# obi_sram_shim

obi_sram_shim, wiring by layer:
Two of the layers only.
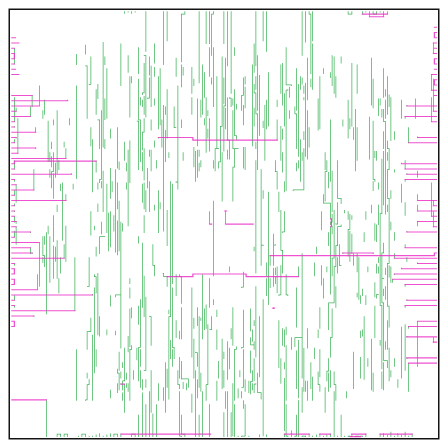
--- config.mk ---
export PLATFORM = sky130hd
export DESIGN_NAME = obi_sram_shim
export DESIGN_NICKNAME = d
export VERILOG_FILES = /design/src/rtl/obi_sram_shim.sv
export SDC_FILE = /design/constraint.sdc
export NUM_CORES = 1
export LEC_CHECK = 0
export CAP_MARGIN = 10
export CORE_MARGIN = 5
export CORE_UTILIZATION = 45
export CTS_CLUSTER_DIAMETER = 60
export DETAILED_ROUTE_END_ITERATION = 8
export PLACE_DENSITY_LB_ADDON = 0.3
export SLEW_MARGIN = 5
export SYNTH_ARGS = -nofsm -noshare
export SYNTH_HDL_FRONTEND = slang
export SYNTH_SLANG_ARGS = --single-unit
--- constraint.sdc ---
create_clock -name clk_i -period 9.5 [get_ports clk_i]
set_clock_uncertainty 0.15 [all_clocks]
set_input_delay 0.95 -clock clk_i [delete_from_list [all_inputs] [get_ports clk_i]]
set_output_delay 0.95 -clock clk_i [all_outputs]
set_load 0.03 [all_outputs]
--- src/rtl/obi_sram_shim.sv ---
// OBI subordinate to single-port SRAM adapter.
// Legal beats go to the SRAM in the grant cycle. Out-of-range and atomic
// beats never reach the SRAM and return an error response instead. Responses
// return in order through a fall-through buffer, so a response can appear in
// the cycle after the grant.
module obi_sram_shim #(
    parameter int unsigned AddrWidth = 32,
    parameter int unsigned DataWidth = 32,
    parameter int unsigned IdWidth   = 8,
    parameter int unsigned NumWords  = 1024,
    parameter int unsigned RspDepth  = 2
) (
    input  logic                         clk_i,
    input  logic                         rst_ni,
    input  logic                         obi_req_i,
    output logic                         obi_gnt_o,
    input  logic [AddrWidth-1:0]         obi_addr_i,
    input  logic                         obi_we_i,
    input  logic [DataWidth/8-1:0]       obi_be_i,
    input  logic [DataWidth-1:0]         obi_wdata_i,
    input  logic [IdWidth-1:0]           obi_aid_i,
    input  logic [5:0]                   obi_atop_i,
    output logic                         obi_rvalid_o,
    input  logic                         obi_rready_i,
    output logic [DataWidth-1:0]         obi_rdata_o,
    output logic [IdWidth-1:0]           obi_rid_o,
    output logic                         obi_err_o,
    output logic                         sram_req_o,
    output logic                         sram_we_o,
    output logic [$clog2(NumWords)-1:0]  sram_addr_o,
    output logic [DataWidth/8-1:0]       sram_be_o,
    output logic [DataWidth-1:0]         sram_wdata_o,
    input  logic [DataWidth-1:0]         sram_rdata_i
);

    localparam int unsigned ByteOffW = $clog2(DataWidth/8);
    localparam int unsigned SramAW   = $clog2(NumWords);
    localparam int unsigned CntWidth = $clog2(RspDepth + 1);
    localparam int unsigned PtrWidth = (RspDepth > 1) ? $clog2(RspDepth) : 1;

    logic [AddrWidth-1:0] word_idx;
    logic                 in_range;
    logic                 legal;
    logic [CntWidth:0]    occupancy;
    logic                 accept;

    logic [CntWidth-1:0]  count_q, count_d;
    logic [PtrWidth-1:0]  wptr_q, wptr_d;
    logic [PtrWidth-1:0]  rptr_q, rptr_d;
    logic                 pending_q;
    logic [IdWidth-1:0]   id_q, id_d;
    logic                 we_q, we_d;
    logic                 err_q, err_d;

    logic [DataWidth-1:0] buf_rdata_q [RspDepth];
    logic [IdWidth-1:0]   buf_rid_q   [RspDepth];
    logic                 buf_err_q   [RspDepth];

    logic [DataWidth-1:0] push_rdata;
    logic                 fifo_empty;
    logic                 pop;
    logic                 store;
    logic                 drop;

    assign word_idx  = obi_addr_i >> ByteOffW;
    assign in_range  = word_idx < AddrWidth'(NumWords);
    assign legal     = in_range && (obi_atop_i == 6'd0);
    // The pending beat is counted so the buffer always has room for it.
    assign occupancy = {1'b0, count_q} + {{CntWidth{1'b0}}, pending_q};
    assign obi_gnt_o = rst_ni && obi_req_i && (occupancy < (CntWidth + 1)'(RspDepth));
    assign accept    = obi_gnt_o;

    assign sram_req_o   = accept && legal;
    assign sram_we_o    = obi_we_i;
    assign sram_addr_o  = word_idx[SramAW-1:0];
    assign sram_be_o    = obi_be_i;
    assign sram_wdata_o = obi_wdata_i;

    // Only a legal read carries SRAM data back; writes and errors return zero.
    assign push_rdata   = (!we_q && !err_q) ? sram_rdata_i : '0;
    assign fifo_empty   = (count_q == '0);
    assign obi_rvalid_o = !fifo_empty || pending_q;
    assign pop          = obi_rvalid_o && obi_rready_i;
    // A response consumed while bypassing an empty buffer is never stored.
    assign store        = pending_q && !(fifo_empty && pop);
    assign drop         = pop && !fifo_empty;

    // Response payload: buffer head, else the bypassed entry, else zero.
    always_comb begin
        obi_rdata_o = '0;
        obi_rid_o   = '0;
        obi_err_o   = 1'b0;
        if (!fifo_empty) begin
            obi_rdata_o = buf_rdata_q[rptr_q];
            obi_rid_o   = buf_rid_q[rptr_q];
            obi_err_o   = buf_err_q[rptr_q];
        end else if (pending_q) begin
            obi_rdata_o = push_rdata;
            obi_rid_o   = id_q;
            obi_err_o   = err_q;
        end
    end

    // Next-state for occupancy, pointers and the accepted-beat attributes.
    always_comb begin
        count_d = count_q;
        wptr_d  = wptr_q;
        rptr_d  = rptr_q;
        id_d    = id_q;
        we_d    = we_q;
        err_d   = err_q;
        if (store && !drop) begin
            count_d = count_q + CntWidth'(1);
        end else if (!store && drop) begin
            count_d = count_q - CntWidth'(1);
        end
        if (store) begin
            wptr_d = (wptr_q == PtrWidth'(RspDepth - 1)) ? '0 : wptr_q + PtrWidth'(1);
        end
        if (drop) begin
            rptr_d = (rptr_q == PtrWidth'(RspDepth - 1)) ? '0 : rptr_q + PtrWidth'(1);
        end
        if (accept) begin
            id_d  = obi_aid_i;
            we_d  = obi_we_i;
            err_d = !legal;
        end
    end

    // Control state; reset discards all in-flight and buffered responses.
    always_ff @(posedge clk_i or negedge rst_ni) begin
        if (!rst_ni) begin
            count_q   <= '0;
            wptr_q    <= '0;
            rptr_q    <= '0;
            pending_q <= 1'b0;
            id_q      <= '0;
            we_q      <= 1'b0;
            err_q     <= 1'b0;
        end else begin
            count_q   <= count_d;
            wptr_q    <= wptr_d;
            rptr_q    <= rptr_d;
            pending_q <= accept;
            id_q      <= id_d;
            we_q      <= we_d;
            err_q     <= err_d;
        end
    end

    // Response storage; contents are only visible while count is non-zero.
    always_ff @(posedge clk_i) begin
        if (store) begin
            buf_rdata_q[wptr_q] <= push_rdata;
            buf_rid_q[wptr_q]   <= id_q;
            buf_err_q[wptr_q]   <= err_q;
        end
    end

endmodule
==> run_results.csv <==
group,metric,value,unit
die,coreArea,9860,um^2
logic_synthesis,xor_area_share,0.382,%
worst_setup_path,path_cells,"clkdlybuf4s50_1 -> buf_4 -> and4_4 -> and3_1 -> clkdlybuf4s50_1",
status,run_status,"completed",
logic_synthesis,synth_top_cell_by_count,"edfxtp_1",
worst_setup_path,worst_setup_path_start_kind,"input pin",
global_route,grt_util_met3,5.02,%
finish,regMostFlops,"buf_rdata_q",
power,combPwrFrac,32.4,%
logic_synthesis,ys_sh_mux,11.8,%
die,tap_cells,133,
route,wl_met3,648,um
die,io_pins,210,
route,drtIter0Drc,178,
worst_hold_path,whs_path_depth,0,
logic_synthesis,fp_nets,482,
logic_synthesis,synth.avg_cell_area,12.6,um^2
logic_synthesis,top_area_cell,"edfxtp_1",
logic_synthesis,synthTopCellsByCount,"edfxtp_1 (82), buf_4 (49), mux2i_1 (40), nand2_1 (36), inv_1 (34)",
worst_hold_path,hold_path.class,"reg2reg",
Notes on 'wiring by layer' of obi_sram_shim above:
- magenta: met3 (wire length 648 um)
- green: met2 (wire length 4,450 um)
Vias: 2,910
Routed wire per std cell: 16.4 um
GR Util All Layers: 15.0%
drt total wl: 9.29 mm


# noc_out_arbiter

noc_out_arbiter, routing congestion map:
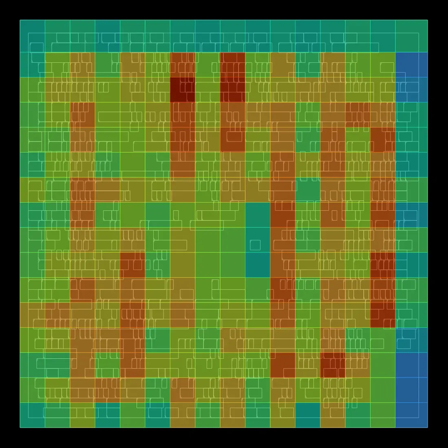
noc_out_arbiter, wiring by layer:
Two of the layers only.
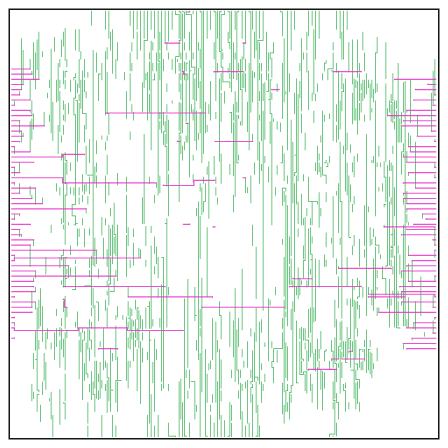
$ cat src/rtl/noc_out_arbiter.sv
// Round-robin output-port arbiter: pops one non-empty input FIFO per cycle into a
// single-entry output register and pushes it downstream over a write/full interface.
module noc_out_arbiter #(
  parameter  int N_IN   = 4,
  parameter  int FLIT_W = 32,
  parameter  int CNT_W  = 16,
  localparam int SRC_W  = (N_IN > 1) ? $clog2(N_IN) : 1
) (
  input  logic                   clk,
  input  logic                   reset,
  input  logic [N_IN-1:0]        in_empty,
  input  logic [N_IN*FLIT_W-1:0] in_item,
  output logic [N_IN-1:0]        in_read,
  output logic [FLIT_W-1:0]      out_item,
  output logic [SRC_W-1:0]       out_src,
  output logic                   out_write,
  input  logic                   out_full,
  output logic [CNT_W-1:0]       fwd_count
);

  logic             out_valid;
  logic [SRC_W-1:0] rr_ptr;
  logic             can_load;
  logic             transfer;
  logic             grant_any;
  logic [SRC_W-1:0] grant_idx;
  logic [SRC_W-1:0] cand;
  logic [SRC_W-1:0] rr_next;
  int               idx;

  assign can_load  = !out_valid || !out_full;
  assign transfer  = out_valid && !out_full;
  assign out_write = out_valid;

  // Search from rr_ptr upward with wrap-around; the first non-empty input wins.
  always_comb begin
    // NOTE: every combinational output gets a default first so no path can infer a latch.
    grant_any = 1'b0;
    grant_idx = '0;
    cand      = '0;
    idx       = 0;
    in_read   = '0;
    if (!reset && can_load) begin
      for (int k = 0; k < N_IN; k++) begin
        idx = int'(rr_ptr) + k;
        if (idx >= N_IN) idx = idx - N_IN;
        cand = SRC_W'(idx);
        if (!grant_any && !in_empty[cand]) begin
          grant_any = 1'b1;
          grant_idx = cand;
        end
      end
    end
    if (grant_any) in_read[grant_idx] = 1'b1;
  end

  assign rr_next = (grant_idx == SRC_W'(N_IN - 1)) ? '0 : grant_idx + 1'b1;

  // NOTE: all state uses non-blocking assignments so every register sees pre-edge values.
  always_ff @(posedge clk or posedge reset) begin
    if (reset) begin
      out_valid <= 1'b0;
      out_item  <= '0;
      out_src   <= '0;
      rr_ptr    <= '0;
      fwd_count <= '0;
    end else begin
      // A grant replaces the output register even while its old flit leaves.
      if (grant_any) begin
        out_item  <= in_item[int'(grant_idx)*FLIT_W +: FLIT_W];
        out_src   <= grant_idx;
        out_valid <= 1'b1;
        rr_ptr    <= rr_next;
      end else if (transfer) begin
        out_valid <= 1'b0;
      end
      if (transfer && (fwd_count != {CNT_W{1'b1}})) fwd_count <= fwd_count + 1'b1;
    end
  end

endmodule

$ cat config.mk
export PLATFORM = sky130hd
export DESIGN_NAME = noc_out_arbiter
export DESIGN_NICKNAME = d
export VERILOG_FILES = /design/src/rtl/noc_out_arbiter.sv
export SDC_FILE = /design/constraint.sdc
export NUM_CORES = 1
export LEC_CHECK = 0
export ABC_AREA = 1
export CORE_MARGIN = 2
export CORE_UTILIZATION = 35
export DETAILED_ROUTE_END_ITERATION = 8
export GPL_TIMING_DRIVEN = 0
export HOLD_SLACK_MARGIN = 0.15
export PLACE_DENSITY_LB_ADDON = 0.12
export SLEW_MARGIN = 10
export SYNTH_ARGS = -nofsm -noshare
export SYNTH_HDL_FRONTEND = slang
export SYNTH_SLANG_ARGS = --single-unit
$ cat constraint.sdc
create_clock -name clk -period 6.1 [get_ports clk]
set_clock_uncertainty 0.15 [all_clocks]
set_input_delay 1.22 -clock clk [delete_from_list [all_inputs] [get_ports clk]]
set_output_delay 1.22 -clock clk [all_outputs]
set_load 0.01 [all_outputs]
==> run_results.csv <==
group,metric,value,unit
worst_setup_path,r2r-start,"rr_ptr[0]",
worst_setup_path,path_buffers,7,
run,drv_cap,0,
final_timing,rsz0062_at_grt,"false",
logic_synthesis,synth_stat.cells,665,
worst_setup_path,cp.depth,16,
status,run_status,"completed",
finish,ff_count,53,
clock_network,ctsHoldBuffers,0,
die,die_x,112,um
logic_synthesis,fp_nets,805,
finish,n_antenna_cell,0,
worst_setup_path,worst_setup_path_start_kind,"input pin",
logic_synthesis,aoi_share,1.70,%
logic_synthesis,ys_area,4110,um^2
die,core.rowCount,39,
finish,reg_top3,"out_item: 32 flops, fwd_count: 16 flops",
finish,logic_area,2250,um^2
finish,lay_top_count,"nand2_1",
route,antenna_left,0,
logic_synthesis,synth_area,4110,um^2
Notes on 'routing congestion map' of noc_out_arbiter above:
final core utilization: 55.6%
GR Util met3: 4.37%
met1 GRT Util: 28.6%
grt met2 use: 37.6%
gr busiest metal: met2

Notes on 'wiring by layer' of noc_out_arbiter above:
- magenta: met3 (wire length 937 um)
- green: met2 (wire length 6,570 um)
GR Util All Layers: 21.7%
drt total wl: 13.7 mm
Vias: 4,634


# alu_issue_ctrl_flat

alu_issue_ctrl_flat, register map, names as in the netlist:
Bar = 20 um.
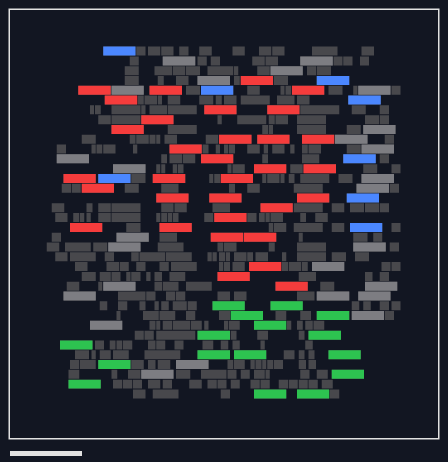
alu_issue_ctrl_flat, M1 wires:
Bar = 20 um. Supply wires on this layer in gray. Cells faint in the background.
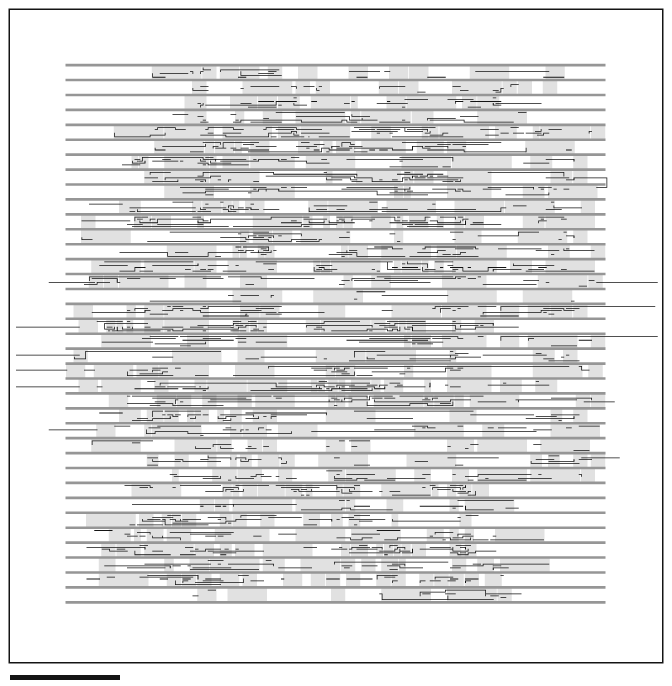
==> config.mk <==
export PLATFORM = sky130hd
export DESIGN_NAME = alu_issue_ctrl_flat
export DESIGN_NICKNAME = d
export VERILOG_FILES = /design/src/rtl/alu_issue_ctrl_if.sv /design/src/rtl/alu_issue_ctrl.sv /design/src/flat_wrapper.sv
export SDC_FILE = /design/constraint.sdc
export NUM_CORES = 1
export LEC_CHECK = 0
export CAP_MARGIN = 15
export CORE_MARGIN = 10
export CORE_UTILIZATION = 40
export CTS_CLUSTER_DIAMETER = 60
export DETAILED_ROUTE_END_ITERATION = 7
export SYNTH_ARGS = -nofsm -noshare
export SYNTH_HDL_FRONTEND = slang
export SYNTH_SLANG_ARGS = --single-unit
export TNS_END_PERCENT = 1
==> constraint.sdc <==
create_clock -name clk -period 2 [get_ports clk]
set_clock_uncertainty 0.2 [all_clocks]
set_input_delay 0.4 -clock clk [delete_from_list [all_inputs] [get_ports clk]]
set_output_delay 0.4 -clock clk [all_outputs]
set_load 0.05 [all_outputs]
==> src/rtl/alu_issue_ctrl_if.sv <==
// Bundle of the instruction handshake, ALU operand/result bus and status outputs
// of the ALU issue/write-back controller.
interface alu_issue_ctrl_if #(
    parameter int DATA_WIDTH = 8,
    parameter int CNT_WIDTH  = 16
);
    logic                  instr_valid;
    logic                  instr_ready;
    logic [3:0]            instr_op;
    logic [1:0]            instr_dst;
    logic [1:0]            instr_src_a;
    logic [1:0]            instr_src_b;
    logic [DATA_WIDTH-1:0] instr_imm;
    logic [DATA_WIDTH-1:0] alu_operand_a;
    logic [DATA_WIDTH-1:0] alu_operand_b;
    logic [3:0]            alu_opcode;
    logic [DATA_WIDTH-1:0] alu_result;
    logic                  out_valid;
    logic [DATA_WIDTH-1:0] out_data;
    logic                  err_illegal;
    logic [CNT_WIDTH-1:0]  retired_count;

    // Controller side.
    modport slave (
        input  instr_valid, instr_op, instr_dst, instr_src_a, instr_src_b, instr_imm,
        input  alu_result,
        output instr_ready, alu_operand_a, alu_operand_b, alu_opcode,
        output out_valid, out_data, err_illegal, retired_count
    );

    // Instruction source / ALU / observer side.
    modport master (
        output instr_valid, instr_op, instr_dst, instr_src_a, instr_src_b, instr_imm,
        output alu_result,
        input  instr_ready, alu_operand_a, alu_operand_b, alu_opcode,
        input  out_valid, out_data, err_illegal, retired_count
    );
endinterface

==> src/rtl/alu_issue_ctrl.sv <==
// Issue/write-back controller for a one-cycle registered ALU: 4-entry register
// file, LDI/OUT executed locally, ADD/SUB sent to the ALU and written back.
module alu_issue_ctrl #(
    parameter int DATA_WIDTH = 8,
    parameter int CNT_WIDTH  = 16
) (
    input logic              clk,
    input logic              rst_n,
    alu_issue_ctrl_if.slave  bus
);
    localparam logic [3:0] OP_ADD = 4'b0000;
    localparam logic [3:0] OP_SUB = 4'b0001;
    localparam logic [3:0] OP_LDI = 4'b1000;
    localparam logic [3:0] OP_OUT = 4'b1001;

    typedef enum logic [1:0] {IDLE, ISSUE, WB} state_t;

    state_t                      state_q, state_d;
    logic [3:0][DATA_WIDTH-1:0]  regs_q;
    logic [1:0]                  dst_q;
    logic [DATA_WIDTH-1:0]       opa_q, opb_q;
    logic [3:0]                  opc_q;
    logic                        out_vld_q;
    logic [DATA_WIDTH-1:0]       out_data_q;
    logic                        err_q;
    logic [CNT_WIDTH-1:0]        retired_q;

    logic accept, is_alu, is_ldi, is_out;

    assign bus.instr_ready = (state_q == IDLE);
    assign accept = bus.instr_valid && (state_q == IDLE);
    assign is_alu = (bus.instr_op == OP_ADD) || (bus.instr_op == OP_SUB);
    assign is_ldi = (bus.instr_op == OP_LDI);
    assign is_out = (bus.instr_op == OP_OUT);

    always_ff @(posedge clk or negedge rst_n) begin
        if (!rst_n) state_q <= IDLE;
        else        state_q <= state_d;
    end

    always_comb begin
        state_d = state_q;
        case (state_q)
            IDLE:    if (accept && is_alu) state_d = ISSUE;
            ISSUE:   state_d = WB;
            WB:      state_d = IDLE;
            default: state_d = IDLE;
        endcase
    end

    // Accepts only happen in IDLE and write-back only in WB, so the two never
    // compete for the register file or the retire counter.
    always_ff @(posedge clk or negedge rst_n) begin
        if (!rst_n) begin
            regs_q     <= '0;
            dst_q      <= '0;
            opa_q      <= '0;
            opb_q      <= '0;
            opc_q      <= '0;
            out_vld_q  <= 1'b0;
            out_data_q <= '0;
            err_q      <= 1'b0;
            retired_q  <= '0;
        end else begin
            out_vld_q <= 1'b0;
            if (accept) begin
                if (is_alu) begin
                    opa_q <= regs_q[bus.instr_src_a];
                    opb_q <= regs_q[bus.instr_src_b];
                    opc_q <= bus.instr_op;
                    dst_q <= bus.instr_dst;
                end else if (is_ldi) begin
                    regs_q[bus.instr_dst] <= bus.instr_imm;
                    retired_q             <= retired_q + CNT_WIDTH'(1);
                end else if (is_out) begin
                    out_data_q <= regs_q[bus.instr_src_a];
                    out_vld_q  <= 1'b1;
                    retired_q  <= retired_q + CNT_WIDTH'(1);
                end else begin
                    err_q <= 1'b1;
                end
            end
            if (state_q == WB) begin
                regs_q[dst_q] <= bus.alu_result;
                retired_q     <= retired_q + CNT_WIDTH'(1);
            end
        end
    end

    assign bus.alu_operand_a = opa_q;
    assign bus.alu_operand_b = opb_q;
    assign bus.alu_opcode    = opc_q;
    assign bus.out_valid     = out_vld_q;
    assign bus.out_data      = out_data_q;
    assign bus.err_illegal   = err_q;
    assign bus.retired_count = retired_q;
endmodule

==> src/flat_wrapper.sv <==
// flat-port wrapper written by rule: the top's interface ports become plain ports
module alu_issue_ctrl_flat 
#(
    parameter int DATA_WIDTH = 8,
    parameter int CNT_WIDTH  = 16
)
  (clk, rst_n, bus_instr_valid, bus_instr_op, bus_instr_dst, bus_instr_src_a, bus_instr_src_b, bus_instr_imm, bus_alu_result, bus_instr_ready, bus_alu_operand_a, bus_alu_operand_b, bus_alu_opcode, bus_out_valid, bus_out_data, bus_err_illegal, bus_retired_count);
  alu_issue_ctrl_if #(.DATA_WIDTH(DATA_WIDTH), .CNT_WIDTH(CNT_WIDTH)) bus_i ();
  input logic clk;
  input logic rst_n;
  input wire logic [$bits(bus_i.instr_valid)-1:0] bus_instr_valid;
  input wire logic [$bits(bus_i.instr_op)-1:0] bus_instr_op;
  input wire logic [$bits(bus_i.instr_dst)-1:0] bus_instr_dst;
  input wire logic [$bits(bus_i.instr_src_a)-1:0] bus_instr_src_a;
  input wire logic [$bits(bus_i.instr_src_b)-1:0] bus_instr_src_b;
  input wire logic [$bits(bus_i.instr_imm)-1:0] bus_instr_imm;
  input wire logic [$bits(bus_i.alu_result)-1:0] bus_alu_result;
  output wire logic [$bits(bus_i.instr_ready)-1:0] bus_instr_ready;
  output wire logic [$bits(bus_i.alu_operand_a)-1:0] bus_alu_operand_a;
  output wire logic [$bits(bus_i.alu_operand_b)-1:0] bus_alu_operand_b;
  output wire logic [$bits(bus_i.alu_opcode)-1:0] bus_alu_opcode;
  output wire logic [$bits(bus_i.out_valid)-1:0] bus_out_valid;
  output wire logic [$bits(bus_i.out_data)-1:0] bus_out_data;
  output wire logic [$bits(bus_i.err_illegal)-1:0] bus_err_illegal;
  output wire logic [$bits(bus_i.retired_count)-1:0] bus_retired_count;
  assign bus_i.instr_valid = bus_instr_valid;
  assign bus_i.instr_op = bus_instr_op;
  assign bus_i.instr_dst = bus_instr_dst;
  assign bus_i.instr_src_a = bus_instr_src_a;
  assign bus_i.instr_src_b = bus_instr_src_b;
  assign bus_i.instr_imm = bus_instr_imm;
  assign bus_i.alu_result = bus_alu_result;
  assign bus_instr_ready = bus_i.instr_ready;
  assign bus_alu_operand_a = bus_i.alu_operand_a;
  assign bus_alu_operand_b = bus_i.alu_operand_b;
  assign bus_alu_opcode = bus_i.alu_opcode;
  assign bus_out_valid = bus_i.out_valid;
  assign bus_out_data = bus_i.out_data;
  assign bus_err_illegal = bus_i.err_illegal;
  assign bus_retired_count = bus_i.retired_count;
  alu_issue_ctrl #(.DATA_WIDTH(DATA_WIDTH), .CNT_WIDTH(CNT_WIDTH)) u_core (.clk(clk), .rst_n(rst_n), .bus(bus_i));
endmodule
==> run_results.csv <==
group,metric,value,unit
status,run_status,"completed",
worst_setup_path,crit_start,"u_core.state_q[0]",
power,switching_share,39.1,%
place,place_ws,-226,ps
die,die_h,119,um
run,drv_cap,0,
global_route,grtUsageTotal,13.7,%
worst_setup_path,reg2reg_to,"u_core.regs_q[18]",
power,combPwrFrac,40.3,%
clock_network,tritoncts,"built",
finish,logic_gates,209,
global_route,grt_pass1_vias,2836,
finish,ff_count,82,
logic_synthesis,ys.flops,82,
worst_setup_path,worst_setup_path_start_kind,"flip-flop",
finish,buf_share,19.1,%
power,internal_power,4.02,mW
clock_network,clock_sinks,82,
finish,n_all_buffers,106,
global_route,grt-ovfl-total,0,
Notes on 'register map, names as in the netlist' of alu_issue_ctrl_flat above:
- red: `u_core.regs_q` (flops 32)
- green: `u_core.bus.retired_count` (flops 16)
- blue: `u_core.bus.alu_operand_a` (flops 8)
- not colored: 26
final core utilization: 54.4%
register area: 2050 um^2
Flop+latch power: 2.59 mW
flop share of the area: 39.2%

Notes on 'M1 wires' of alu_issue_ctrl_flat above:
- share of all routed wire: 46%
- main direction: horizontal
- nets with wire on the layer: 386
met1 GRT Util: 17.9%
Vias: 2,766
drt total wl: 9.51 mm


# mem_burst_ctrl_flat

mem_burst_ctrl_flat, M1 wires:
Bar = 20 um. Supply wires on this layer in gray. Cells faint in the background.
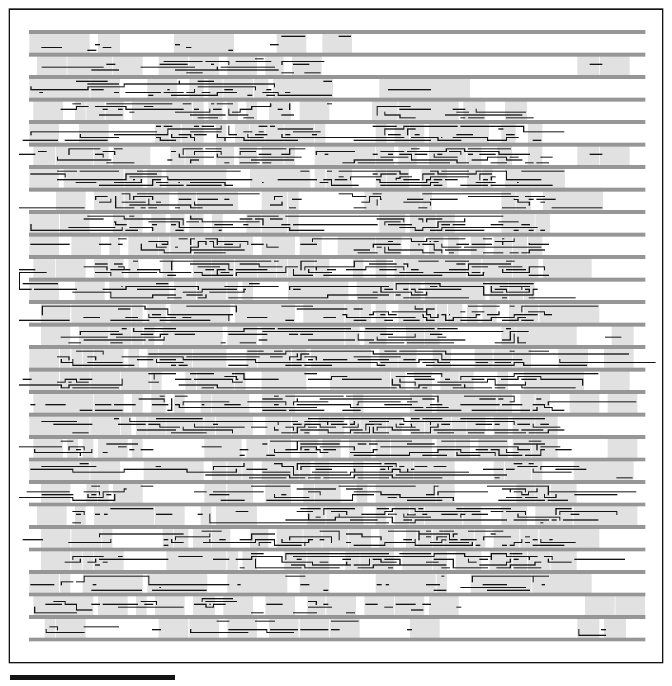
mem_burst_ctrl_flat, wiring by layer:
Two of the layers only.
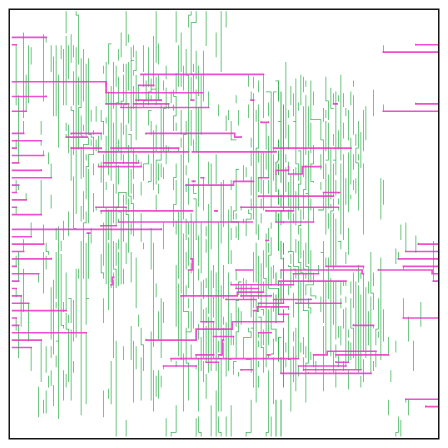
mem_burst_ctrl_flat, port wiring:
Bar = 20 um.
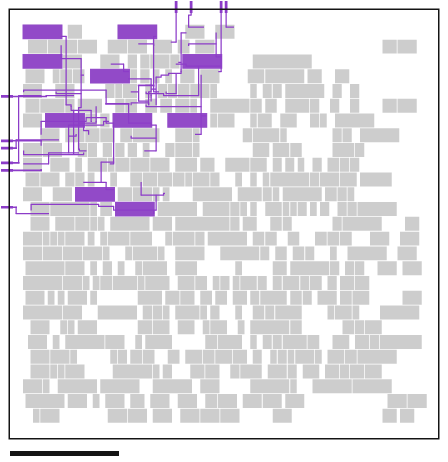
===== config.mk =====
export PLATFORM = sky130hd
export DESIGN_NAME = mem_burst_ctrl_flat
export DESIGN_NICKNAME = d
export VERILOG_FILES = /design/src/rtl/mem_burst_ctrl_if.sv /design/src/rtl/mem_burst_ctrl.sv /design/src/flat_wrapper.sv
export SDC_FILE = /design/constraint.sdc
export NUM_CORES = 1
export LEC_CHECK = 0
export CORE_MARGIN = 2
export CORE_UTILIZATION = 51
export DETAILED_ROUTE_END_ITERATION = 6
export GPL_TIMING_DRIVEN = 0
export PLACE_DENSITY = 0.86
export SKIP_CTS_REPAIR_TIMING = 1
export SYNTH_ARGS = -nofsm -noshare
export SYNTH_HDL_FRONTEND = slang
export SYNTH_SLANG_ARGS = --single-unit

===== constraint.sdc =====
create_clock -name I_clk -period 5.8 [get_ports I_clk]
set_clock_uncertainty 0.05 [all_clocks]
set_input_delay 1.74 -clock I_clk [delete_from_list [all_inputs] [get_ports I_clk]]
set_output_delay 1.74 -clock I_clk [all_outputs]
set_load 0.005 [all_outputs]

===== src/rtl/mem_burst_ctrl_if.sv =====
// Bundles the host command, write and read handshakes, and the external
// memory port of the PUF response memory burst controller.
//   slave  : the controller (mem_burst_ctrl) side
//   master : the host / memory side (testbench or enclosing block)
// Command : I_start, I_dir, I_base, I_len -> O_busy, O_done
// Write   : I_wvalid, I_wdata -> O_wready
// Read    : O_rvalid, O_rdata -> I_rready
// Memory  : O_ext_wen, O_ext_addr, O_ext_wdata, I_ext_data, I_core_wen
interface mem_burst_ctrl_if #(
    parameter int unsigned C_ADDRSIZE = 10,
    parameter int unsigned C_WORDSIZE = 8
);
    logic                  I_start;
    logic                  I_dir;
    logic [C_ADDRSIZE-1:0] I_base;
    logic [C_ADDRSIZE:0]   I_len;
    logic                  O_busy;
    logic                  O_done;
    logic                  I_wvalid;
    logic [C_WORDSIZE-1:0] I_wdata;
    logic                  O_wready;
    logic                  O_rvalid;
    logic [C_WORDSIZE-1:0] O_rdata;
    logic                  I_rready;
    logic                  I_core_wen;
    logic                  O_ext_wen;
    logic [C_ADDRSIZE-1:0] O_ext_addr;
    logic [C_WORDSIZE-1:0] O_ext_wdata;
    logic [C_WORDSIZE-1:0] I_ext_data;

    modport slave (
        input  I_start, I_dir, I_base, I_len, I_wvalid, I_wdata, I_rready,
               I_core_wen, I_ext_data,
        output O_busy, O_done, O_wready, O_rvalid, O_rdata, O_ext_wen,
               O_ext_addr, O_ext_wdata
    );

    modport master (
        output I_start, I_dir, I_base, I_len, I_wvalid, I_wdata, I_rready,
               I_core_wen, I_ext_data,
        input  O_busy, O_done, O_wready, O_rvalid, O_rdata, O_ext_wen,
               O_ext_addr, O_ext_wdata
    );
endinterface


===== src/rtl/mem_burst_ctrl.sv =====
// Burst controller on the external port of the PUF response memory.
// A start command either streams host words into memory (write burst) or
// streams memory words out to the host through a registered output stage
// (read burst). Core-side writes have priority and stall write bursts.
// Ports:
//   I_clk  : clock, rising edge
//   I_rst  : synchronous active-high reset
//   bus    : mem_burst_ctrl_if.slave (command, write/read handshakes, memory port)
module mem_burst_ctrl #(
    parameter int unsigned C_ADDRSIZE = 10,
    parameter int unsigned C_WORDSIZE = 8
) (
    input logic            I_clk,
    input logic            I_rst,
    mem_burst_ctrl_if.slave bus
);

    typedef enum logic [1:0] {StIdle, StWrite, StRead, StDone} state_e;

    state_e                state_q, state_d;
    logic [C_ADDRSIZE-1:0] addr_q, addr_d;
    // Words still to be transferred (write) or accepted by the host (read).
    logic [C_ADDRSIZE:0]   remain_q, remain_d;
    // Read only: words still to be loaded into the output register.
    logic [C_ADDRSIZE:0]   pend_q, pend_d;
    logic                  rvalid_q, rvalid_d;
    logic [C_WORDSIZE-1:0] rdata_q, rdata_d;

    logic wready;
    logic ext_wen;
    logic load;
    logic accept;

    always_comb begin
        state_d  = state_q;
        addr_d   = addr_q;
        remain_d = remain_q;
        pend_d   = pend_q;
        rvalid_d = rvalid_q;
        rdata_d  = rdata_q;
        wready   = 1'b0;
        ext_wen  = 1'b0;
        load     = 1'b0;
        accept   = 1'b0;

        case (state_q)
            StIdle: begin
                if (bus.I_start) begin
                    addr_d   = bus.I_base;
                    remain_d = bus.I_len;
                    pend_d   = bus.I_len;
                    if (bus.I_len == '0) begin
                        state_d = StDone;
                    end else if (bus.I_dir) begin
                        state_d = StRead;
                    end else begin
                        state_d = StWrite;
                    end
                end
            end
            StWrite: begin
                // Core writes own the memory this cycle; host must hold its word.
                wready = ~bus.I_core_wen;
                if (bus.I_wvalid && wready) begin
                    ext_wen  = 1'b1;
                    addr_d   = addr_q + 1'b1;
                    remain_d = remain_q - 1'b1;
                    if (remain_q == 1) begin
                        state_d = StDone;
                    end
                end
            end
            StRead: begin
                accept = rvalid_q & bus.I_rready;
                load   = (~rvalid_q | bus.I_rready) & (pend_q != '0);
                if (load) begin
                    rdata_d  = bus.I_ext_data;
                    rvalid_d = 1'b1;
                    addr_d   = addr_q + 1'b1;
                    pend_d   = pend_q - 1'b1;
                end else if (accept) begin
                    rvalid_d = 1'b0;
                end
                if (accept) begin
                    remain_d = remain_q - 1'b1;
                    // Last accept implies nothing left to load, so rvalid drops too.
                    if (remain_q == 1) begin
                        state_d = StDone;
                    end
                end
            end
            StDone: begin
                state_d = StIdle;
            end
            default: begin
                state_d = StIdle;
            end
        endcase

        // No memory write may escape in a reset cycle.
        if (I_rst) begin
            wready  = 1'b0;
            ext_wen = 1'b0;
        end
    end

    always_ff @(posedge I_clk) begin
        if (I_rst) begin
            state_q  <= StIdle;
            addr_q   <= '0;
            remain_q <= '0;
            pend_q   <= '0;
            rvalid_q <= 1'b0;
            rdata_q  <= '0;
        end else begin
            state_q  <= state_d;
            addr_q   <= addr_d;
            remain_q <= remain_d;
            pend_q   <= pend_d;
            rvalid_q <= rvalid_d;
            rdata_q  <= rdata_d;
        end
    end

    assign bus.O_busy      = (state_q != StIdle);
    assign bus.O_done      = (state_q == StDone);
    assign bus.O_wready    = wready;
    assign bus.O_ext_wen   = ext_wen;
    assign bus.O_ext_addr  = addr_q;
    assign bus.O_ext_wdata = bus.I_wdata;
    assign bus.O_rvalid    = rvalid_q;
    assign bus.O_rdata     = rdata_q;

endmodule


===== src/flat_wrapper.sv =====
// flat-port wrapper written by rule: the top's interface ports become plain ports
module mem_burst_ctrl_flat 
#(
    parameter int unsigned C_ADDRSIZE = 10,
    parameter int unsigned C_WORDSIZE = 8
)
  (I_clk, I_rst, bus_I_start, bus_I_dir, bus_I_base, bus_I_len, bus_I_wvalid, bus_I_wdata, bus_I_rready, bus_I_core_wen, bus_I_ext_data, bus_O_busy, bus_O_done, bus_O_wready, bus_O_rvalid, bus_O_rdata, bus_O_ext_wen, bus_O_ext_addr, bus_O_ext_wdata);
  mem_burst_ctrl_if #(.C_ADDRSIZE(C_ADDRSIZE), .C_WORDSIZE(C_WORDSIZE)) bus_i ();
  input logic I_clk;
  input logic I_rst;
  input wire logic [$bits(bus_i.I_start)-1:0] bus_I_start;
  input wire logic [$bits(bus_i.I_dir)-1:0] bus_I_dir;
  input wire logic [$bits(bus_i.I_base)-1:0] bus_I_base;
  input wire logic [$bits(bus_i.I_len)-1:0] bus_I_len;
  input wire logic [$bits(bus_i.I_wvalid)-1:0] bus_I_wvalid;
  input wire logic [$bits(bus_i.I_wdata)-1:0] bus_I_wdata;
  input wire logic [$bits(bus_i.I_rready)-1:0] bus_I_rready;
  input wire logic [$bits(bus_i.I_core_wen)-1:0] bus_I_core_wen;
  input wire logic [$bits(bus_i.I_ext_data)-1:0] bus_I_ext_data;
  output wire logic [$bits(bus_i.O_busy)-1:0] bus_O_busy;
  output wire logic [$bits(bus_i.O_done)-1:0] bus_O_done;
  output wire logic [$bits(bus_i.O_wready)-1:0] bus_O_wready;
  output wire logic [$bits(bus_i.O_rvalid)-1:0] bus_O_rvalid;
  output wire logic [$bits(bus_i.O_rdata)-1:0] bus_O_rdata;
  output wire logic [$bits(bus_i.O_ext_wen)-1:0] bus_O_ext_wen;
  output wire logic [$bits(bus_i.O_ext_addr)-1:0] bus_O_ext_addr;
  output wire logic [$bits(bus_i.O_ext_wdata)-1:0] bus_O_ext_wdata;
  assign bus_i.I_start = bus_I_start;
  assign bus_i.I_dir = bus_I_dir;
  assign bus_i.I_base = bus_I_base;
  assign bus_i.I_len = bus_I_len;
  assign bus_i.I_wvalid = bus_I_wvalid;
  assign bus_i.I_wdata = bus_I_wdata;
  assign bus_i.I_rready = bus_I_rready;
  assign bus_i.I_core_wen = bus_I_core_wen;
  assign bus_i.I_ext_data = bus_I_ext_data;
  assign bus_O_busy = bus_i.O_busy;
  assign bus_O_done = bus_i.O_done;
  assign bus_O_wready = bus_i.O_wready;
  assign bus_O_rvalid = bus_i.O_rvalid;
  assign bus_O_rdata = bus_i.O_rdata;
  assign bus_O_ext_wen = bus_i.O_ext_wen;
  assign bus_O_ext_addr = bus_i.O_ext_addr;
  assign bus_O_ext_wdata = bus_i.O_ext_wdata;
  mem_burst_ctrl #(.C_ADDRSIZE(C_ADDRSIZE), .C_WORDSIZE(C_WORDSIZE)) u_core (.I_clk(I_clk), .I_rst(I_rst), .bus(bus_i));
endmodule

==> run_results.csv <==
group,metric,value,unit
worst_setup_path,crit_start,"I_rst",
logic_synthesis,aoi_share,28.5,%
clock_network,clock_sinks,43,
power,combPwrFrac,55.6,%
power,switching_share,45.2,%
finish,ff_count,43,
final_timing,tightest_slew,722,ps
status,run_status,"completed",
finish,drive_gt1_share,9.39,%
route,remaining_drc_errors,0,
logic_synthesis,xor_area_share,0,%
die,die_h,78.8,um
power,power.total,1.78,mW
global_route,grt_pass1_wl,13.8,mm
worst_setup_path,crit_type,"in2out",
power,leakage,1.38,nW
logic_synthesis,synth-edff-count,0,
logic_synthesis,synthTopCellsByCount,"dfxtp_1 (43), nand2_1 (34), a21oi_1 (30), clkbuf_1 (16), inv_1 (16)",
worst_setup_path,setup.worst_path.end,"bus_O_ext_wen",
final_timing,fin_ws,650,ps
worst_setup_path,path_delay_family,"buffers and inverters",
worst_setup_path,cp.depth,5,
finish,logic_area,1750,um^2
final_timing,tns,0,ps
logic_synthesis,async_flop_share,0,%
power,p_seq_share,30.2,%
power,pg_seq,538,uW
worst_setup_path,path_cells,"clkdlybuf4s50_1 -> clkbuf_1 -> nor3b_1 -> and2_1 -> clkdlybuf4s50_1",
final_timing,drv_slew,0,
Notes on 'M1 wires' of mem_burst_ctrl_flat above:
- nets with wire on the layer: 424
- main direction: horizontal
- wire length on this layer: 3,650 um
- share of all routed wire: 42%
met1 GRT Util: 36.5%
drt total wl: 8.61 mm

Notes on 'wiring by layer' of mem_burst_ctrl_flat above:
- magenta: met3 (wire length 807 um)
- green: met2 (wire length 3,950 um)
GR Util All Layers: 27.9%
Vias: 3,121

Notes on 'port wiring' of mem_burst_ctrl_flat above:
- purple: `bus_O_ext_addr` (direction output; edge 6 left, 4 top; end cells 10; buffers 10; wire 439 um)
IO Port Bufs: 66
# IOs: 75


# ex_hazard_fwd_ctrl_flat

==> config.mk <==
export PLATFORM = sky130hd
export DESIGN_NAME = ex_hazard_fwd_ctrl_flat
export DESIGN_NICKNAME = d
export VERILOG_FILES = /design/src/rtl/ex_hazard_fwd_ctrl_pkg.sv /design/src/rtl/ex_hazard_fwd_ctrl_if.sv /design/src/rtl/ex_hazard_fwd_ctrl_hz_fwd_sel.sv /design/src/rtl/ex_hazard_fwd_ctrl.sv /design/src/flat_wrapper.sv
export SDC_FILE = /design/constraint.sdc
export NUM_CORES = 1
export LEC_CHECK = 0
export ABC_AREA = 1
export ABC_CLOCK_PERIOD_IN_PS = 2800
export CAP_MARGIN = 20
export CORE_UTILIZATION = 45
export CTS_BUF_LIST = sky130_fd_sc_hd__clkbuf_16
export DETAILED_ROUTE_END_ITERATION = 7
export GPL_TIMING_DRIVEN = 0
export PLACE_DENSITY = 0.8
export SLEW_MARGIN = 20
export SYNTH_ARGS = -nofsm -noshare
export SYNTH_HDL_FRONTEND = slang
export SYNTH_SLANG_ARGS = --single-unit
==> constraint.sdc <==
create_clock -name clk -period 2.8 [get_ports clk]
set_input_delay 0.56 -clock clk [delete_from_list [all_inputs] [get_ports clk]]
set_output_delay 0.56 -clock clk [all_outputs]
set_load 0.005 [all_outputs]
==> src/rtl/ex_hazard_fwd_ctrl_pkg.sv <==
// ex_hazard_fwd_ctrl_pkg: shared forward encodings, FSM states and scoreboard slot layout.
package ex_hazard_fwd_ctrl_pkg;
  localparam logic [1:0] FWD_RF  = 2'b00;
  localparam logic [1:0] FWD_MEM = 2'b01;
  localparam logic [1:0] FWD_WB  = 2'b10;
  typedef enum logic [1:0] {ST_RUN, ST_LU_STALL, ST_FLUSH} state_t;
  typedef struct packed {
    logic       valid;
    logic [4:0] rd;
    logic       wb;
    logic       load;
  } slot_t;
  // x0 is hardwired, so a write to it never produces a value worth forwarding
  function automatic logic produces(slot_t s, logic [4:0] r);
    return s.valid & s.wb & (s.rd != 5'd0) & (s.rd == r);
  endfunction
endpackage

==> src/rtl/ex_hazard_fwd_ctrl_if.sv <==
// ex_hazard_fwd_ctrl_if: ID-stage fields in, pipeline control and forward selects out.
interface ex_hazard_fwd_ctrl_if #(parameter int CNT_W = 16);
  logic             id_valid;
  logic [4:0]       id_rs1;
  logic [4:0]       id_rs2;
  logic             id_uses_rs1;
  logic             id_uses_rs2;
  logic [4:0]       id_rd;
  logic             id_wb_reg_file;
  logic             id_memtoreg;
  logic             branch_taken_ex;
  logic             mem_stall;
  logic             stall_if_id;
  logic             bubble_id_ex;
  logic             flush_if_id;
  logic [1:0]       operand_a_forward_cntl;
  logic [1:0]       operand_b_forward_cntl;
  logic [CNT_W-1:0] lu_stall_cnt;
  logic [CNT_W-1:0] flush_cnt;
  modport master (
    output id_valid, id_rs1, id_rs2, id_uses_rs1, id_uses_rs2, id_rd, id_wb_reg_file,
           id_memtoreg, branch_taken_ex, mem_stall,
    input  stall_if_id, bubble_id_ex, flush_if_id, operand_a_forward_cntl,
           operand_b_forward_cntl, lu_stall_cnt, flush_cnt
  );
  modport slave (
    input  id_valid, id_rs1, id_rs2, id_uses_rs1, id_uses_rs2, id_rd, id_wb_reg_file,
           id_memtoreg, branch_taken_ex, mem_stall,
    output stall_if_id, bubble_id_ex, flush_if_id, operand_a_forward_cntl,
           operand_b_forward_cntl, lu_stall_cnt, flush_cnt
  );
endinterface

==> src/rtl/ex_hazard_fwd_ctrl_hz_fwd_sel.sv <==
// hz_fwd_sel: per-operand forward select and load-use detect against the EX/MEM scoreboard.
module hz_fwd_sel
  import ex_hazard_fwd_ctrl_pkg::*;
(
  input  logic       i_used,
  input  logic [4:0] i_rs,
  input  slot_t      i_ex,
  input  slot_t      i_mem,
  output logic [1:0] o_fwd,
  output logic       o_lu
);
  logic w_ex, w_mem;
  always_comb begin
    w_ex  = produces(i_ex, i_rs);
    w_mem = produces(i_mem, i_rs);
    o_fwd = !i_used ? FWD_RF : (w_ex && !i_ex.load) ? FWD_MEM : w_mem ? FWD_WB : FWD_RF;
    o_lu  = i_used & w_ex & i_ex.load;
  end
endmodule

==> src/rtl/ex_hazard_fwd_ctrl.sv <==
// ex_hazard_fwd_ctrl: EX-stage forwarding selects plus load-use stall, branch flush and
// memory-stall freeze control.
module ex_hazard_fwd_ctrl
  import ex_hazard_fwd_ctrl_pkg::*;
#(
  parameter int FLUSH_EXTRA = 0,
  parameter int CNT_W       = 16
) (
  input logic                  clk,
  input logic                  rst_n,
  ex_hazard_fwd_ctrl_if.slave  bus
);
  localparam logic [2:0] LP_FE = 3'(FLUSH_EXTRA);
  state_t           r_state;
  logic [2:0]       r_fcnt;
  slot_t            r_ex, r_mem;
  logic [1:0]       r_fa, r_fb;
  logic [CNT_W-1:0] r_lu_cnt, r_fl_cnt;
  logic [1:0]       w_fa, w_fb;
  logic             w_lu_a, w_lu_b, w_run, w_br, w_lu, w_bubble;
  slot_t            w_id;

  hz_fwd_sel u_sel_a (.i_used(bus.id_uses_rs1), .i_rs(bus.id_rs1), .i_ex(r_ex), .i_mem(r_mem),
                      .o_fwd(w_fa), .o_lu(w_lu_a));
  hz_fwd_sel u_sel_b (.i_used(bus.id_uses_rs2), .i_rs(bus.id_rs2), .i_ex(r_ex), .i_mem(r_mem),
                      .o_fwd(w_fb), .o_lu(w_lu_b));

  // LU_STALL leaves a bubble in EX, so it naturally behaves like RUN
  always_comb begin
    w_run    = r_state != ST_FLUSH;
    w_br     = w_run & bus.branch_taken_ex;
    w_lu     = w_run & !bus.branch_taken_ex & bus.id_valid & (w_lu_a | w_lu_b);
    w_bubble = !w_run | w_br | w_lu;
    w_id     = (w_bubble | !bus.id_valid) ? '0
             : slot_t'({1'b1, bus.id_rd, bus.id_wb_reg_file, bus.id_memtoreg});
  end

  assign bus.stall_if_id            = rst_n & (bus.mem_stall | w_lu);
  assign bus.bubble_id_ex           = rst_n & !bus.mem_stall & w_bubble;
  assign bus.flush_if_id            = rst_n & !bus.mem_stall & (!w_run | w_br);
  assign bus.operand_a_forward_cntl = r_fa;
  assign bus.operand_b_forward_cntl = r_fb;
  assign bus.lu_stall_cnt           = r_lu_cnt;
  assign bus.flush_cnt              = r_fl_cnt;

  always_ff @(posedge clk or negedge rst_n) begin
    if (!rst_n) begin
      r_state  <= ST_RUN;
      r_fcnt   <= '0;
      r_ex     <= '0;
      r_mem    <= '0;
      r_fa     <= FWD_RF;
      r_fb     <= FWD_RF;
      r_lu_cnt <= '0;
      r_fl_cnt <= '0;
    end else if (!bus.mem_stall) begin
      r_mem <= r_ex;
      r_ex  <= w_id;
      r_fa  <= w_bubble ? FWD_RF : w_fa;
      r_fb  <= w_bubble ? FWD_RF : w_fb;
      if (w_br) begin
        r_fl_cnt <= r_fl_cnt + CNT_W'(r_fl_cnt != '1);
        r_state  <= (LP_FE != 3'd0) ? ST_FLUSH : ST_RUN;
        r_fcnt   <= LP_FE;
      end else if (w_lu) begin
        r_lu_cnt <= r_lu_cnt + CNT_W'(r_lu_cnt != '1);
        r_state  <= ST_LU_STALL;
      end else if (!w_run) begin
        r_fcnt  <= r_fcnt - 3'd1;
        r_state <= (r_fcnt == 3'd1) ? ST_RUN : ST_FLUSH;
      end else begin
        r_state <= ST_RUN;
      end
    end
  end
endmodule
==> src/flat_wrapper.sv <==
// flat-port wrapper written by rule: the top's interface ports become plain ports
module ex_hazard_fwd_ctrl_flat import ex_hazard_fwd_ctrl_pkg::*;
#(
  parameter int FLUSH_EXTRA = 0,
  parameter int CNT_W       = 16
)
  (clk, rst_n, bus_id_valid, bus_id_rs1, bus_id_rs2, bus_id_uses_rs1, bus_id_uses_rs2, bus_id_rd, bus_id_wb_reg_file, bus_id_memtoreg, bus_branch_taken_ex, bus_mem_stall, bus_stall_if_id, bus_bubble_id_ex, bus_flush_if_id, bus_operand_a_forward_cntl, bus_operand_b_forward_cntl, bus_lu_stall_cnt, bus_flush_cnt);
  ex_hazard_fwd_ctrl_if #(.CNT_W(CNT_W)) bus_i ();
  input logic clk;
  input logic rst_n;
  input wire logic [$bits(bus_i.id_valid)-1:0] bus_id_valid;
  input wire logic [$bits(bus_i.id_rs1)-1:0] bus_id_rs1;
  input wire logic [$bits(bus_i.id_rs2)-1:0] bus_id_rs2;
  input wire logic [$bits(bus_i.id_uses_rs1)-1:0] bus_id_uses_rs1;
  input wire logic [$bits(bus_i.id_uses_rs2)-1:0] bus_id_uses_rs2;
  input wire logic [$bits(bus_i.id_rd)-1:0] bus_id_rd;
  input wire logic [$bits(bus_i.id_wb_reg_file)-1:0] bus_id_wb_reg_file;
  input wire logic [$bits(bus_i.id_memtoreg)-1:0] bus_id_memtoreg;
  input wire logic [$bits(bus_i.branch_taken_ex)-1:0] bus_branch_taken_ex;
  input wire logic [$bits(bus_i.mem_stall)-1:0] bus_mem_stall;
  output wire logic [$bits(bus_i.stall_if_id)-1:0] bus_stall_if_id;
  output wire logic [$bits(bus_i.bubble_id_ex)-1:0] bus_bubble_id_ex;
  output wire logic [$bits(bus_i.flush_if_id)-1:0] bus_flush_if_id;
  output wire logic [$bits(bus_i.operand_a_forward_cntl)-1:0] bus_operand_a_forward_cntl;
  output wire logic [$bits(bus_i.operand_b_forward_cntl)-1:0] bus_operand_b_forward_cntl;
  output wire logic [$bits(bus_i.lu_stall_cnt)-1:0] bus_lu_stall_cnt;
  output wire logic [$bits(bus_i.flush_cnt)-1:0] bus_flush_cnt;
  assign bus_i.id_valid = bus_id_valid;
  assign bus_i.id_rs1 = bus_id_rs1;
  assign bus_i.id_rs2 = bus_id_rs2;
  assign bus_i.id_uses_rs1 = bus_id_uses_rs1;
  assign bus_i.id_uses_rs2 = bus_id_uses_rs2;
  assign bus_i.id_rd = bus_id_rd;
  assign bus_i.id_wb_reg_file = bus_id_wb_reg_file;
  assign bus_i.id_memtoreg = bus_id_memtoreg;
  assign bus_i.branch_taken_ex = bus_branch_taken_ex;
  assign bus_i.mem_stall = bus_mem_stall;
  assign bus_stall_if_id = bus_i.stall_if_id;
  assign bus_bubble_id_ex = bus_i.bubble_id_ex;
  assign bus_flush_if_id = bus_i.flush_if_id;
  assign bus_operand_a_forward_cntl = bus_i.operand_a_forward_cntl;
  assign bus_operand_b_forward_cntl = bus_i.operand_b_forward_cntl;
  assign bus_lu_stall_cnt = bus_i.lu_stall_cnt;
  assign bus_flush_cnt = bus_i.flush_cnt;
  ex_hazard_fwd_ctrl #(.FLUSH_EXTRA(FLUSH_EXTRA), .CNT_W(CNT_W)) u_core (.clk(clk), .rst_n(rst_n), .bus(bus_i));
endmodule
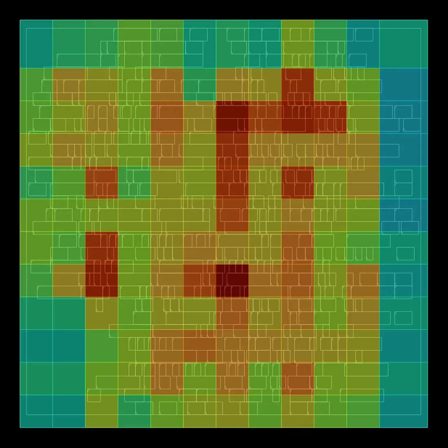
ex_hazard_fwd_ctrl_flat: routing congestion map
Routed wire per std cell: 13.4 um
GR Util All Layers: 21.5%

==> run_results.csv <==
group,metric,value,unit
status,run_status,"completed",
logic_synthesis,synth-edff-count,0,
power,internal_power,1.35,mW
logic_synthesis,synth_stat.cells,390,
finish,buf_share,17.5,%
finish,instances_no_fill,560,
place,dp_cells,547,
final_timing,min_period,2710,ps
logic_synthesis,ys.flops,56,
route,vias,2850,
place,place_ws,-530,ps
clock_network,clockRootBuffer,"clkbuf_16",
worst_setup_path,cp.depth,8,
route,remaining_drc_errors,0,
logic_synthesis,top_area_cell,"dfrtp_1",
finish,clockBufferCount,5,
final_timing,setup_viol,0,
worst_setup_path,reg2reg_to,"u_core.bus.lu_stall_cnt[12]",
clock_network,htreeDepth,2,
power,power_density,452,nW/um^2
finish,sh_seq_area,33.9,%
finish,fillers,616,
final_timing,tns,0,ps
route,route.met2.wl,3.58,mm
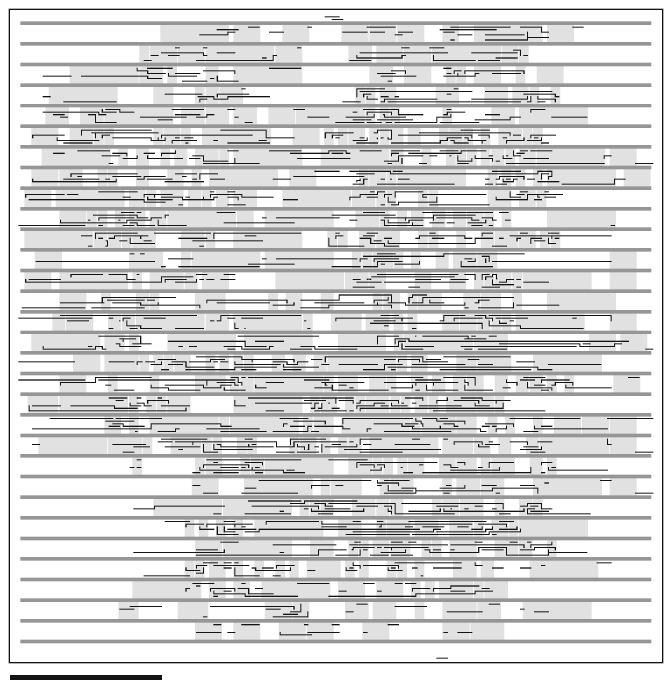
ex_hazard_fwd_ctrl_flat: M1 wires
Bar = 20 um. Supply wires on this layer in gray. Cells faint in the background.
- nets with wire on the layer: 448
- wire length on this layer: 3,560 um
- main direction: horizontal
drt total wl: 7.52 mm
met1 GRT Util: 30.2%


# ex_muldiv_unit_flat

ex_muldiv_unit_flat, port wiring:
Bar = 50 um.
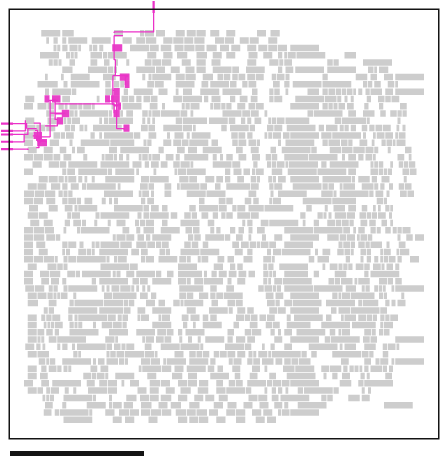
ex_muldiv_unit_flat, M1 wires:
Bar = 50 um. Supply wires on this layer in gray. Cells faint in the background.
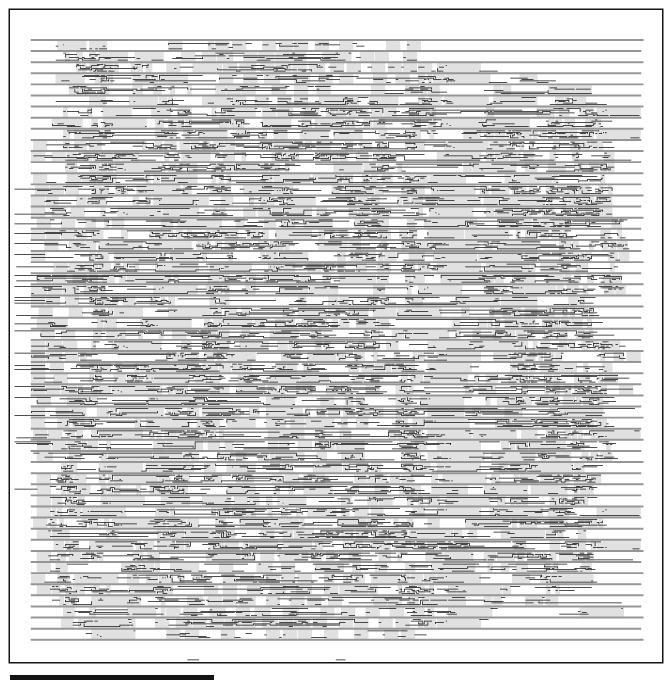
==> config.mk <==
export PLATFORM = sky130hd
export DESIGN_NAME = ex_muldiv_unit_flat
export DESIGN_NICKNAME = d
export VERILOG_FILES = /design/src/rtl/ex_muldiv_unit_if.sv /design/src/rtl/ex_muldiv_unit.sv /design/src/flat_wrapper.sv
export SDC_FILE = /design/constraint.sdc
export NUM_CORES = 1
export LEC_CHECK = 0
export CORE_MARGIN = 5
export CORE_UTILIZATION = 50
export DETAILED_ROUTE_END_ITERATION = 10
export PLACE_DENSITY_LB_ADDON = 0.1
export SYNTH_ARGS = -nofsm -noshare
export SYNTH_HDL_FRONTEND = slang
export SYNTH_SLANG_ARGS = --single-unit
==> constraint.sdc <==
create_clock -name clk -period 3.7 [get_ports clk]
set_input_delay 0.74 -clock clk [delete_from_list [all_inputs] [get_ports clk]]
set_output_delay 0.74 -clock clk [all_outputs]
set_load 0.005 [all_outputs]
==> src/rtl/ex_muldiv_unit_if.sv <==
// HI/LO instruction bus between the ID/EX pipeline register and the EX-stage multiply/divide unit.
// The master drives the EX instruction fields and the slave returns HI/LO, mf_data and the stall request.
interface ex_muldiv_unit_if;
  logic        op_valid;
  logic [5:0]  funct;
  logic [31:0] rs;
  logic [31:0] rt;
  logic [31:0] hi;
  logic [31:0] lo;
  logic [31:0] mf_data;
  logic        busy;
  logic        stall;

  modport master (
    output op_valid, funct, rs, rt,
    input  hi, lo, mf_data, busy, stall
  );

  modport slave (
    input  op_valid, funct, rs, rt,
    output hi, lo, mf_data, busy, stall
  );
endinterface

==> src/rtl/ex_muldiv_unit.sv <==
// Iterative 32-bit multiply/divide unit that owns HI/LO: a shift-add multiply and a restoring divide, each 33 cycles.
// Define MULDIV_DIV_EN to build the divider; without it, DIV/DIVU issued in IDLE are treated as no-ops.
module ex_muldiv_unit (
  input  logic           clk,
  input  logic           reset,
  ex_muldiv_unit_if.slave bus
);
  localparam int DATA_W = 32;

  localparam logic [5:0] F_MFHI  = 6'h10;
  localparam logic [5:0] F_MTHI  = 6'h11;
  localparam logic [5:0] F_MFLO  = 6'h12;
  localparam logic [5:0] F_MTLO  = 6'h13;
  localparam logic [5:0] F_MULT  = 6'h18;
  localparam logic [5:0] F_MULTU = 6'h19;
  localparam logic [5:0] F_DIV   = 6'h1A;
  localparam logic [5:0] F_DIVU  = 6'h1B;

  typedef enum logic [1:0] {S_IDLE, S_RUN, S_FIX} state_e;

  function automatic logic [DATA_W-1:0] abs32(input logic signed [DATA_W-1:0] v);
    return v[DATA_W-1] ? DATA_W'(-v) : DATA_W'(v);
  endfunction

  function automatic logic [DATA_W-1:0] cond_neg32(input logic [DATA_W-1:0] v, input logic neg);
    return neg ? (~v + 32'd1) : v;
  endfunction

  function automatic logic [2*DATA_W-1:0] cond_neg64(input logic [2*DATA_W-1:0] v, input logic neg);
    return neg ? (~v + 64'd1) : v;
  endfunction

  state_e state_q, state_d;
  logic [4:0]          cnt_q, cnt_d;
  logic [DATA_W-1:0]   hi_q, hi_d;
  logic [DATA_W-1:0]   lo_q, lo_d;
  logic                neg_res_q, neg_res_d;
  logic                neg_rem_q, neg_rem_d;
  logic [2*DATA_W-1:0] acc_q, acc_d;
  logic [DATA_W-1:0]   opb_q, opb_d;
  logic [2*DATA_W-1:0] prod;
  logic [DATA_W:0]     mul_sum;
`ifdef MULDIV_DIV_EN
  logic                op_div_q, op_div_d;
  logic [DATA_W:0]     rem_q, rem_d;
  logic [DATA_W+1:0]   div_shift;
  logic [DATA_W+1:0]   div_diff;
  logic                div_ge;
  logic                div_zero;
`endif

  logic is_mul, is_div, is_hilo, signed_op, start_mul, start_div, start;

  assign is_mul    = (bus.funct == F_MULT) || (bus.funct == F_MULTU);
  assign is_div    = (bus.funct == F_DIV)  || (bus.funct == F_DIVU);
  assign is_hilo   = is_mul || is_div || (bus.funct == F_MFHI) || (bus.funct == F_MTHI) ||
                     (bus.funct == F_MFLO) || (bus.funct == F_MTLO);
  assign signed_op = (bus.funct == F_MULT) || (bus.funct == F_DIV);
  assign start_mul = (state_q == S_IDLE) && bus.op_valid && is_mul;
`ifdef MULDIV_DIV_EN
  assign start_div = (state_q == S_IDLE) && bus.op_valid && is_div;
`else
  assign start_div = 1'b0;
`endif
  assign start     = start_mul || start_div;

  // FSM state register
  always_ff @(posedge clk) begin
    if (reset) begin
      state_q <= S_IDLE;
    end else begin
      state_q <= state_d;
    end
  end

  // FSM next state
  always_comb begin
    state_d = state_q;
    case (state_q)
      S_IDLE:  if (start) state_d = S_RUN;
      S_RUN:   if (cnt_q == 5'd31) state_d = S_FIX;
      S_FIX:   state_d = S_IDLE;
      default: state_d = S_IDLE;
    endcase
  end

  // FSM outputs
  always_comb begin
    bus.busy    = (state_q != S_IDLE);
    bus.stall   = bus.busy && bus.op_valid && is_hilo;
    bus.mf_data = (bus.funct == F_MFHI) ? hi_q : lo_q;
    bus.hi      = hi_q;
    bus.lo      = lo_q;
  end

  // Iteration and result datapath
  always_comb begin
    cnt_d     = cnt_q;
    hi_d      = hi_q;
    lo_d      = lo_q;
    neg_res_d = neg_res_q;
    neg_rem_d = neg_rem_q;
    acc_d     = acc_q;
    opb_d     = opb_q;
    mul_sum   = {1'b0, acc_q[2*DATA_W-1:DATA_W]} + (acc_q[0] ? {1'b0, opb_q} : 33'd0);
    prod      = cond_neg64(acc_q, neg_res_q);
`ifdef MULDIV_DIV_EN
    op_div_d  = op_div_q;
    rem_d     = rem_q;
    div_shift = {rem_q, acc_q[DATA_W-1]};
    div_diff  = div_shift - {2'b00, opb_q};
    div_ge    = (div_shift >= {2'b00, opb_q});
    div_zero  = (bus.rt == 32'd0);
`endif
    case (state_q)
      S_IDLE: begin
        if (bus.op_valid && bus.funct == F_MTHI) hi_d = bus.rs;
        if (bus.op_valid && bus.funct == F_MTLO) lo_d = bus.rs;
        if (start_mul) begin
          cnt_d     = 5'd0;
          opb_d     = signed_op ? abs32(bus.rs) : bus.rs;
          acc_d     = {32'd0, (signed_op ? abs32(bus.rt) : bus.rt)};
          neg_res_d = signed_op && (bus.rs[DATA_W-1] ^ bus.rt[DATA_W-1]);
          neg_rem_d = 1'b0;
`ifdef MULDIV_DIV_EN
          op_div_d  = 1'b0;
`endif
        end
`ifdef MULDIV_DIV_EN
        // A zero divisor keeps the raw dividend so the divide naturally leaves quotient all-ones and remainder rs
        if (start_div) begin
          cnt_d     = 5'd0;
          opb_d     = signed_op ? abs32(bus.rt) : bus.rt;
          acc_d     = {32'd0, ((signed_op && !div_zero) ? abs32(bus.rs) : bus.rs)};
          rem_d     = 33'd0;
          neg_res_d = signed_op && !div_zero && (bus.rs[DATA_W-1] ^ bus.rt[DATA_W-1]);
          neg_rem_d = signed_op && !div_zero && bus.rs[DATA_W-1];
          op_div_d  = 1'b1;
        end
`endif
      end
      S_RUN: begin
        cnt_d = cnt_q + 5'd1;
`ifdef MULDIV_DIV_EN
        if (op_div_q) begin
          rem_d = 33'(div_ge ? div_diff : div_shift);
          acc_d = {acc_q[2*DATA_W-1:DATA_W], acc_q[DATA_W-2:0], div_ge};
        end else begin
          acc_d = {mul_sum, acc_q[DATA_W-1:1]};
        end
`else
        acc_d = {mul_sum, acc_q[DATA_W-1:1]};
`endif
      end
      S_FIX: begin
`ifdef MULDIV_DIV_EN
        if (op_div_q) begin
          lo_d = cond_neg32(acc_q[DATA_W-1:0], neg_res_q);
          hi_d = cond_neg32(rem_q[DATA_W-1:0], neg_rem_q);
        end else begin
          hi_d = prod[2*DATA_W-1:DATA_W];
          lo_d = prod[DATA_W-1:0];
        end
`else
        hi_d = prod[2*DATA_W-1:DATA_W];
        lo_d = prod[DATA_W-1:0];
`endif
      end
      default: ;
    endcase
  end

  // Control and architectural registers
  always_ff @(posedge clk) begin
    if (reset) begin
      cnt_q     <= 5'd0;
      hi_q      <= 32'd0;
      lo_q      <= 32'd0;
      neg_res_q <= 1'b0;
      neg_rem_q <= 1'b0;
`ifdef MULDIV_DIV_EN
      op_div_q  <= 1'b0;
`endif
    end else begin
      cnt_q     <= cnt_d;
      hi_q      <= hi_d;
      lo_q      <= lo_d;
      neg_res_q <= neg_res_d;
      neg_rem_q <= neg_rem_d;
`ifdef MULDIV_DIV_EN
      op_div_q  <= op_div_d;
`endif
    end
  end

  // Operand and accumulator registers
  always_ff @(posedge clk) begin
    acc_q <= acc_d;
    opb_q <= opb_d;
`ifdef MULDIV_DIV_EN
    rem_q <= rem_d;
`endif
  end
endmodule

==> src/flat_wrapper.sv <==
// flat-port wrapper written by rule: the top's interface ports become plain ports
module ex_muldiv_unit_flat 
  (clk, reset, bus_op_valid, bus_funct, bus_rs, bus_rt, bus_hi, bus_lo, bus_mf_data, bus_busy, bus_stall);
  ex_muldiv_unit_if bus_i ();
  input  logic clk;
  input  logic reset;
  input wire logic [$bits(bus_i.op_valid)-1:0] bus_op_valid;
  input wire logic [$bits(bus_i.funct)-1:0] bus_funct;
  input wire logic [$bits(bus_i.rs)-1:0] bus_rs;
  input wire logic [$bits(bus_i.rt)-1:0] bus_rt;
  output wire logic [$bits(bus_i.hi)-1:0] bus_hi;
  output wire logic [$bits(bus_i.lo)-1:0] bus_lo;
  output wire logic [$bits(bus_i.mf_data)-1:0] bus_mf_data;
  output wire logic [$bits(bus_i.busy)-1:0] bus_busy;
  output wire logic [$bits(bus_i.stall)-1:0] bus_stall;
  assign bus_i.op_valid = bus_op_valid;
  assign bus_i.funct = bus_funct;
  assign bus_i.rs = bus_rs;
  assign bus_i.rt = bus_rt;
  assign bus_hi = bus_i.hi;
  assign bus_lo = bus_i.lo;
  assign bus_mf_data = bus_i.mf_data;
  assign bus_busy = bus_i.busy;
  assign bus_stall = bus_i.stall;
  ex_muldiv_unit u_core (.clk(clk), .reset(reset), .bus(bus_i));
endmodule
==> run_results.csv <==
group,metric,value,unit
finish,clockBufferCount,17,
global_route,grt-ovfl-total,0,
power,comb-power,337,uW
global_route,grtUsageMet1,37.2,%
power,clk-power,1.73,mW
finish,clk_share,4.06,%
clock_network,post_cts_buffers,0,
logic_synthesis,ff_type,"edfxtp_1",
logic_synthesis,top_area_share,25.7,%
route,drtIter0Drc,1042,
route,wl_met3,2.87,mm
power,leakage,4.81,nW
worst_setup_path,slowest_delay,470,ps
route,wl_met1,15.0,mm
logic_synthesis,fp_nets,1347,
logic_synthesis,top_area_cell,"edfxtp_1",
logic_synthesis,simple_gate_area_share,17.5,%
finish,final_util,63.0,%
worst_setup_path,crit_required,2960,ps
route,remaining_drc_errors,0,
worst_hold_path,whs_path_depth,1,
logic_synthesis,synth_area,11200,um^2
worst_hold_path,hp-start,"u_core.cnt_q[3]",
worst_setup_path,setup.worst_path.end,"bus_mf_data[22]",
clock_network,numCtsBuffers,17,
status,run_status,"completed",
final_timing,max_slew_margin,47.8,%
global_route,grt_pass1_vias,9731,
power,switching_share,25.5,%
About 'port wiring' of ex_muldiv_unit_flat:
- magenta: `bus_funct` (direction input; edge 5 left, 1 top; end cells 15; buffers 6; wire 227 um)
# IOs: 171
IO Port Bufs: 170

About 'M1 wires' of ex_muldiv_unit_flat:
- nets with wire on the layer: 1,384
- main direction: horizontal
Vias: 10,300
drt total wl: 34.3 mm


# lap_stopwatch_core

lap_stopwatch_core, wiring by layer:
Two of the layers only.
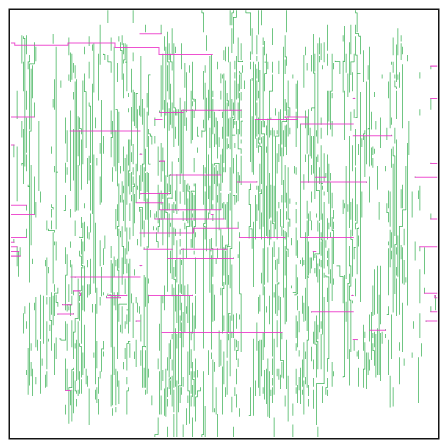
lap_stopwatch_core, M1 wires:
Bar = 50 um. Supply wires on this layer in gray. Cells faint in the background.
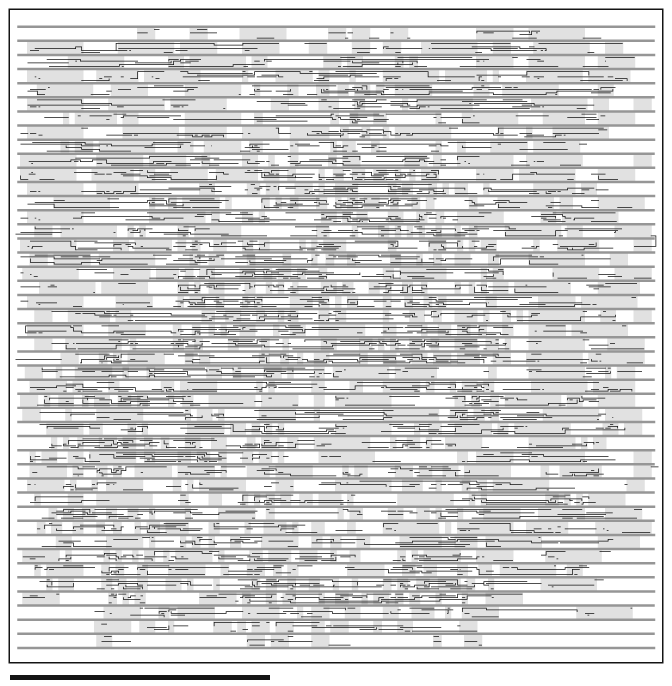
--- config.mk ---
export PLATFORM = sky130hd
export DESIGN_NAME = lap_stopwatch_core
export DESIGN_NICKNAME = d
export VERILOG_FILES = /design/src/rtl/lap_stopwatch_core.sv
export SDC_FILE = /design/constraint.sdc
export NUM_CORES = 1
export LEC_CHECK = 0
export CAP_MARGIN = 20
export CELL_PAD_IN_SITES_DETAIL_PLACEMENT = 1
export CELL_PAD_IN_SITES_GLOBAL_PLACEMENT = 1
export CORE_UTILIZATION = 45
export DETAILED_ROUTE_END_ITERATION = 10
export PLACE_DENSITY_LB_ADDON = 0.1
export SLEW_MARGIN = 20
export SYNTH_ARGS = -nofsm -noshare
export SYNTH_HDL_FRONTEND = slang
export SYNTH_SLANG_ARGS = --single-unit
export TNS_END_PERCENT = 5
--- constraint.sdc ---
create_clock -name clk -period 4.4 [get_ports clk]
set_clock_uncertainty 0.2 [all_clocks]
set_input_delay 0.44 -clock clk [delete_from_list [all_inputs] [get_ports clk]]
set_output_delay 0.44 -clock clk [all_outputs]
set_load 0.05 [all_outputs]
--- src/rtl/lap_stopwatch_core.sv ---
`default_nettype none
// ============================================================================
// Module      : lap_stopwatch_core
// Description : Centisecond stopwatch / count-down timer with lap memory and
//               recall. Optional split-time laps when LAP_SPLIT_EN is defined.
// Revision    : 1.0 - initial release
// ============================================================================
module lap_stopwatch_core #(
    parameter int CLK_FREQ_HZ = 100_000_000,
    parameter int TICK_HZ     = 100,
    parameter int LAP_DEPTH   = 4,
    parameter int MIN_MAX     = 59
) (
    input  logic                           clk,
    input  logic                           reset,
    input  logic                           btn_run,
    input  logic                           btn_lap,
    input  logic                           btn_clear,
    input  logic                           mode_down,
    input  logic [5:0]                     load_min,
    input  logic [5:0]                     load_sec,
    output logic [5:0]                     disp_min,
    output logic [5:0]                     disp_sec,
    output logic [6:0]                     disp_csec,
    output logic                           running,
    output logic                           viewing_lap,
    output logic [$clog2(LAP_DEPTH+1)-1:0] lap_count,
    output logic                           lap_full,
    output logic                           expired
);

    localparam int             c_div       = CLK_FREQ_HZ / TICK_HZ;
    localparam int             c_div_w     = $clog2(c_div);
    localparam int             c_cnt_w     = $clog2(LAP_DEPTH + 1);
    localparam int             c_idx_w     = (LAP_DEPTH > 1) ? $clog2(LAP_DEPTH) : 1;
    localparam logic [5:0]     c_min_max   = 6'(MIN_MAX);
    localparam logic [c_cnt_w-1:0] c_depth = c_cnt_w'(LAP_DEPTH);
    localparam logic [c_div_w-1:0] c_tick_last = c_div_w'(c_div - 1);

    localparam logic [1:0] c_st_idle  = 2'd0;
    localparam logic [1:0] c_st_run   = 2'd1;
    localparam logic [1:0] c_st_pause = 2'd2;
    localparam logic [1:0] c_st_exp   = 2'd3;

    // Time words are packed {min[5:0], sec[5:0], csec[6:0]}.
    function automatic logic [18:0] f_inc(input logic [18:0] t);
        logic [5:0] m;
        logic [5:0] s;
        logic [6:0] c;
        {m, s, c} = t;
        if (c != 7'd99) begin
            c = c + 7'd1;
        end else begin
            c = 7'd0;
            if (s != 6'd59) begin
                s = s + 6'd1;
            end else begin
                s = 6'd0;
                m = (m >= c_min_max) ? 6'd0 : m + 6'd1;
            end
        end
        return {m, s, c};
    endfunction

    function automatic logic [18:0] f_dec(input logic [18:0] t);
        logic [5:0] m;
        logic [5:0] s;
        logic [6:0] c;
        {m, s, c} = t;
        if (c != 7'd0) begin
            c = c - 7'd1;
        end else begin
            c = 7'd99;
            if (s != 6'd0) begin
                s = s - 6'd1;
            end else begin
                s = 6'd59;
                m = m - 6'd1;
            end
        end
        return {m, s, c};
    endfunction

    logic [1:0]         r_state;
    logic [18:0]        r_time;
    logic [c_div_w-1:0] r_tick_cnt;
    logic               r_mode_down;
    logic [c_cnt_w-1:0] r_lap_count;
    logic [c_cnt_w-1:0] r_recall;
    logic [18:0]        r_disp;
    logic               r_expired;
    logic [18:0]        r_lap_mem [LAP_DEPTH];

    logic [1:0]         w_state_nxt;
    logic [18:0]        w_time_nxt;
    logic [c_div_w-1:0] w_tick_nxt;
    logic               w_mode_nxt;
    logic [c_cnt_w-1:0] w_count_nxt;
    logic [c_cnt_w-1:0] w_recall_nxt;
    logic [c_cnt_w-1:0] w_recall_step;
    logic               w_expired_nxt;
    logic               w_lap_wr;
    logic               w_full;
    logic               w_tick;
    logic               w_run_pulse;
    logic               w_lap_pulse;
    logic               w_clear_act;
    logic               w_time_low;
    logic [5:0]         w_load_min;
    logic [5:0]         w_load_sec;
    logic [18:0]        w_clear_val;
    logic [18:0]        w_disp_nxt;
    logic [18:0]        w_lap_data;
    logic [c_idx_w-1:0] w_rd_idx;
    logic [c_idx_w-1:0] w_wr_idx;

    assign w_load_min = (load_min > c_min_max) ? c_min_max : load_min;
    assign w_load_sec = (load_sec > 6'd59) ? 6'd59 : load_sec;
    assign w_wr_idx   = r_lap_count[c_idx_w-1:0];

    always_comb begin
        w_full        = (r_lap_count == c_depth);
        // Priority clear > run > lap: lower pulses are masked by higher ones.
        w_run_pulse   = btn_run && !btn_clear;
        w_lap_pulse   = btn_lap && !btn_clear && !btn_run;
        w_clear_act   = btn_clear && (r_state != c_st_run);
        w_tick        = (r_state == c_st_run) && (r_tick_cnt == c_tick_last);
        w_time_low    = (r_time[18:7] == 12'd0) && (r_time[6:0] <= 7'd1);
        w_clear_val   = mode_down ? {w_load_min, w_load_sec, 7'd0} : 19'd0;
        w_recall_step = (r_recall == r_lap_count) ? '0 : r_recall + c_cnt_w'(1);

        w_state_nxt   = r_state;
        w_time_nxt    = r_time;
        w_tick_nxt    = r_tick_cnt;
        w_mode_nxt    = r_mode_down;
        w_count_nxt   = r_lap_count;
        w_recall_nxt  = r_recall;
        w_expired_nxt = 1'b0;
        w_lap_wr      = 1'b0;

        case (r_state)
            c_st_run: begin
                w_tick_nxt = w_tick ? '0 : r_tick_cnt + c_div_w'(1);
                if (w_tick) begin
                    if (!r_mode_down) begin
                        w_time_nxt = f_inc(r_time);
                    end else if (w_time_low) begin
                        // Covers both a 00:00.01 decrement and a zero load.
                        w_time_nxt    = '0;
                        w_state_nxt   = c_st_exp;
                        w_expired_nxt = 1'b1;
                    end else begin
                        w_time_nxt = f_dec(r_time);
                    end
                end
                if (w_lap_pulse && !w_full) begin
                    w_lap_wr    = 1'b1;
                    w_count_nxt = r_lap_count + c_cnt_w'(1);
                end
                if (w_run_pulse && !w_expired_nxt) begin
                    w_state_nxt = c_st_pause;
                end
            end
            default: begin
                if (w_clear_act) begin
                    w_state_nxt  = c_st_idle;
                    w_time_nxt   = w_clear_val;
                    w_count_nxt  = '0;
                    w_recall_nxt = '0;
                end else if (w_run_pulse && (r_state != c_st_exp)) begin
                    w_state_nxt  = c_st_run;
                    w_tick_nxt   = '0;
                    w_recall_nxt = '0;
                    if (r_state == c_st_idle) begin
                        w_mode_nxt = mode_down;
                    end
                end else if (w_lap_pulse && (r_lap_count != '0)) begin
                    w_recall_nxt = w_recall_step;
                end
            end
        endcase

        w_rd_idx   = c_idx_w'(w_recall_nxt - c_cnt_w'(1));
        w_disp_nxt = (w_recall_nxt == '0) ? w_time_nxt : r_lap_mem[w_rd_idx];
    end

`ifdef LAP_SPLIT_EN
    logic [18:0] r_split;
    logic [18:0] w_split_nxt;

    // Split counter always counts up; a stored lap restarts it.
    always_comb begin
        w_split_nxt = r_split;
        if (w_clear_act || w_lap_wr) begin
            w_split_nxt = '0;
        end else if (w_tick) begin
            w_split_nxt = f_inc(r_split);
        end
    end

    always_ff @(posedge clk) begin
        if (reset) begin
            r_split <= '0;
        end else begin
            r_split <= w_split_nxt;
        end
    end

    assign w_lap_data = r_split;
`else
    assign w_lap_data = r_time;
`endif

    always_ff @(posedge clk) begin
        if (reset) begin
            r_state     <= c_st_idle;
            r_time      <= '0;
            r_tick_cnt  <= '0;
            r_mode_down <= 1'b0;
            r_lap_count <= '0;
            r_recall    <= '0;
            r_disp      <= '0;
            r_expired   <= 1'b0;
        end else begin
            r_state     <= w_state_nxt;
            r_time      <= w_time_nxt;
            r_tick_cnt  <= w_tick_nxt;
            r_mode_down <= w_mode_nxt;
            r_lap_count <= w_count_nxt;
            r_recall    <= w_recall_nxt;
            r_disp      <= w_disp_nxt;
            r_expired   <= w_expired_nxt;
        end
    end

    // Entries are invalidated through lap_count, so the storage needs no reset.
    always_ff @(posedge clk) begin
        if (w_lap_wr) begin
            r_lap_mem[w_wr_idx] <= w_lap_data;
        end
    end

    assign disp_min    = r_disp[18:13];
    assign disp_sec    = r_disp[12:7];
    assign disp_csec   = r_disp[6:0];
    assign running     = (r_state == c_st_run);
    assign viewing_lap = (r_recall != '0);
    assign lap_count   = r_lap_count;
    assign lap_full    = w_full;
    assign expired     = r_expired;

endmodule
`default_nettype wire

==> run_results.csv <==
group,metric,value,unit
worst_hold_path,worstHoldEndpoint,"r_recall[1]",
finish,clockBufferCount,19,
global_route,grt_pass1_wl,29.9,mm
global_route,grt_pass1_vias,5429,
final_timing,fmax,297,MHz
die,coreArea,14700,um^2
logic_synthesis,synth_area,6880,um^2
finish,n_all_buffers,55,
route,wl_met3,528,um
route,remaining_drc_errors,1,
die,fp-utilization,46.8,%
finish,drive_gt1_share,10.2,%
logic_synthesis,yosys-dominant-comb-family,"simple AND/OR/NAND/NOR gates",
clock_network,cts-resized-gates,0,
final_timing,setup_viol,0,
status,violations,"DRC",
logic_synthesis,yosys-top-cells-area,"edfxtp_1 (33%), dfxtp_1 (20%), mux4_2 (5.9%), nor2_1 (4.0%), ha_1 (2.9%)",
status,run_status,"complete, but fails checks",
clock_network,insertion_delay,430,ps
logic_synthesis,synth_cells,643,
Notes on 'wiring by layer' of lap_stopwatch_core above:
- magenta: met3 (wire length 529 um)
- green: met2 (wire length 9,060 um)
Routed wire per std cell: 21.3 um
drt total wl: 18.7 mm
Vias: 5,262
GR Util All Layers: 25.1%

Notes on 'M1 wires' of lap_stopwatch_core above:
- nets with wire on the layer: 669
- wire length on this layer: 8,860 um
met1 GRT Util: 33.1%


# serial_adder_core

serial_adder_core, register map, names as in the netlist:
Bar = 20 um.
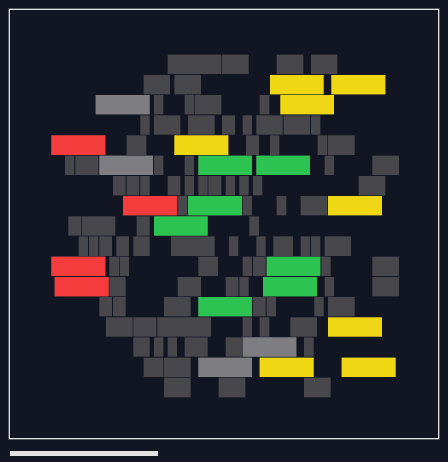
serial_adder_core, wiring by layer:
Two of the layers only.
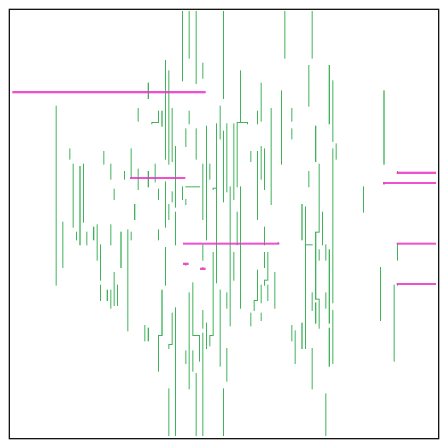
$ cat config.mk
export PLATFORM = sky130hd
export DESIGN_NAME = serial_adder_core
export DESIGN_NICKNAME = d
export VERILOG_FILES = /design/src/rtl/serial_adder_core.sv
export SDC_FILE = /design/constraint.sdc
export NUM_CORES = 1
export LEC_CHECK = 0
export CORE_MARGIN = 5
export CORE_UTILIZATION = 42
export DETAILED_ROUTE_END_ITERATION = 10
export GPL_ROUTABILITY_DRIVEN = 0
export PLACE_DENSITY = 0.66
export SYNTH_ARGS = -nofsm -noshare
export SYNTH_HDL_FRONTEND = slang
export SYNTH_SLANG_ARGS = --single-unit
$ cat constraint.sdc
create_clock -name clk -period 3.4 [get_ports clk]
set_clock_uncertainty 0.05 [all_clocks]
set_input_delay 0.68 -clock clk [delete_from_list [all_inputs] [get_ports clk]]
set_output_delay 0.68 -clock clk [all_outputs]
set_load 0.02 [all_outputs]
$ cat src/rtl/serial_adder_core.sv
// Bit-serial adder: sums LSB-first operand streams with a registered carry,
// rebuilds the WIDTH-bit result and flags completion with a one-cycle done.
//
// state   | meaning
// --------+--------------------------------------------------------------
// ST_IDLE | waiting for start; bit_valid ignored, result outputs held
// ST_ADD  | consuming one bit pair per bit_valid cycle, gaps hold state
// ST_DONE | single cycle after the final bit; done high, start ignored
module serial_adder_core #(
    parameter int WIDTH = 8
) (
    input  logic             clk,
    input  logic             reset_n,
    input  logic             start,
    input  logic             bit_valid,
    input  logic             a_bit,
    input  logic             b_bit,
    output logic [WIDTH-1:0] sum,
    output logic             carry_out,
    output logic             busy,
    output logic             done
);

    localparam int CW = $clog2(WIDTH) + 1;
    localparam logic [CW-1:0] LAST_IDX = CW'(WIDTH - 1);

    typedef enum logic [1:0] {
        ST_IDLE = 2'd0,
        ST_ADD  = 2'd1,
        ST_DONE = 2'd2
    } state_t;

    state_t           state;
    state_t           state_nxt;
    logic             carry;
    logic [CW-1:0]    count;
    // Holds the bits received so far in the upper positions; bit 0 of the
    // full word is only ever needed at the completion edge.
    logic [WIDTH-2:0] sr;

    logic             s_bit;
    logic             c_next;
    logic             take_bit;
    logic             last_bit;
    logic [WIDTH-1:0] word;

    assign s_bit    = a_bit ^ b_bit ^ carry;
    assign c_next   = (a_bit & b_bit) | (a_bit & carry) | (b_bit & carry);
    assign word     = {s_bit, sr};
    assign take_bit = (state == ST_ADD) && bit_valid;
    assign last_bit = take_bit && (count == LAST_IDX);

    assign busy = (state != ST_IDLE);
    assign done = (state == ST_DONE);

    always_ff @(posedge clk) begin
        if (!reset_n) begin
            state <= ST_IDLE;
        end else begin
            state <= state_nxt;
        end
    end

    always_comb begin
        state_nxt = state;
        case (state)
            ST_IDLE: if (start)    state_nxt = ST_ADD;
            ST_ADD:  if (last_bit) state_nxt = ST_DONE;
            ST_DONE: state_nxt = ST_IDLE;
            default: state_nxt = ST_IDLE;
        endcase
    end

    always_ff @(posedge clk) begin
        if (!reset_n) begin
            carry     <= 1'b0;
            count     <= '0;
            sr        <= '0;
            sum       <= '0;
            carry_out <= 1'b0;
        end else if (state == ST_IDLE && start) begin
            carry <= 1'b0;
            count <= '0;
            sr    <= '0;
        end else if (take_bit) begin
            sr    <= word[WIDTH-1:1];
            carry <= c_next;
            count <= count + 1'b1;
            if (last_bit) begin
                sum       <= word;
                carry_out <= c_next;
            end
        end
    end

endmodule

==> run_results.csv <==
group,metric,value,unit
power,switching_share,23.5,%
worst_setup_path,cp_max_fo,5,
die,die_x,57.6,um
final_timing,hold_viol_final,0,
worst_setup_path,path_cells,"or2_2 -> clkdlybuf4s50_1",
power,clock_power_share,29.1,%
clock_network,numCtsBuffers,3,
logic_synthesis,async_flop_share,0,%
route,remaining_drc_errors,0,
logic_synthesis,yosysUniqueCellTypes,24,
final_timing,tns,0,ps
finish,clockBufferCount,3,
global_route,grt_use_met2,19.0,%
clock_network,post_cts_buffers,0,
clock_network,clockRootBuffer,"clkbuf_4",
finish,buf_share,14.1,%
status,run_status,"completed",
## Picture notes: 'register map, names as in the netlist' of serial_adder_core
- red: `count` (flops 4; where middle left)
- green: `sr` (flops 7; where center)
- yellow: `sum` (flops 8)
Flop+latch power: 274 uW
final core utilization: 51.7%
flop share of the area: 40.6%
register area: 460 um^2

## Picture notes: 'wiring by layer' of serial_adder_core
- green: met2 (wire length 812 um)
- magenta: met3 (wire length 68.0 um)
drt total wl: 1.68 mm
Routed wire per std cell: 11.4 um
GR Util All Layers: 11.6%
Vias: 712


# acc_mode_controller

acc_mode_controller, port wiring:
Bar = 20 um.
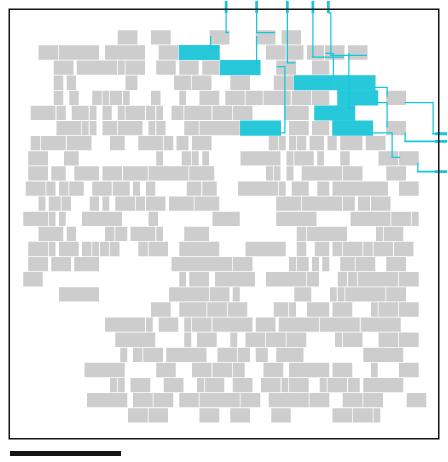
acc_mode_controller, wiring by layer:
Two of the layers only.
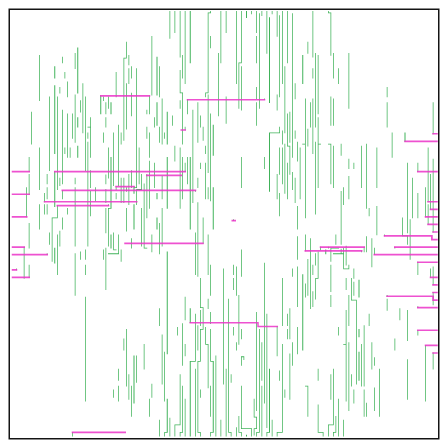
acc_mode_controller, routing congestion map:
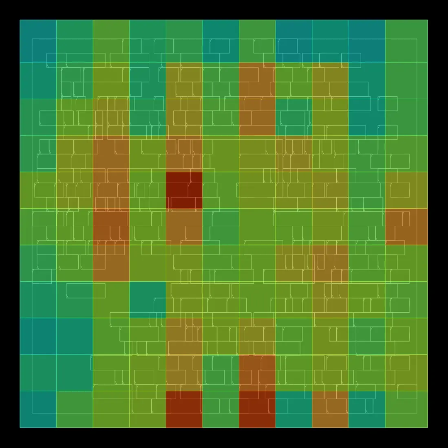
<file path="src/rtl/acc_mode_controller.sv">
// acc_mode_controller: supervisory ACC mode FSM with set-speed latch, sensor
// timeout fault, and slew-limited, state-gated throttle/brake commands.
//
// Optional feature macro: ACC_RESUME_EN
//   defined   - a driver_resume rising edge in STANDBY re-engages ACTIVE with
//               the stored set_speed (set edge wins if both occur together)
//   undefined - driver_resume is ignored
//
// Ports:
//   clk            system clock, rising edge
//   reset          synchronous active-low reset (0 = reset)
//   acc_on         ACC main switch level
//   driver_set     set button level (rising edge detected internally)
//   driver_cancel  cancel button level
//   driver_resume  resume button level (used only with ACC_RESUME_EN)
//   brake_pedal    driver brake applied
//   accel_pedal    driver accelerator applied
//   sensor_valid   radar/lead data valid this cycle
//   vehicle_speed  current ego speed, unsigned
//   throttle_in    throttle request from pipeline
//   brake_in       brake request from pipeline
//   acc_state      0 OFF, 1 STANDBY, 2 ACTIVE, 3 OVERRIDE, 4 FAULT
//   pipe_enable    pipeline run enable (ACTIVE or OVERRIDE)
//   set_speed      latched target speed
//   throttle_cmd   gated, slew-limited throttle to actuator
//   brake_cmd      gated brake to actuator
//   fault          high while in FAULT
module acc_mode_controller #(
    parameter int unsigned MIN_ENGAGE_SPEED = 30,
    parameter int unsigned SENSOR_TIMEOUT   = 8,
    parameter int unsigned RAMP_STEP        = 4
) (
    input  logic        clk,
    input  logic        reset,
    input  logic        acc_on,
    input  logic        driver_set,
    input  logic        driver_cancel,
    input  logic        driver_resume,
    input  logic        brake_pedal,
    input  logic        accel_pedal,
    input  logic        sensor_valid,
    input  logic [15:0] vehicle_speed,
    input  logic [7:0]  throttle_in,
    input  logic [7:0]  brake_in,
    output logic [2:0]  acc_state,
    output logic        pipe_enable,
    output logic [15:0] set_speed,
    output logic [7:0]  throttle_cmd,
    output logic [7:0]  brake_cmd,
    output logic        fault
);

    localparam int TW = $clog2(SENSOR_TIMEOUT + 1);
    localparam logic [TW-1:0] TMAX = TW'(SENSOR_TIMEOUT);

    typedef enum logic [2:0] {
        S_OFF      = 3'd0,
        S_STANDBY  = 3'd1,
        S_ACTIVE   = 3'd2,
        S_OVERRIDE = 3'd3,
        S_FAULT    = 3'd4
    } state_t;

    state_t        state_q, state_d;
    logic [TW-1:0] timeout_q, timeout_d;
    logic          set_prev_q;
    logic [15:0]   set_speed_q, set_speed_d;
    logic [7:0]    throttle_cmd_q, throttle_cmd_d;
    logic [7:0]    brake_cmd_q, brake_cmd_d;
    logic          pipe_enable_q, pipe_enable_d;
    logic          fault_q, fault_d;

    logic          set_edge, engage_ok, set_go, resume_go, timeout_hit;
    logic [8:0]    ramp_sum;
    logic [7:0]    ramp_lim, throttle_next;

    // Engagement needs speed, valid data and no cancel (cancel beats set/resume)
    assign set_edge    = driver_set & ~set_prev_q;
    assign engage_ok   = (vehicle_speed >= 16'(MIN_ENGAGE_SPEED)) & sensor_valid & ~driver_cancel;
    assign set_go      = set_edge & engage_ok;
    // Fault fires on the edge where the counter reaches the limit
    assign timeout_d   = sensor_valid ? '0 : (timeout_q == TMAX ? timeout_q : timeout_q + TW'(1));
    assign timeout_hit = timeout_d == TMAX;

`ifdef ACC_RESUME_EN
    logic resume_prev_q;
    always_ff @(posedge clk) begin
        if (!reset) resume_prev_q <= 1'b0;
        else        resume_prev_q <= driver_resume;
    end
    assign resume_go = driver_resume & ~resume_prev_q & engage_ok & (set_speed_q != 16'd0);
`else
    logic unused_resume;
    assign unused_resume = driver_resume;
    assign resume_go     = 1'b0;
`endif

    // State register and all output flops
    always_ff @(posedge clk) begin
        if (!reset) begin
            state_q        <= S_OFF;
            timeout_q      <= '0;
            set_prev_q     <= 1'b0;
            set_speed_q    <= '0;
            throttle_cmd_q <= '0;
            brake_cmd_q    <= '0;
            pipe_enable_q  <= 1'b0;
            fault_q        <= 1'b0;
        end else begin
            state_q        <= state_d;
            timeout_q      <= timeout_d;
            set_prev_q     <= driver_set;
            set_speed_q    <= set_speed_d;
            throttle_cmd_q <= throttle_cmd_d;
            brake_cmd_q    <= brake_cmd_d;
            pipe_enable_q  <= pipe_enable_d;
            fault_q        <= fault_d;
        end
    end

    // Next-state logic, including the set-speed latch
    always_comb begin
        state_d     = state_q;
        set_speed_d = set_speed_q;
        if (!acc_on) begin
            state_d     = S_OFF;
            set_speed_d = '0;
        end else begin
            case (state_q)
                S_OFF:     state_d = S_STANDBY;
                S_STANDBY: begin
                    if (set_go) begin
                        state_d     = S_ACTIVE;
                        set_speed_d = vehicle_speed;
                    end else if (resume_go) begin
                        state_d = S_ACTIVE;
                    end
                end
                S_ACTIVE:   state_d = timeout_hit ? S_FAULT :
                                      (brake_pedal | driver_cancel) ? S_STANDBY :
                                      accel_pedal ? S_OVERRIDE : S_ACTIVE;
                S_OVERRIDE: state_d = timeout_hit ? S_FAULT :
                                      (brake_pedal | driver_cancel) ? S_STANDBY :
                                      accel_pedal ? S_OVERRIDE : S_ACTIVE;
                S_FAULT:    state_d = S_FAULT;
                default:    state_d = S_OFF;
            endcase
        end
    end

    // Outputs are gated by the next state so they line up with acc_state
    always_comb begin
        ramp_sum       = {1'b0, throttle_cmd_q} + 9'(RAMP_STEP);
        ramp_lim       = ramp_sum[8] ? 8'hFF : ramp_sum[7:0];
        throttle_next  = (throttle_in > throttle_cmd_q) ?
                         ((throttle_in < ramp_lim) ? throttle_in : ramp_lim) : throttle_in;
        throttle_cmd_d = (state_d == S_ACTIVE) ? throttle_next : 8'd0;
        brake_cmd_d    = (state_d == S_ACTIVE) ? brake_in : 8'd0;
        pipe_enable_d  = (state_d == S_ACTIVE) || (state_d == S_OVERRIDE);
        fault_d        = state_d == S_FAULT;
    end

    assign acc_state    = state_q;
    assign pipe_enable  = pipe_enable_q;
    assign set_speed    = set_speed_q;
    assign throttle_cmd = throttle_cmd_q;
    assign brake_cmd    = brake_cmd_q;
    assign fault        = fault_q;

endmodule

</file>
<file path="config.mk">
export PLATFORM = sky130hd
export DESIGN_NAME = acc_mode_controller
export DESIGN_NICKNAME = d
export VERILOG_FILES = /design/src/rtl/acc_mode_controller.sv
export SDC_FILE = /design/constraint.sdc
export NUM_CORES = 1
export LEC_CHECK = 0
export CAP_MARGIN = 15
export CORE_MARGIN = 2
export CORE_UTILIZATION = 40
export DETAILED_ROUTE_END_ITERATION = 10
export GPL_TIMING_DRIVEN = 1
export PLACE_DENSITY = 0.73
export SYNTH_ARGS = -nofsm -noshare
export SYNTH_HDL_FRONTEND = slang
export SYNTH_SLANG_ARGS = --single-unit
</file>
<file path="constraint.sdc">
create_clock -name clk -period 3.48 [get_ports clk]
set_input_delay 0.696 -clock clk [delete_from_list [all_inputs] [get_ports clk]]
set_output_delay 0.696 -clock clk [all_outputs]
set_load 0.01 [all_outputs]
</file>
==> run_results.csv <==
group,metric,value,unit
worst_hold_path,worstHoldEndpoint,"set_speed[0]",
clock_network,ctsHoldBuffers,0,
global_route,top_usage_layer,"met2",
status,run_status,"completed",
finish,clockBufferCount,6,
finish,dominant-cell-class,"combinational gates",
logic_synthesis,top_area_cell,"dfxtp_1",
die,coreArea,5140,um^2
logic_synthesis,synth_top_cell_by_count,"dfxtp_1",
logic_synthesis,ff_type,"dfxtp_1",
clock_network,numCtsBuffers,5,
place,place_ws,488,ps
place,dp_hpwl,3.79,mm
finish,logic_gates,166,
worst_setup_path,cp.depth,11,
Notes on 'port wiring' of acc_mode_controller above:
- cyan: `brake_cmd` (direction output; edge 5 top, 3 right; end cells 8; buffers 8; wire 133 um)
IO Port Bufs: 76
# IOs: 78

Notes on 'wiring by layer' of acc_mode_controller above:
- green: met2 (wire length 2,360 um)
- magenta: met3 (wire length 256 um)
Routed wire per std cell: 12.9 um
Vias: 1,848
drt total wl: 4.84 mm
GR Util All Layers: 17.0%

Notes on 'routing congestion map' of acc_mode_controller above:
met1 GRT Util: 21.5%
final core utilization: 59.7%
grt met2 use: 28.4%
GR Util met3: 3.65%


# nes_palette_ram

`src/rtl/nes_palette_pkg.sv`:
```
// Shared definitions for the NES palette memory: default sizes, the power-on
// palette table, the controller state type and the backdrop address fold.
package nes_palette_pkg;

  localparam int unsigned DEF_ADDR_W = 5;
  localparam int unsigned PAL_DEPTH  = 32;

  localparam logic [5:0] BLACK_IDX = 6'h0F;

  // Power-on palette, indexed by logical palette address.
  localparam logic [5:0] DEFAULT_PAL [PAL_DEPTH] = '{
    6'h0F, 6'h11, 6'h21, 6'h30, 6'h0F, 6'h0A, 6'h38, 6'h25,
    6'h0F, 6'h0A, 6'h1A, 6'h29, 6'h0F, 6'h0A, 6'h10, 6'h20,
    6'h0F, 6'h11, 6'h27, 6'h20, 6'h0F, 6'h2A, 6'h39, 6'h25,
    6'h0F, 6'h06, 6'h27, 6'h37, 6'h0F, 6'h0F, 6'h00, 6'h30
  };

  typedef enum logic [1:0] {
    StBoot,
    StIdle,
    StAck
  } pal_state_e;

  // Sprite backdrop slots (upper half, low two bits zero) alias the
  // background backdrop slots in the lower half.
  function automatic logic [15:0] fold_addr(input logic [15:0] addr,
                                            input int unsigned addr_w,
                                            input bit mirror);
    logic [15:0] msb;
    logic [15:0] res;
    msb = 16'h1 << (addr_w - 1);
    res = addr;
    if (mirror && (addr_w >= 3) && ((addr & msb) != 16'h0) && (addr[1:0] == 2'b00)) begin
      res = addr & ~msb;
    end
    return res;
  endfunction

  // Boot value for a palette slot; slots past the table load black.
  function automatic logic [5:0] boot_value(input logic [15:0] idx);
    logic [5:0] val;
    val = BLACK_IDX;
    if (idx < 16'(PAL_DEPTH)) begin
      val = DEFAULT_PAL[idx[4:0]];
    end
    return val;
  endfunction

endpackage

```
`src/rtl/nes_palette_ram.sv`:
```
// Writable NES palette memory. Loads the default palette after reset (busy=1
// meanwhile), then serves a 1-cycle pixel lookup port and a req/ack CPU port.
// Backdrop mirroring is applied to every access path when MIRROR=1.
// Optional feature: define NES_PALETTE_GREYSCALE_EN to add the greyscale input,
// which masks pixel lookups with 6'h30.
module nes_palette_ram
  import nes_palette_pkg::*;
#(
  parameter int unsigned ADDR_W = DEF_ADDR_W,
  parameter int unsigned DATA_W = 6,
  parameter int unsigned BUS_W  = 8,
  parameter bit          MIRROR = 1'b1
) (
  input  logic              clk,
  input  logic              rst_n,
  input  logic              pix_en,
  input  logic [ADDR_W-1:0] pix_addr,
`ifdef NES_PALETTE_GREYSCALE_EN
  input  logic              greyscale,
`endif
  output logic [DATA_W-1:0] pix_color,
  output logic              pix_valid,
  input  logic              cpu_req,
  input  logic              cpu_we,
  input  logic [ADDR_W-1:0] cpu_addr,
  input  logic [BUS_W-1:0]  cpu_wdata,
  output logic [BUS_W-1:0]  cpu_rdata,
  output logic              cpu_ack,
  output logic              busy
);

  localparam int unsigned DEPTH = 2 ** ADDR_W;

`ifdef NES_PALETTE_GREYSCALE_EN
  localparam logic [DATA_W-1:0] GREY_MASK = DATA_W'(6'h30);
`endif

  function automatic logic [ADDR_W-1:0] phys(input logic [ADDR_W-1:0] a);
    return ADDR_W'(fold_addr(16'(a), ADDR_W, MIRROR));
  endfunction

  logic [DATA_W-1:0] mem [DEPTH];

  pal_state_e        state_q;
  logic [ADDR_W-1:0] cnt_q;
  // Cleared on acceptance; set once cpu_req is seen low, so a held request
  // is served only once.
  logic              armed_q;

  logic              cpu_take;
  logic              mem_we;
  logic [ADDR_W-1:0] mem_waddr;
  logic [DATA_W-1:0] mem_wdata;

  // Bus bits above DATA_W are not stored.
  logic unused_wdata;
  assign unused_wdata = ^cpu_wdata;

  assign cpu_take = (state_q == StIdle) && cpu_req && armed_q;

  // Select the single write source: boot loader or an accepted CPU write.
  always_comb begin
    mem_we    = 1'b0;
    mem_waddr = phys(cnt_q);
    mem_wdata = DATA_W'(boot_value(16'(cnt_q)));
    unique case (state_q)
      StBoot: mem_we = 1'b1;
      StIdle: begin
        if (cpu_take && cpu_we) begin
          mem_we    = 1'b1;
          mem_waddr = phys(cpu_addr);
          mem_wdata = cpu_wdata[DATA_W-1:0];
        end
      end
      default: ;
    endcase
    // An access pending when reset hits is dropped.
    if (!rst_n) begin
      mem_we = 1'b0;
    end
  end

  // Palette storage; reads elsewhere see the pre-write value.
  always_ff @(posedge clk) begin
    if (mem_we) begin
      mem[mem_waddr] <= mem_wdata;
    end
  end

  // Pixel lookup path, live once boot has finished.
  always_ff @(posedge clk) begin
    if (!rst_n) begin
      pix_color <= '0;
      pix_valid <= 1'b0;
    end else begin
      pix_valid <= 1'b0;
      if ((state_q != StBoot) && pix_en) begin
        pix_valid <= 1'b1;
`ifdef NES_PALETTE_GREYSCALE_EN
        pix_color <= greyscale ? (mem[phys(pix_addr)] & GREY_MASK) : mem[phys(pix_addr)];
`else
        pix_color <= mem[phys(pix_addr)];
`endif
      end
    end
  end

  // Boot sequencer and CPU handshake controller.
  always_ff @(posedge clk) begin
    if (!rst_n) begin
      state_q   <= StBoot;
      cnt_q     <= '0;
      busy      <= 1'b1;
      cpu_ack   <= 1'b0;
      cpu_rdata <= '0;
      armed_q   <= 1'b1;
    end else begin
      cpu_ack <= 1'b0;
      if (!cpu_req) begin
        armed_q <= 1'b1;
      end
      unique case (state_q)
        StBoot: begin
          cnt_q <= cnt_q + ADDR_W'(1);
          if (cnt_q == ADDR_W'(DEPTH - 1)) begin
            state_q <= StIdle;
            busy    <= 1'b0;
          end
        end
        StIdle: begin
          if (cpu_take) begin
            state_q   <= StAck;
            cpu_ack   <= 1'b1;
            armed_q   <= 1'b0;
            cpu_rdata <= cpu_we ? '0 : BUS_W'(mem[phys(cpu_addr)]);
          end
        end
        StAck: state_q <= StIdle;
        default: state_q <= StBoot;
      endcase
    end
  end

endmodule

```
`config.mk`:
```
export PLATFORM = sky130hd
export DESIGN_NAME = nes_palette_ram
export DESIGN_NICKNAME = d
export VERILOG_FILES = /design/src/rtl/nes_palette_pkg.sv /design/src/rtl/nes_palette_ram.sv
export SDC_FILE = /design/constraint.sdc
export NUM_CORES = 1
export LEC_CHECK = 0
export ABC_AREA = 0
export CELL_PAD_IN_SITES_DETAIL_PLACEMENT = 0
export CELL_PAD_IN_SITES_GLOBAL_PLACEMENT = 2
export CORE_MARGIN = 5
export CORE_UTILIZATION = 41
export CTS_BUF_LIST = sky130_fd_sc_hd__clkbuf_8 sky130_fd_sc_hd__clkbuf_16
export DETAILED_ROUTE_END_ITERATION = 12
export PLACE_DENSITY = 0.74
export SLEW_MARGIN = 0
export SYNTH_ARGS = -nofsm -noshare
export SYNTH_HDL_FRONTEND = slang
export SYNTH_SLANG_ARGS = --single-unit
```
`constraint.sdc`:
```
create_clock -name clk -period 3.2 [get_ports clk]
set_clock_uncertainty 0.1 [all_clocks]
set_input_delay 0.64 -clock clk [delete_from_list [all_inputs] [get_ports clk]]
set_output_delay 0.64 -clock clk [all_outputs]
set_load 0.01 [all_outputs]
```
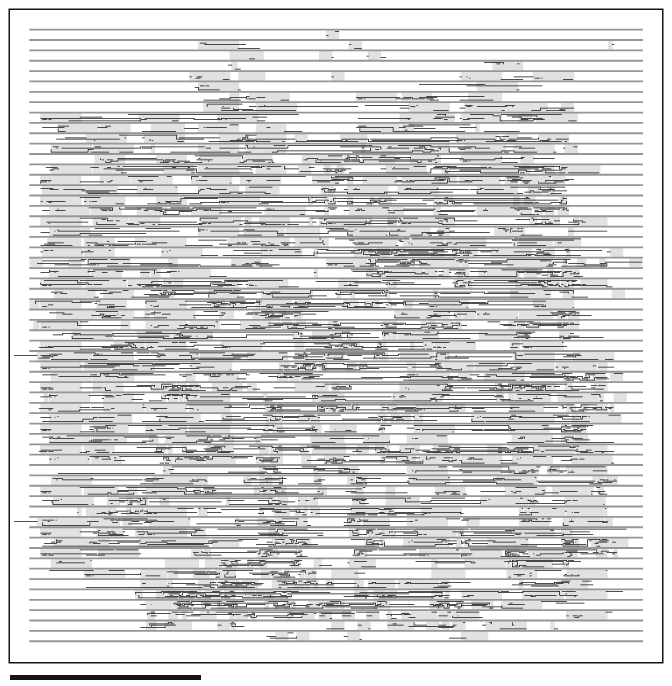
nes_palette_ram: M1 wires
Bar = 50 um. Supply wires on this layer in gray. Cells faint in the background.
- longest straight run: 58.0 um
- nets with wire on the layer: 798
Vias: 6,813
met1 GRT Util: 29.7%

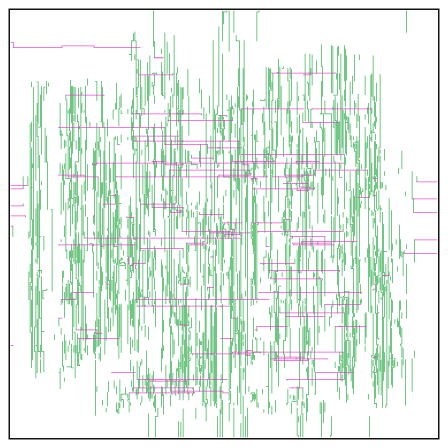
nes_palette_ram: wiring by layer
Two of the layers only.
- magenta: met3 (wire length 1,850 um)
- green: met2 (wire length 14,000 um)
GR Util All Layers: 20.5%
Routed wire per std cell: 25.5 um
drt total wl: 29.6 mm

==> run_results.csv <==
group,metric,value,unit
final_timing,finalClockPeriodUsage,84.0,%
power,clk-power,2.73,mW
final_timing,min_period,2690,ps
final_timing,tightest_slew,963,ps
status,run_status,"completed",
global_route,grt_pass1_wl,44.6,mm
finish,regArea,6230,um^2
clock_network,insertion_delay,520,ps
logic_synthesis,ys_area,10600,um^2
worst_hold_path,worstHoldEndpoint,"busy",
power,leakage,4.29,nW
logic_synthesis,synth_stat.cells,730,
logic_synthesis,ys_seq_share,58.5,%
worst_setup_path,crit_arrival,2830,ps
global_route,grt_max_degree,51,

# skid_buf

--- src/rtl/skid_buf_pkg.sv ---
// Shared types and constants for the skid_buf register slice.
package skid_buf_pkg;

  typedef enum logic [1:0] {
    EMPTY = 2'b00,
    BUSY  = 2'b01,
    FULL  = 2'b10
  } skid_state_e;

  localparam int unsigned SKID_DEPTH = 2;

  // Number of beats held in each state.
  function automatic logic [1:0] occupancy(input skid_state_e s);
    case (s)
      EMPTY:   occupancy = 2'd0;
      BUSY:    occupancy = 2'd1;
      FULL:    occupancy = 2'd2;
      default: occupancy = 2'd0;
    endcase
  endfunction

endpackage

--- src/rtl/dffer.sv ---
// Load-enabled D flop with async active-low reset to zero.
module dffer #(
  parameter int unsigned W = 1
) (
  input  logic         clk,
  input  logic         rst_n,
  input  logic         en,
  input  logic [W-1:0] d,
  output logic [W-1:0] q
);

  always_ff @(posedge clk or negedge rst_n) begin
    if (!rst_n)  q <= '0;
    else if (en) q <= d;
  end

endmodule

--- src/rtl/dffr.sv ---
// D flop with async active-low reset to zero.
module dffr #(
  parameter int unsigned W = 1
) (
  input  logic         clk,
  input  logic         rst_n,
  input  logic [W-1:0] d,
  output logic [W-1:0] q
);

  always_ff @(posedge clk or negedge rst_n) begin
    if (!rst_n) q <= '0;
    else        q <= d;
  end

endmodule

--- src/rtl/dffrc.sv ---
// D flop with async active-low reset to a configurable constant.
module dffrc #(
  parameter int unsigned   W         = 1,
  parameter logic [W-1:0]  RESET_VAL = '0
) (
  input  logic         clk,
  input  logic         rst_n,
  input  logic [W-1:0] d,
  output logic [W-1:0] q
);

  always_ff @(posedge clk or negedge rst_n) begin
    if (!rst_n) q <= RESET_VAL;
    else        q <= d;
  end

endmodule

--- src/rtl/dffrh.sv ---
// D flop with async active-low reset to all-ones.
module dffrh #(
  parameter int unsigned W = 1
) (
  input  logic         clk,
  input  logic         rst_n,
  input  logic [W-1:0] d,
  output logic [W-1:0] q
);

  always_ff @(posedge clk or negedge rst_n) begin
    if (!rst_n) q <= '1;
    else        q <= d;
  end

endmodule

--- src/rtl/skid_buf.sv ---
// Two-entry valid/ready skid buffer with registered valid, data and ready.
// Optional stall counter enabled by defining SKID_BUF_PERF_EN.
module skid_buf
  import skid_buf_pkg::*;
#(
  parameter int unsigned DATA_WIDTH = 32,
  parameter int unsigned CNT_WIDTH  = 16
) (
  input  logic                  clk_i,
  input  logic                  rst_n_i,
  input  logic                  flush_i,
  input  logic                  valid_i,
  output logic                  ready_o,
  input  logic [DATA_WIDTH-1:0] dat_i,
  output logic                  valid_o,
  input  logic                  ready_i,
  output logic [DATA_WIDTH-1:0] dat_o
`ifdef SKID_BUF_PERF_EN
  ,
  output logic [CNT_WIDTH-1:0]  stall_cnt_o
`endif
);

  logic [1:0]            w_state_q;
  skid_state_e           r_state;
  skid_state_e           w_state_nxt;
  logic                  w_in_fire;
  logic                  w_out_fire;
  logic                  w_main_en;
  logic                  w_main_sel_skid;
  logic                  w_skid_en;
  logic                  w_valid_nxt;
  logic                  w_ready_nxt;
  logic [DATA_WIDTH-1:0] w_main_d;
  logic [DATA_WIDTH-1:0] r_skid;

  assign r_state    = skid_state_e'(w_state_q);
  assign w_in_fire  = valid_i & ready_o;
  assign w_out_fire = valid_o & ready_i;

  // Next state and register load enables; flush overrides every transfer.
  always_comb begin
    w_state_nxt     = r_state;
    w_main_en       = 1'b0;
    w_main_sel_skid = 1'b0;
    w_skid_en       = 1'b0;
    if (flush_i) begin
      w_state_nxt = EMPTY;
    end else begin
      case (r_state)
        EMPTY: begin
          if (valid_i) begin
            w_main_en   = 1'b1;
            w_state_nxt = BUSY;
          end
        end
        BUSY: begin
          case ({w_in_fire, w_out_fire})
            2'b11: w_main_en = 1'b1;
            2'b10: begin
              w_skid_en   = 1'b1;
              w_state_nxt = FULL;
            end
            2'b01: w_state_nxt = EMPTY;
            default: w_state_nxt = BUSY;
          endcase
        end
        FULL: begin
          if (ready_i) begin
            w_main_en       = 1'b1;
            w_main_sel_skid = 1'b1;
            w_state_nxt     = BUSY;
          end
        end
        default: w_state_nxt = EMPTY;
      endcase
    end
  end

  assign w_valid_nxt = (w_state_nxt != EMPTY);
  assign w_ready_nxt = (occupancy(w_state_nxt) < 2'(SKID_DEPTH));
  assign w_main_d    = w_main_sel_skid ? r_skid : dat_i;

  dffrc #(.W(2), .RESET_VAL(2'(EMPTY))) u_state (
    .clk(clk_i), .rst_n(rst_n_i), .d(w_state_nxt), .q(w_state_q)
  );

  dffrh #(.W(1)) u_ready (
    .clk(clk_i), .rst_n(rst_n_i), .d(w_ready_nxt), .q(ready_o)
  );

  dffr #(.W(1)) u_valid (
    .clk(clk_i), .rst_n(rst_n_i), .d(w_valid_nxt), .q(valid_o)
  );

  dffer #(.W(DATA_WIDTH)) u_main (
    .clk(clk_i), .rst_n(rst_n_i), .en(w_main_en), .d(w_main_d), .q(dat_o)
  );

  dffer #(.W(DATA_WIDTH)) u_skid (
    .clk(clk_i), .rst_n(rst_n_i), .en(w_skid_en), .d(dat_i), .q(r_skid)
  );

`ifdef SKID_BUF_PERF_EN
  logic [CNT_WIDTH-1:0] w_cnt_nxt;

  // Saturating count of cycles where a beat waits on downstream.
  always_comb begin
    w_cnt_nxt = stall_cnt_o;
    if (flush_i)
      w_cnt_nxt = '0;
    else if (valid_o && !ready_i && !(&stall_cnt_o))
      w_cnt_nxt = stall_cnt_o + CNT_WIDTH'(1);
  end

  dffr #(.W(CNT_WIDTH)) u_stall_cnt (
    .clk(clk_i), .rst_n(rst_n_i), .d(w_cnt_nxt), .q(stall_cnt_o)
  );
`else
  logic [CNT_WIDTH-1:0] w_unused_cnt;
  assign w_unused_cnt = '0;
`endif

`ifndef SV_ASSRT_DISABLE
  a_handshake_known: assert property (
    @(posedge clk_i) disable iff (!rst_n_i) !$isunknown({valid_i, ready_i})
  );
`endif

endmodule

--- config.mk ---
export PLATFORM = sky130hd
export DESIGN_NAME = skid_buf
export DESIGN_NICKNAME = d
export VERILOG_FILES = /design/src/rtl/skid_buf_pkg.sv /design/src/rtl/dffer.sv /design/src/rtl/dffr.sv /design/src/rtl/dffrc.sv /design/src/rtl/dffrh.sv /design/src/rtl/skid_buf.sv
export SDC_FILE = /design/constraint.sdc
export NUM_CORES = 1
export LEC_CHECK = 0
export CAP_MARGIN = 5
export CORE_ASPECT_RATIO = 2
export CORE_UTILIZATION = 50
export DETAILED_ROUTE_END_ITERATION = 7
export GPL_TIMING_DRIVEN = 1
export PLACE_DENSITY_LB_ADDON = 0.08
export SYNTH_ARGS = -nofsm -noshare
export SYNTH_HDL_FRONTEND = slang
export SYNTH_SLANG_ARGS = --single-unit
--- constraint.sdc ---
create_clock -name clk_i -period 2.5 [get_ports clk_i]
set_input_delay 0.375 -clock clk_i [delete_from_list [all_inputs] [get_ports clk_i]]
set_output_delay 0.375 -clock clk_i [all_outputs]
set_load 0.01 [all_outputs]
==> run_results.csv <==
group,metric,value,unit
status,run_status,"complete, but fails checks",
status,violations,"DRC",
finish,nets,318,
logic_synthesis,synth_area,3100,um^2
final_timing,min_period,1960,ps
finish,dominant-cell-class,"sequential cells",
route,remaining_drc_errors,7,
worst_setup_path,path_delay_family,"flip-flops",
clock_network,ctsHoldBuffers,0,
route,vias,1890,
clock_network,tritoncts,"built",
route,drt-pass1-iter-count,6,
finish,final_util,70.6,%
finish,reg_top3,"u_main.q: 32 flops, u_skid.q: 32 flops, u_state.q: 2 flops",
finish,n_antenna_cell,0,
finish,buf_share,19.4,%
worst_setup_path,slowest_delay,530,ps
finish,mostFrequentLayoutCells,"mux2_2 (83), clkdlybuf4s50_1 (69), dfrtp_1 (67), clkbuf_16 (9), buf_4 (9)",
place,gp_congestion,0.756,
logic_synthesis,xor_area_share,0,%
worst_setup_path,setup.worst_path.end,"u_main.q[15]",
finish,instances_no_fill,347,
worst_setup_path,crit_type,"reg2reg",
clock_network,clock_sinks,68,
final_timing,fin_ws,536,ps
logic_synthesis,adder_share,0.808,%
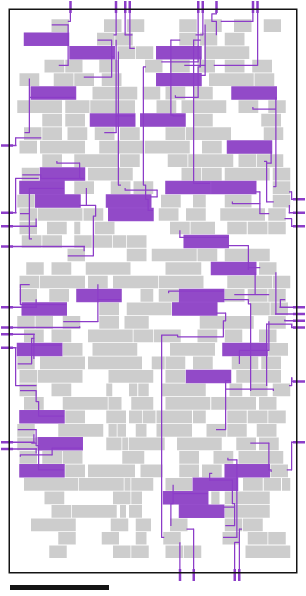
skid_buf: port wiring
Bar = 20 um.
- purple: `dat_o` (direction output; edge 10 left, 9 top, 9 right, 4 bottom; end cells 32; buffers 32; wire 931 um)
# IOs: 71
IO Port Bufs: 70

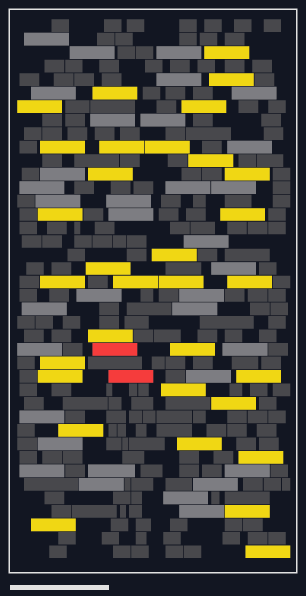
skid_buf: register map, names as in the netlist
Bar = 20 um.
- red: `u_state.q` (flops 2)
- yellow: `u_skid.q` (flops 32; where widely spread)
- not colored: 34
flop share of the area: 40.1%
Flop+latch power: 1.75 mW


# full_subtractor

<file path="src/rtl/full_subtractor.sv">
// Ripple-borrow subtractor A - B - Bin built from 1-bit full-subtractor slices, plus a
// one-stage registered copy with valid tracking. Optional signed overflow: FULL_SUBTRACTOR_OVF_EN.
module full_subtractor #(
  parameter int WIDTH = 1
) (
  input  logic             clk,
  input  logic             rst,
  input  logic [WIDTH-1:0] A,
  input  logic [WIDTH-1:0] B,
  input  logic             Bin,
  input  logic             in_valid,
  output logic [WIDTH-1:0] Difference,
  output logic             Borrow,
  output logic [WIDTH-1:0] diff_q,
  output logic             borrow_q,
  output logic             out_valid,
  output logic             ovf_q
);

  logic [WIDTH-1:0] diff_c;
  logic             borrow_c;

  // Each slice keeps its own borrow signals so the chain is a plain ripple, not a
  // self-referencing vector.
  for (genvar i = 0; i < WIDTH; i++) begin : g_slice
    logic bin_i;
    logic bout;
    if (i == 0) begin : g_first
      assign bin_i = Bin;
    end else begin : g_rest
      assign bin_i = g_slice[i-1].bout;
    end
    assign diff_c[i] = A[i] ^ B[i] ^ bin_i;
    assign bout      = (~A[i] & B[i]) | (~(A[i] ^ B[i]) & bin_i);
  end

  assign borrow_c   = g_slice[WIDTH-1].bout;
  assign Difference = diff_c;
  assign Borrow     = borrow_c;

  // Valid semantics: in_valid qualifies A/B/Bin on a rising edge; out_valid is in_valid
  // delayed one cycle, and the data registers only load on qualified cycles.
  logic [WIDTH-1:0] diff_d;
  logic             borrow_d;
  logic             out_valid_d;

  always_comb begin
    diff_d      = diff_q;
    borrow_d    = borrow_q;
    out_valid_d = in_valid;
    if (in_valid) begin
      diff_d   = diff_c;
      borrow_d = borrow_c;
    end
  end

  always_ff @(posedge clk or posedge rst) begin
    if (rst) begin
      diff_q    <= '0;
      borrow_q  <= 1'b0;
      out_valid <= 1'b0;
    end else begin
      diff_q    <= diff_d;
      borrow_q  <= borrow_d;
      out_valid <= out_valid_d;
    end
  end

`ifdef FULL_SUBTRACTOR_OVF_EN
  logic ovf_c;
  logic ovf_d;

  // Operands of differing sign whose result takes the subtrahend's sign overflowed.
  assign ovf_c = (A[WIDTH-1] ^ B[WIDTH-1]) & (A[WIDTH-1] ^ diff_c[WIDTH-1]);

  always_comb begin
    ovf_d = ovf_q;
    if (in_valid) begin
      ovf_d = ovf_c;
    end
  end

  always_ff @(posedge clk or posedge rst) begin
    if (rst) begin
      ovf_q <= 1'b0;
    end else begin
      ovf_q <= ovf_d;
    end
  end
`else
  assign ovf_q = 1'b0;
`endif

endmodule

</file>
<file path="config.mk">
export PLATFORM = sky130hd
export DESIGN_NAME = full_subtractor
export DESIGN_NICKNAME = d
export VERILOG_FILES = /design/src/rtl/full_subtractor.sv
export SDC_FILE = /design/constraint.sdc
export NUM_CORES = 1
export LEC_CHECK = 0
export ABC_AREA = 1
export CAP_MARGIN = 10
export CORE_AREA = 10 10 47 49
export DETAILED_ROUTE_END_ITERATION = 6
export DIE_AREA = 0 0 57 59
export PLACE_DENSITY_LB_ADDON = 0.25
export SLEW_MARGIN = 20
export SYNTH_ARGS = -nofsm -noshare
export SYNTH_HDL_FRONTEND = slang
export SYNTH_SLANG_ARGS = --single-unit
</file>
<file path="constraint.sdc">
create_clock -name clk -period 1.4 [get_ports clk]
set_input_delay 0.21 -clock clk [delete_from_list [all_inputs] [get_ports clk]]
set_output_delay 0.21 -clock clk [all_outputs]
set_load 0.1 [all_outputs]
</file>
==> run_results.csv <==
group,metric,value,unit
status,run_status,"completed",
logic_synthesis,top_area_cell,"dfrtp_1",
route,wl_met1,154,um
worst_setup_path,crit_arrival,1140,ps
worst_setup_path,worst_setup_path_start_kind,"input pin",
die,die_area,3360,um^2
power,comb-power,236,uW
final_timing,fin_ws,47.4,ps
worst_setup_path,slowest_delay,550,ps
finish,ff_count,3,
die,tap_cells,16,
logic_synthesis,synth_cells,17,
die,io_pins,12,
finish,logic_gates,8,
worst_setup_path,rr_worst_depth,2,
global_route,grt_use_met2,3.10,%
global_route,grt_util_met3,4.08,%
finish,clk_share,7.89,%
finish,drive_gt1_share,43.3,%
finish,n_antenna_cell,0,
clock_network,htreeDepth,1,
worst_setup_path,path_cells,"clkdlybuf4s15_1 -> inv_1 -> fa_2 -> buf_12",
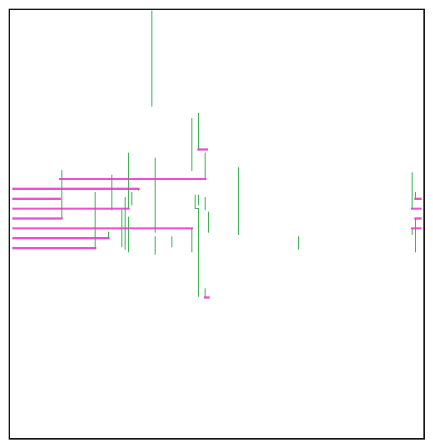
full_subtractor: wiring by layer
Two of the layers only.
- magenta: met3 (wire length 120 um)
- green: met2 (wire length 136 um)
drt total wl: 433 um
Vias: 136
GR Util All Layers: 3.24%
Routed wire per std cell: 9.41 um

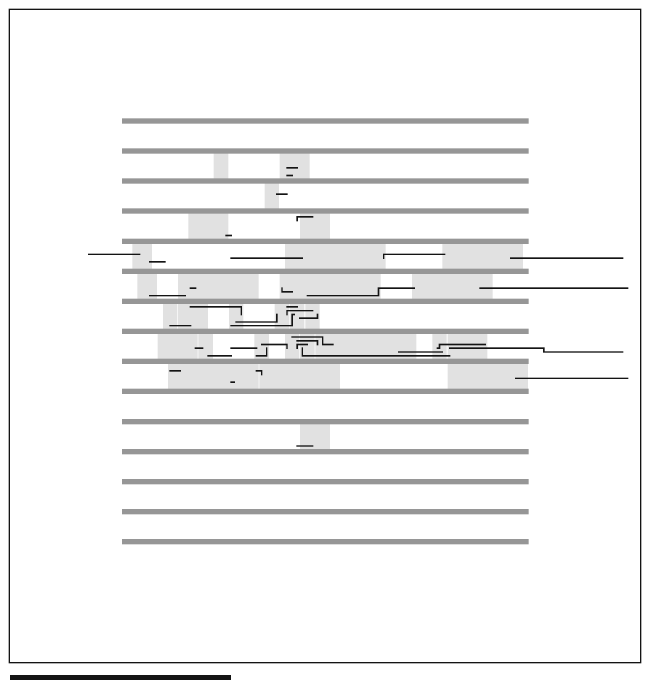
full_subtractor: M1 wires
Bar = 20 um. Supply wires on this layer in gray. Cells faint in the background.
- nets with wire on the layer: 29
- wire length on this layer: 154 um
- main direction: horizontal
- share of all routed wire: 36%
met1 GRT Util: 2.49%



==> notes/layouts.md <==
Pictures saved along the way, in no particular order.

M1 wires.
Bar = 20 um. Supply wires on this layer in gray. Cells faint in the background.
(a)
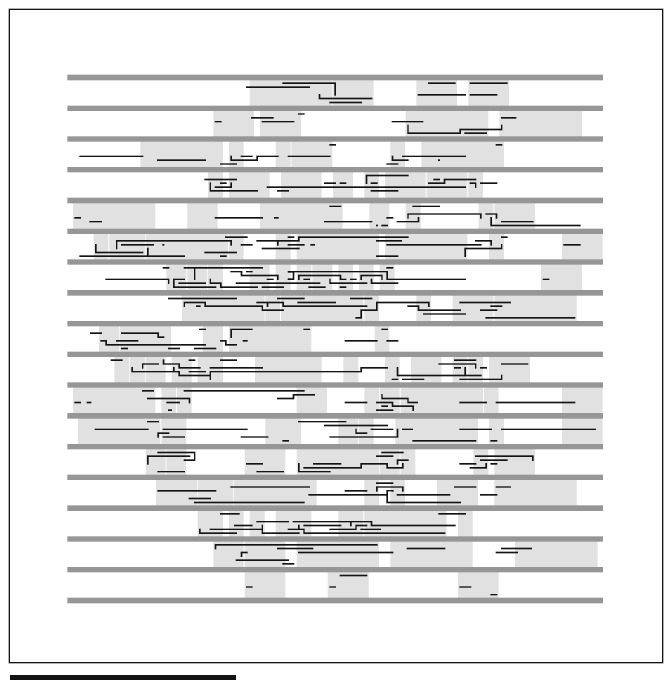
(b)
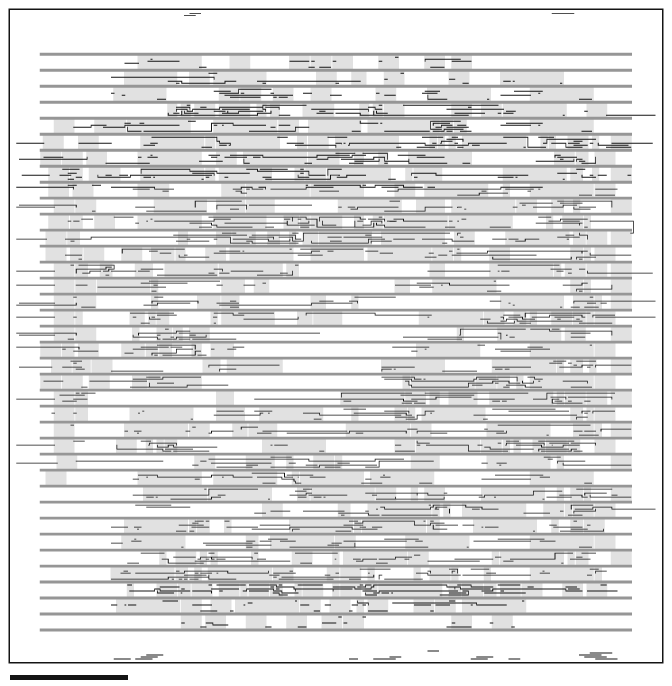
(c)
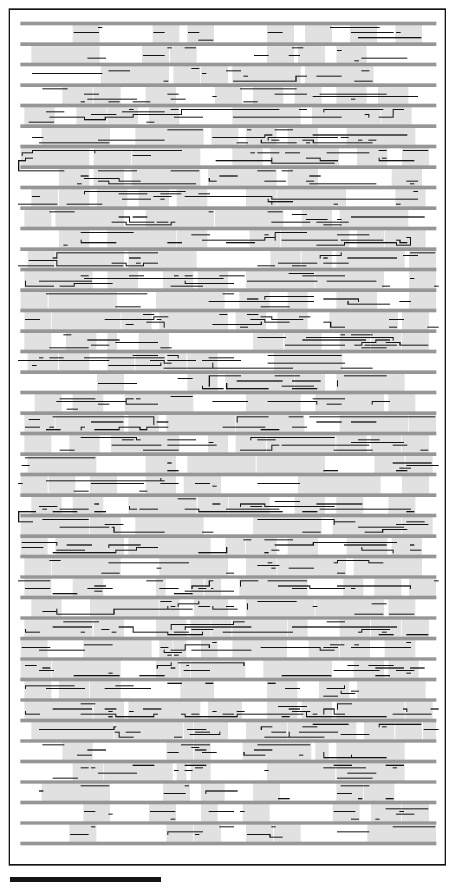
(d)
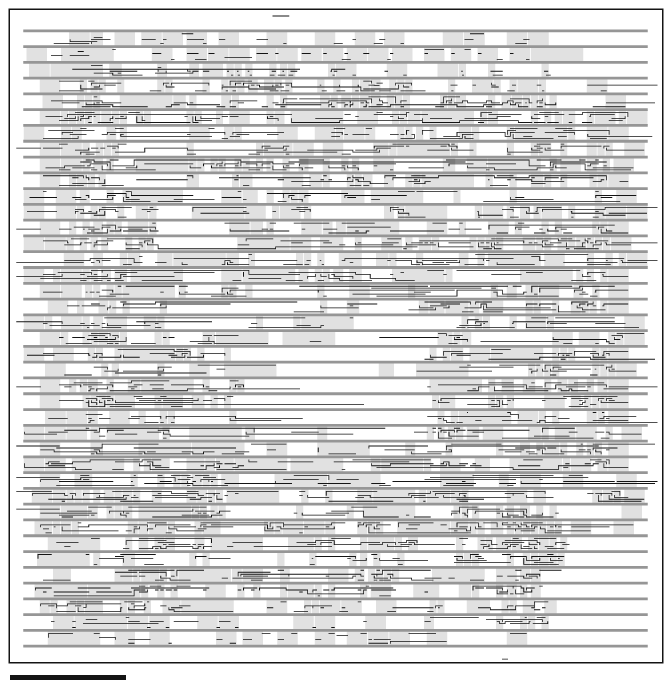
(e)
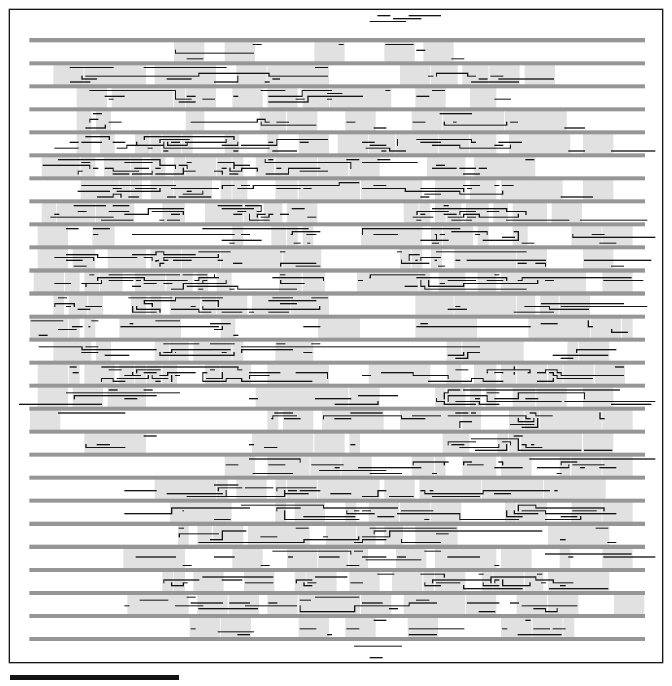
- smallest die: (a)
obi_sram_shim -> (b)
serial_adder_core -> (a)
acc_mode_controller -> (e)
skid_buf -> (c)
noc_out_arbiter -> (d)


## Gallery

Wiring by layer.
Two of the layers only.
Plate I
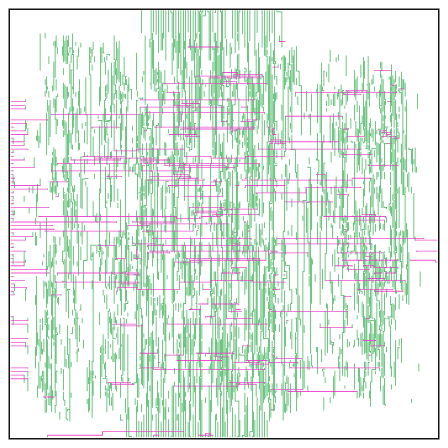
Plate II
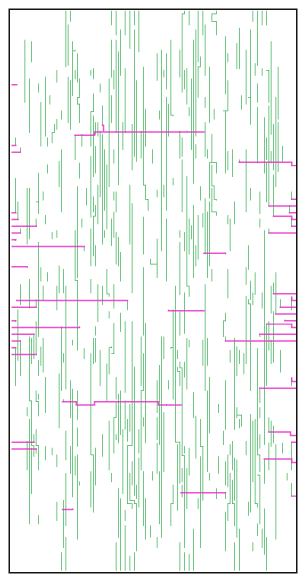
Plate III
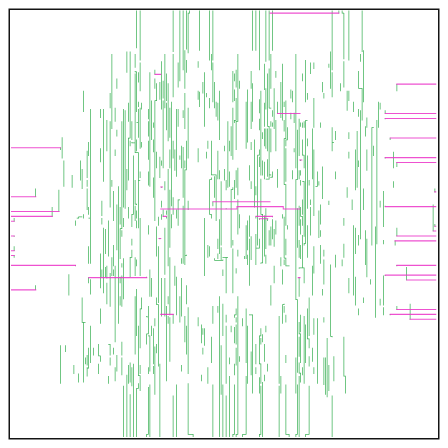
Plate IV
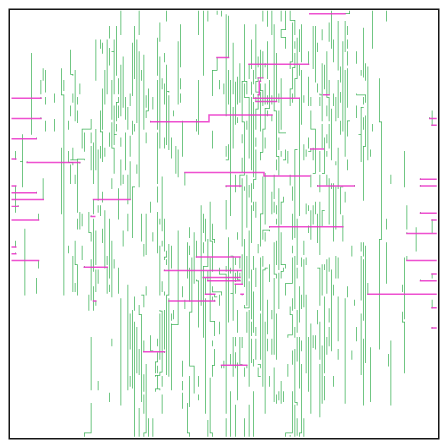
Plate IV: ex_hazard_fwd_ctrl_flat
Plate I: ex_muldiv_unit_flat
Plate II: skid_buf
Plate III: alu_issue_ctrl_flat
Of these, most wire: Plate I
Of these, least wire: Plate II

Key to Plate II:
- green: met2 (wire length 3,210 um)
- magenta: met3 (wire length 264 um)

Power figures rest on the tool's default switching activity, not on a simulated workload.
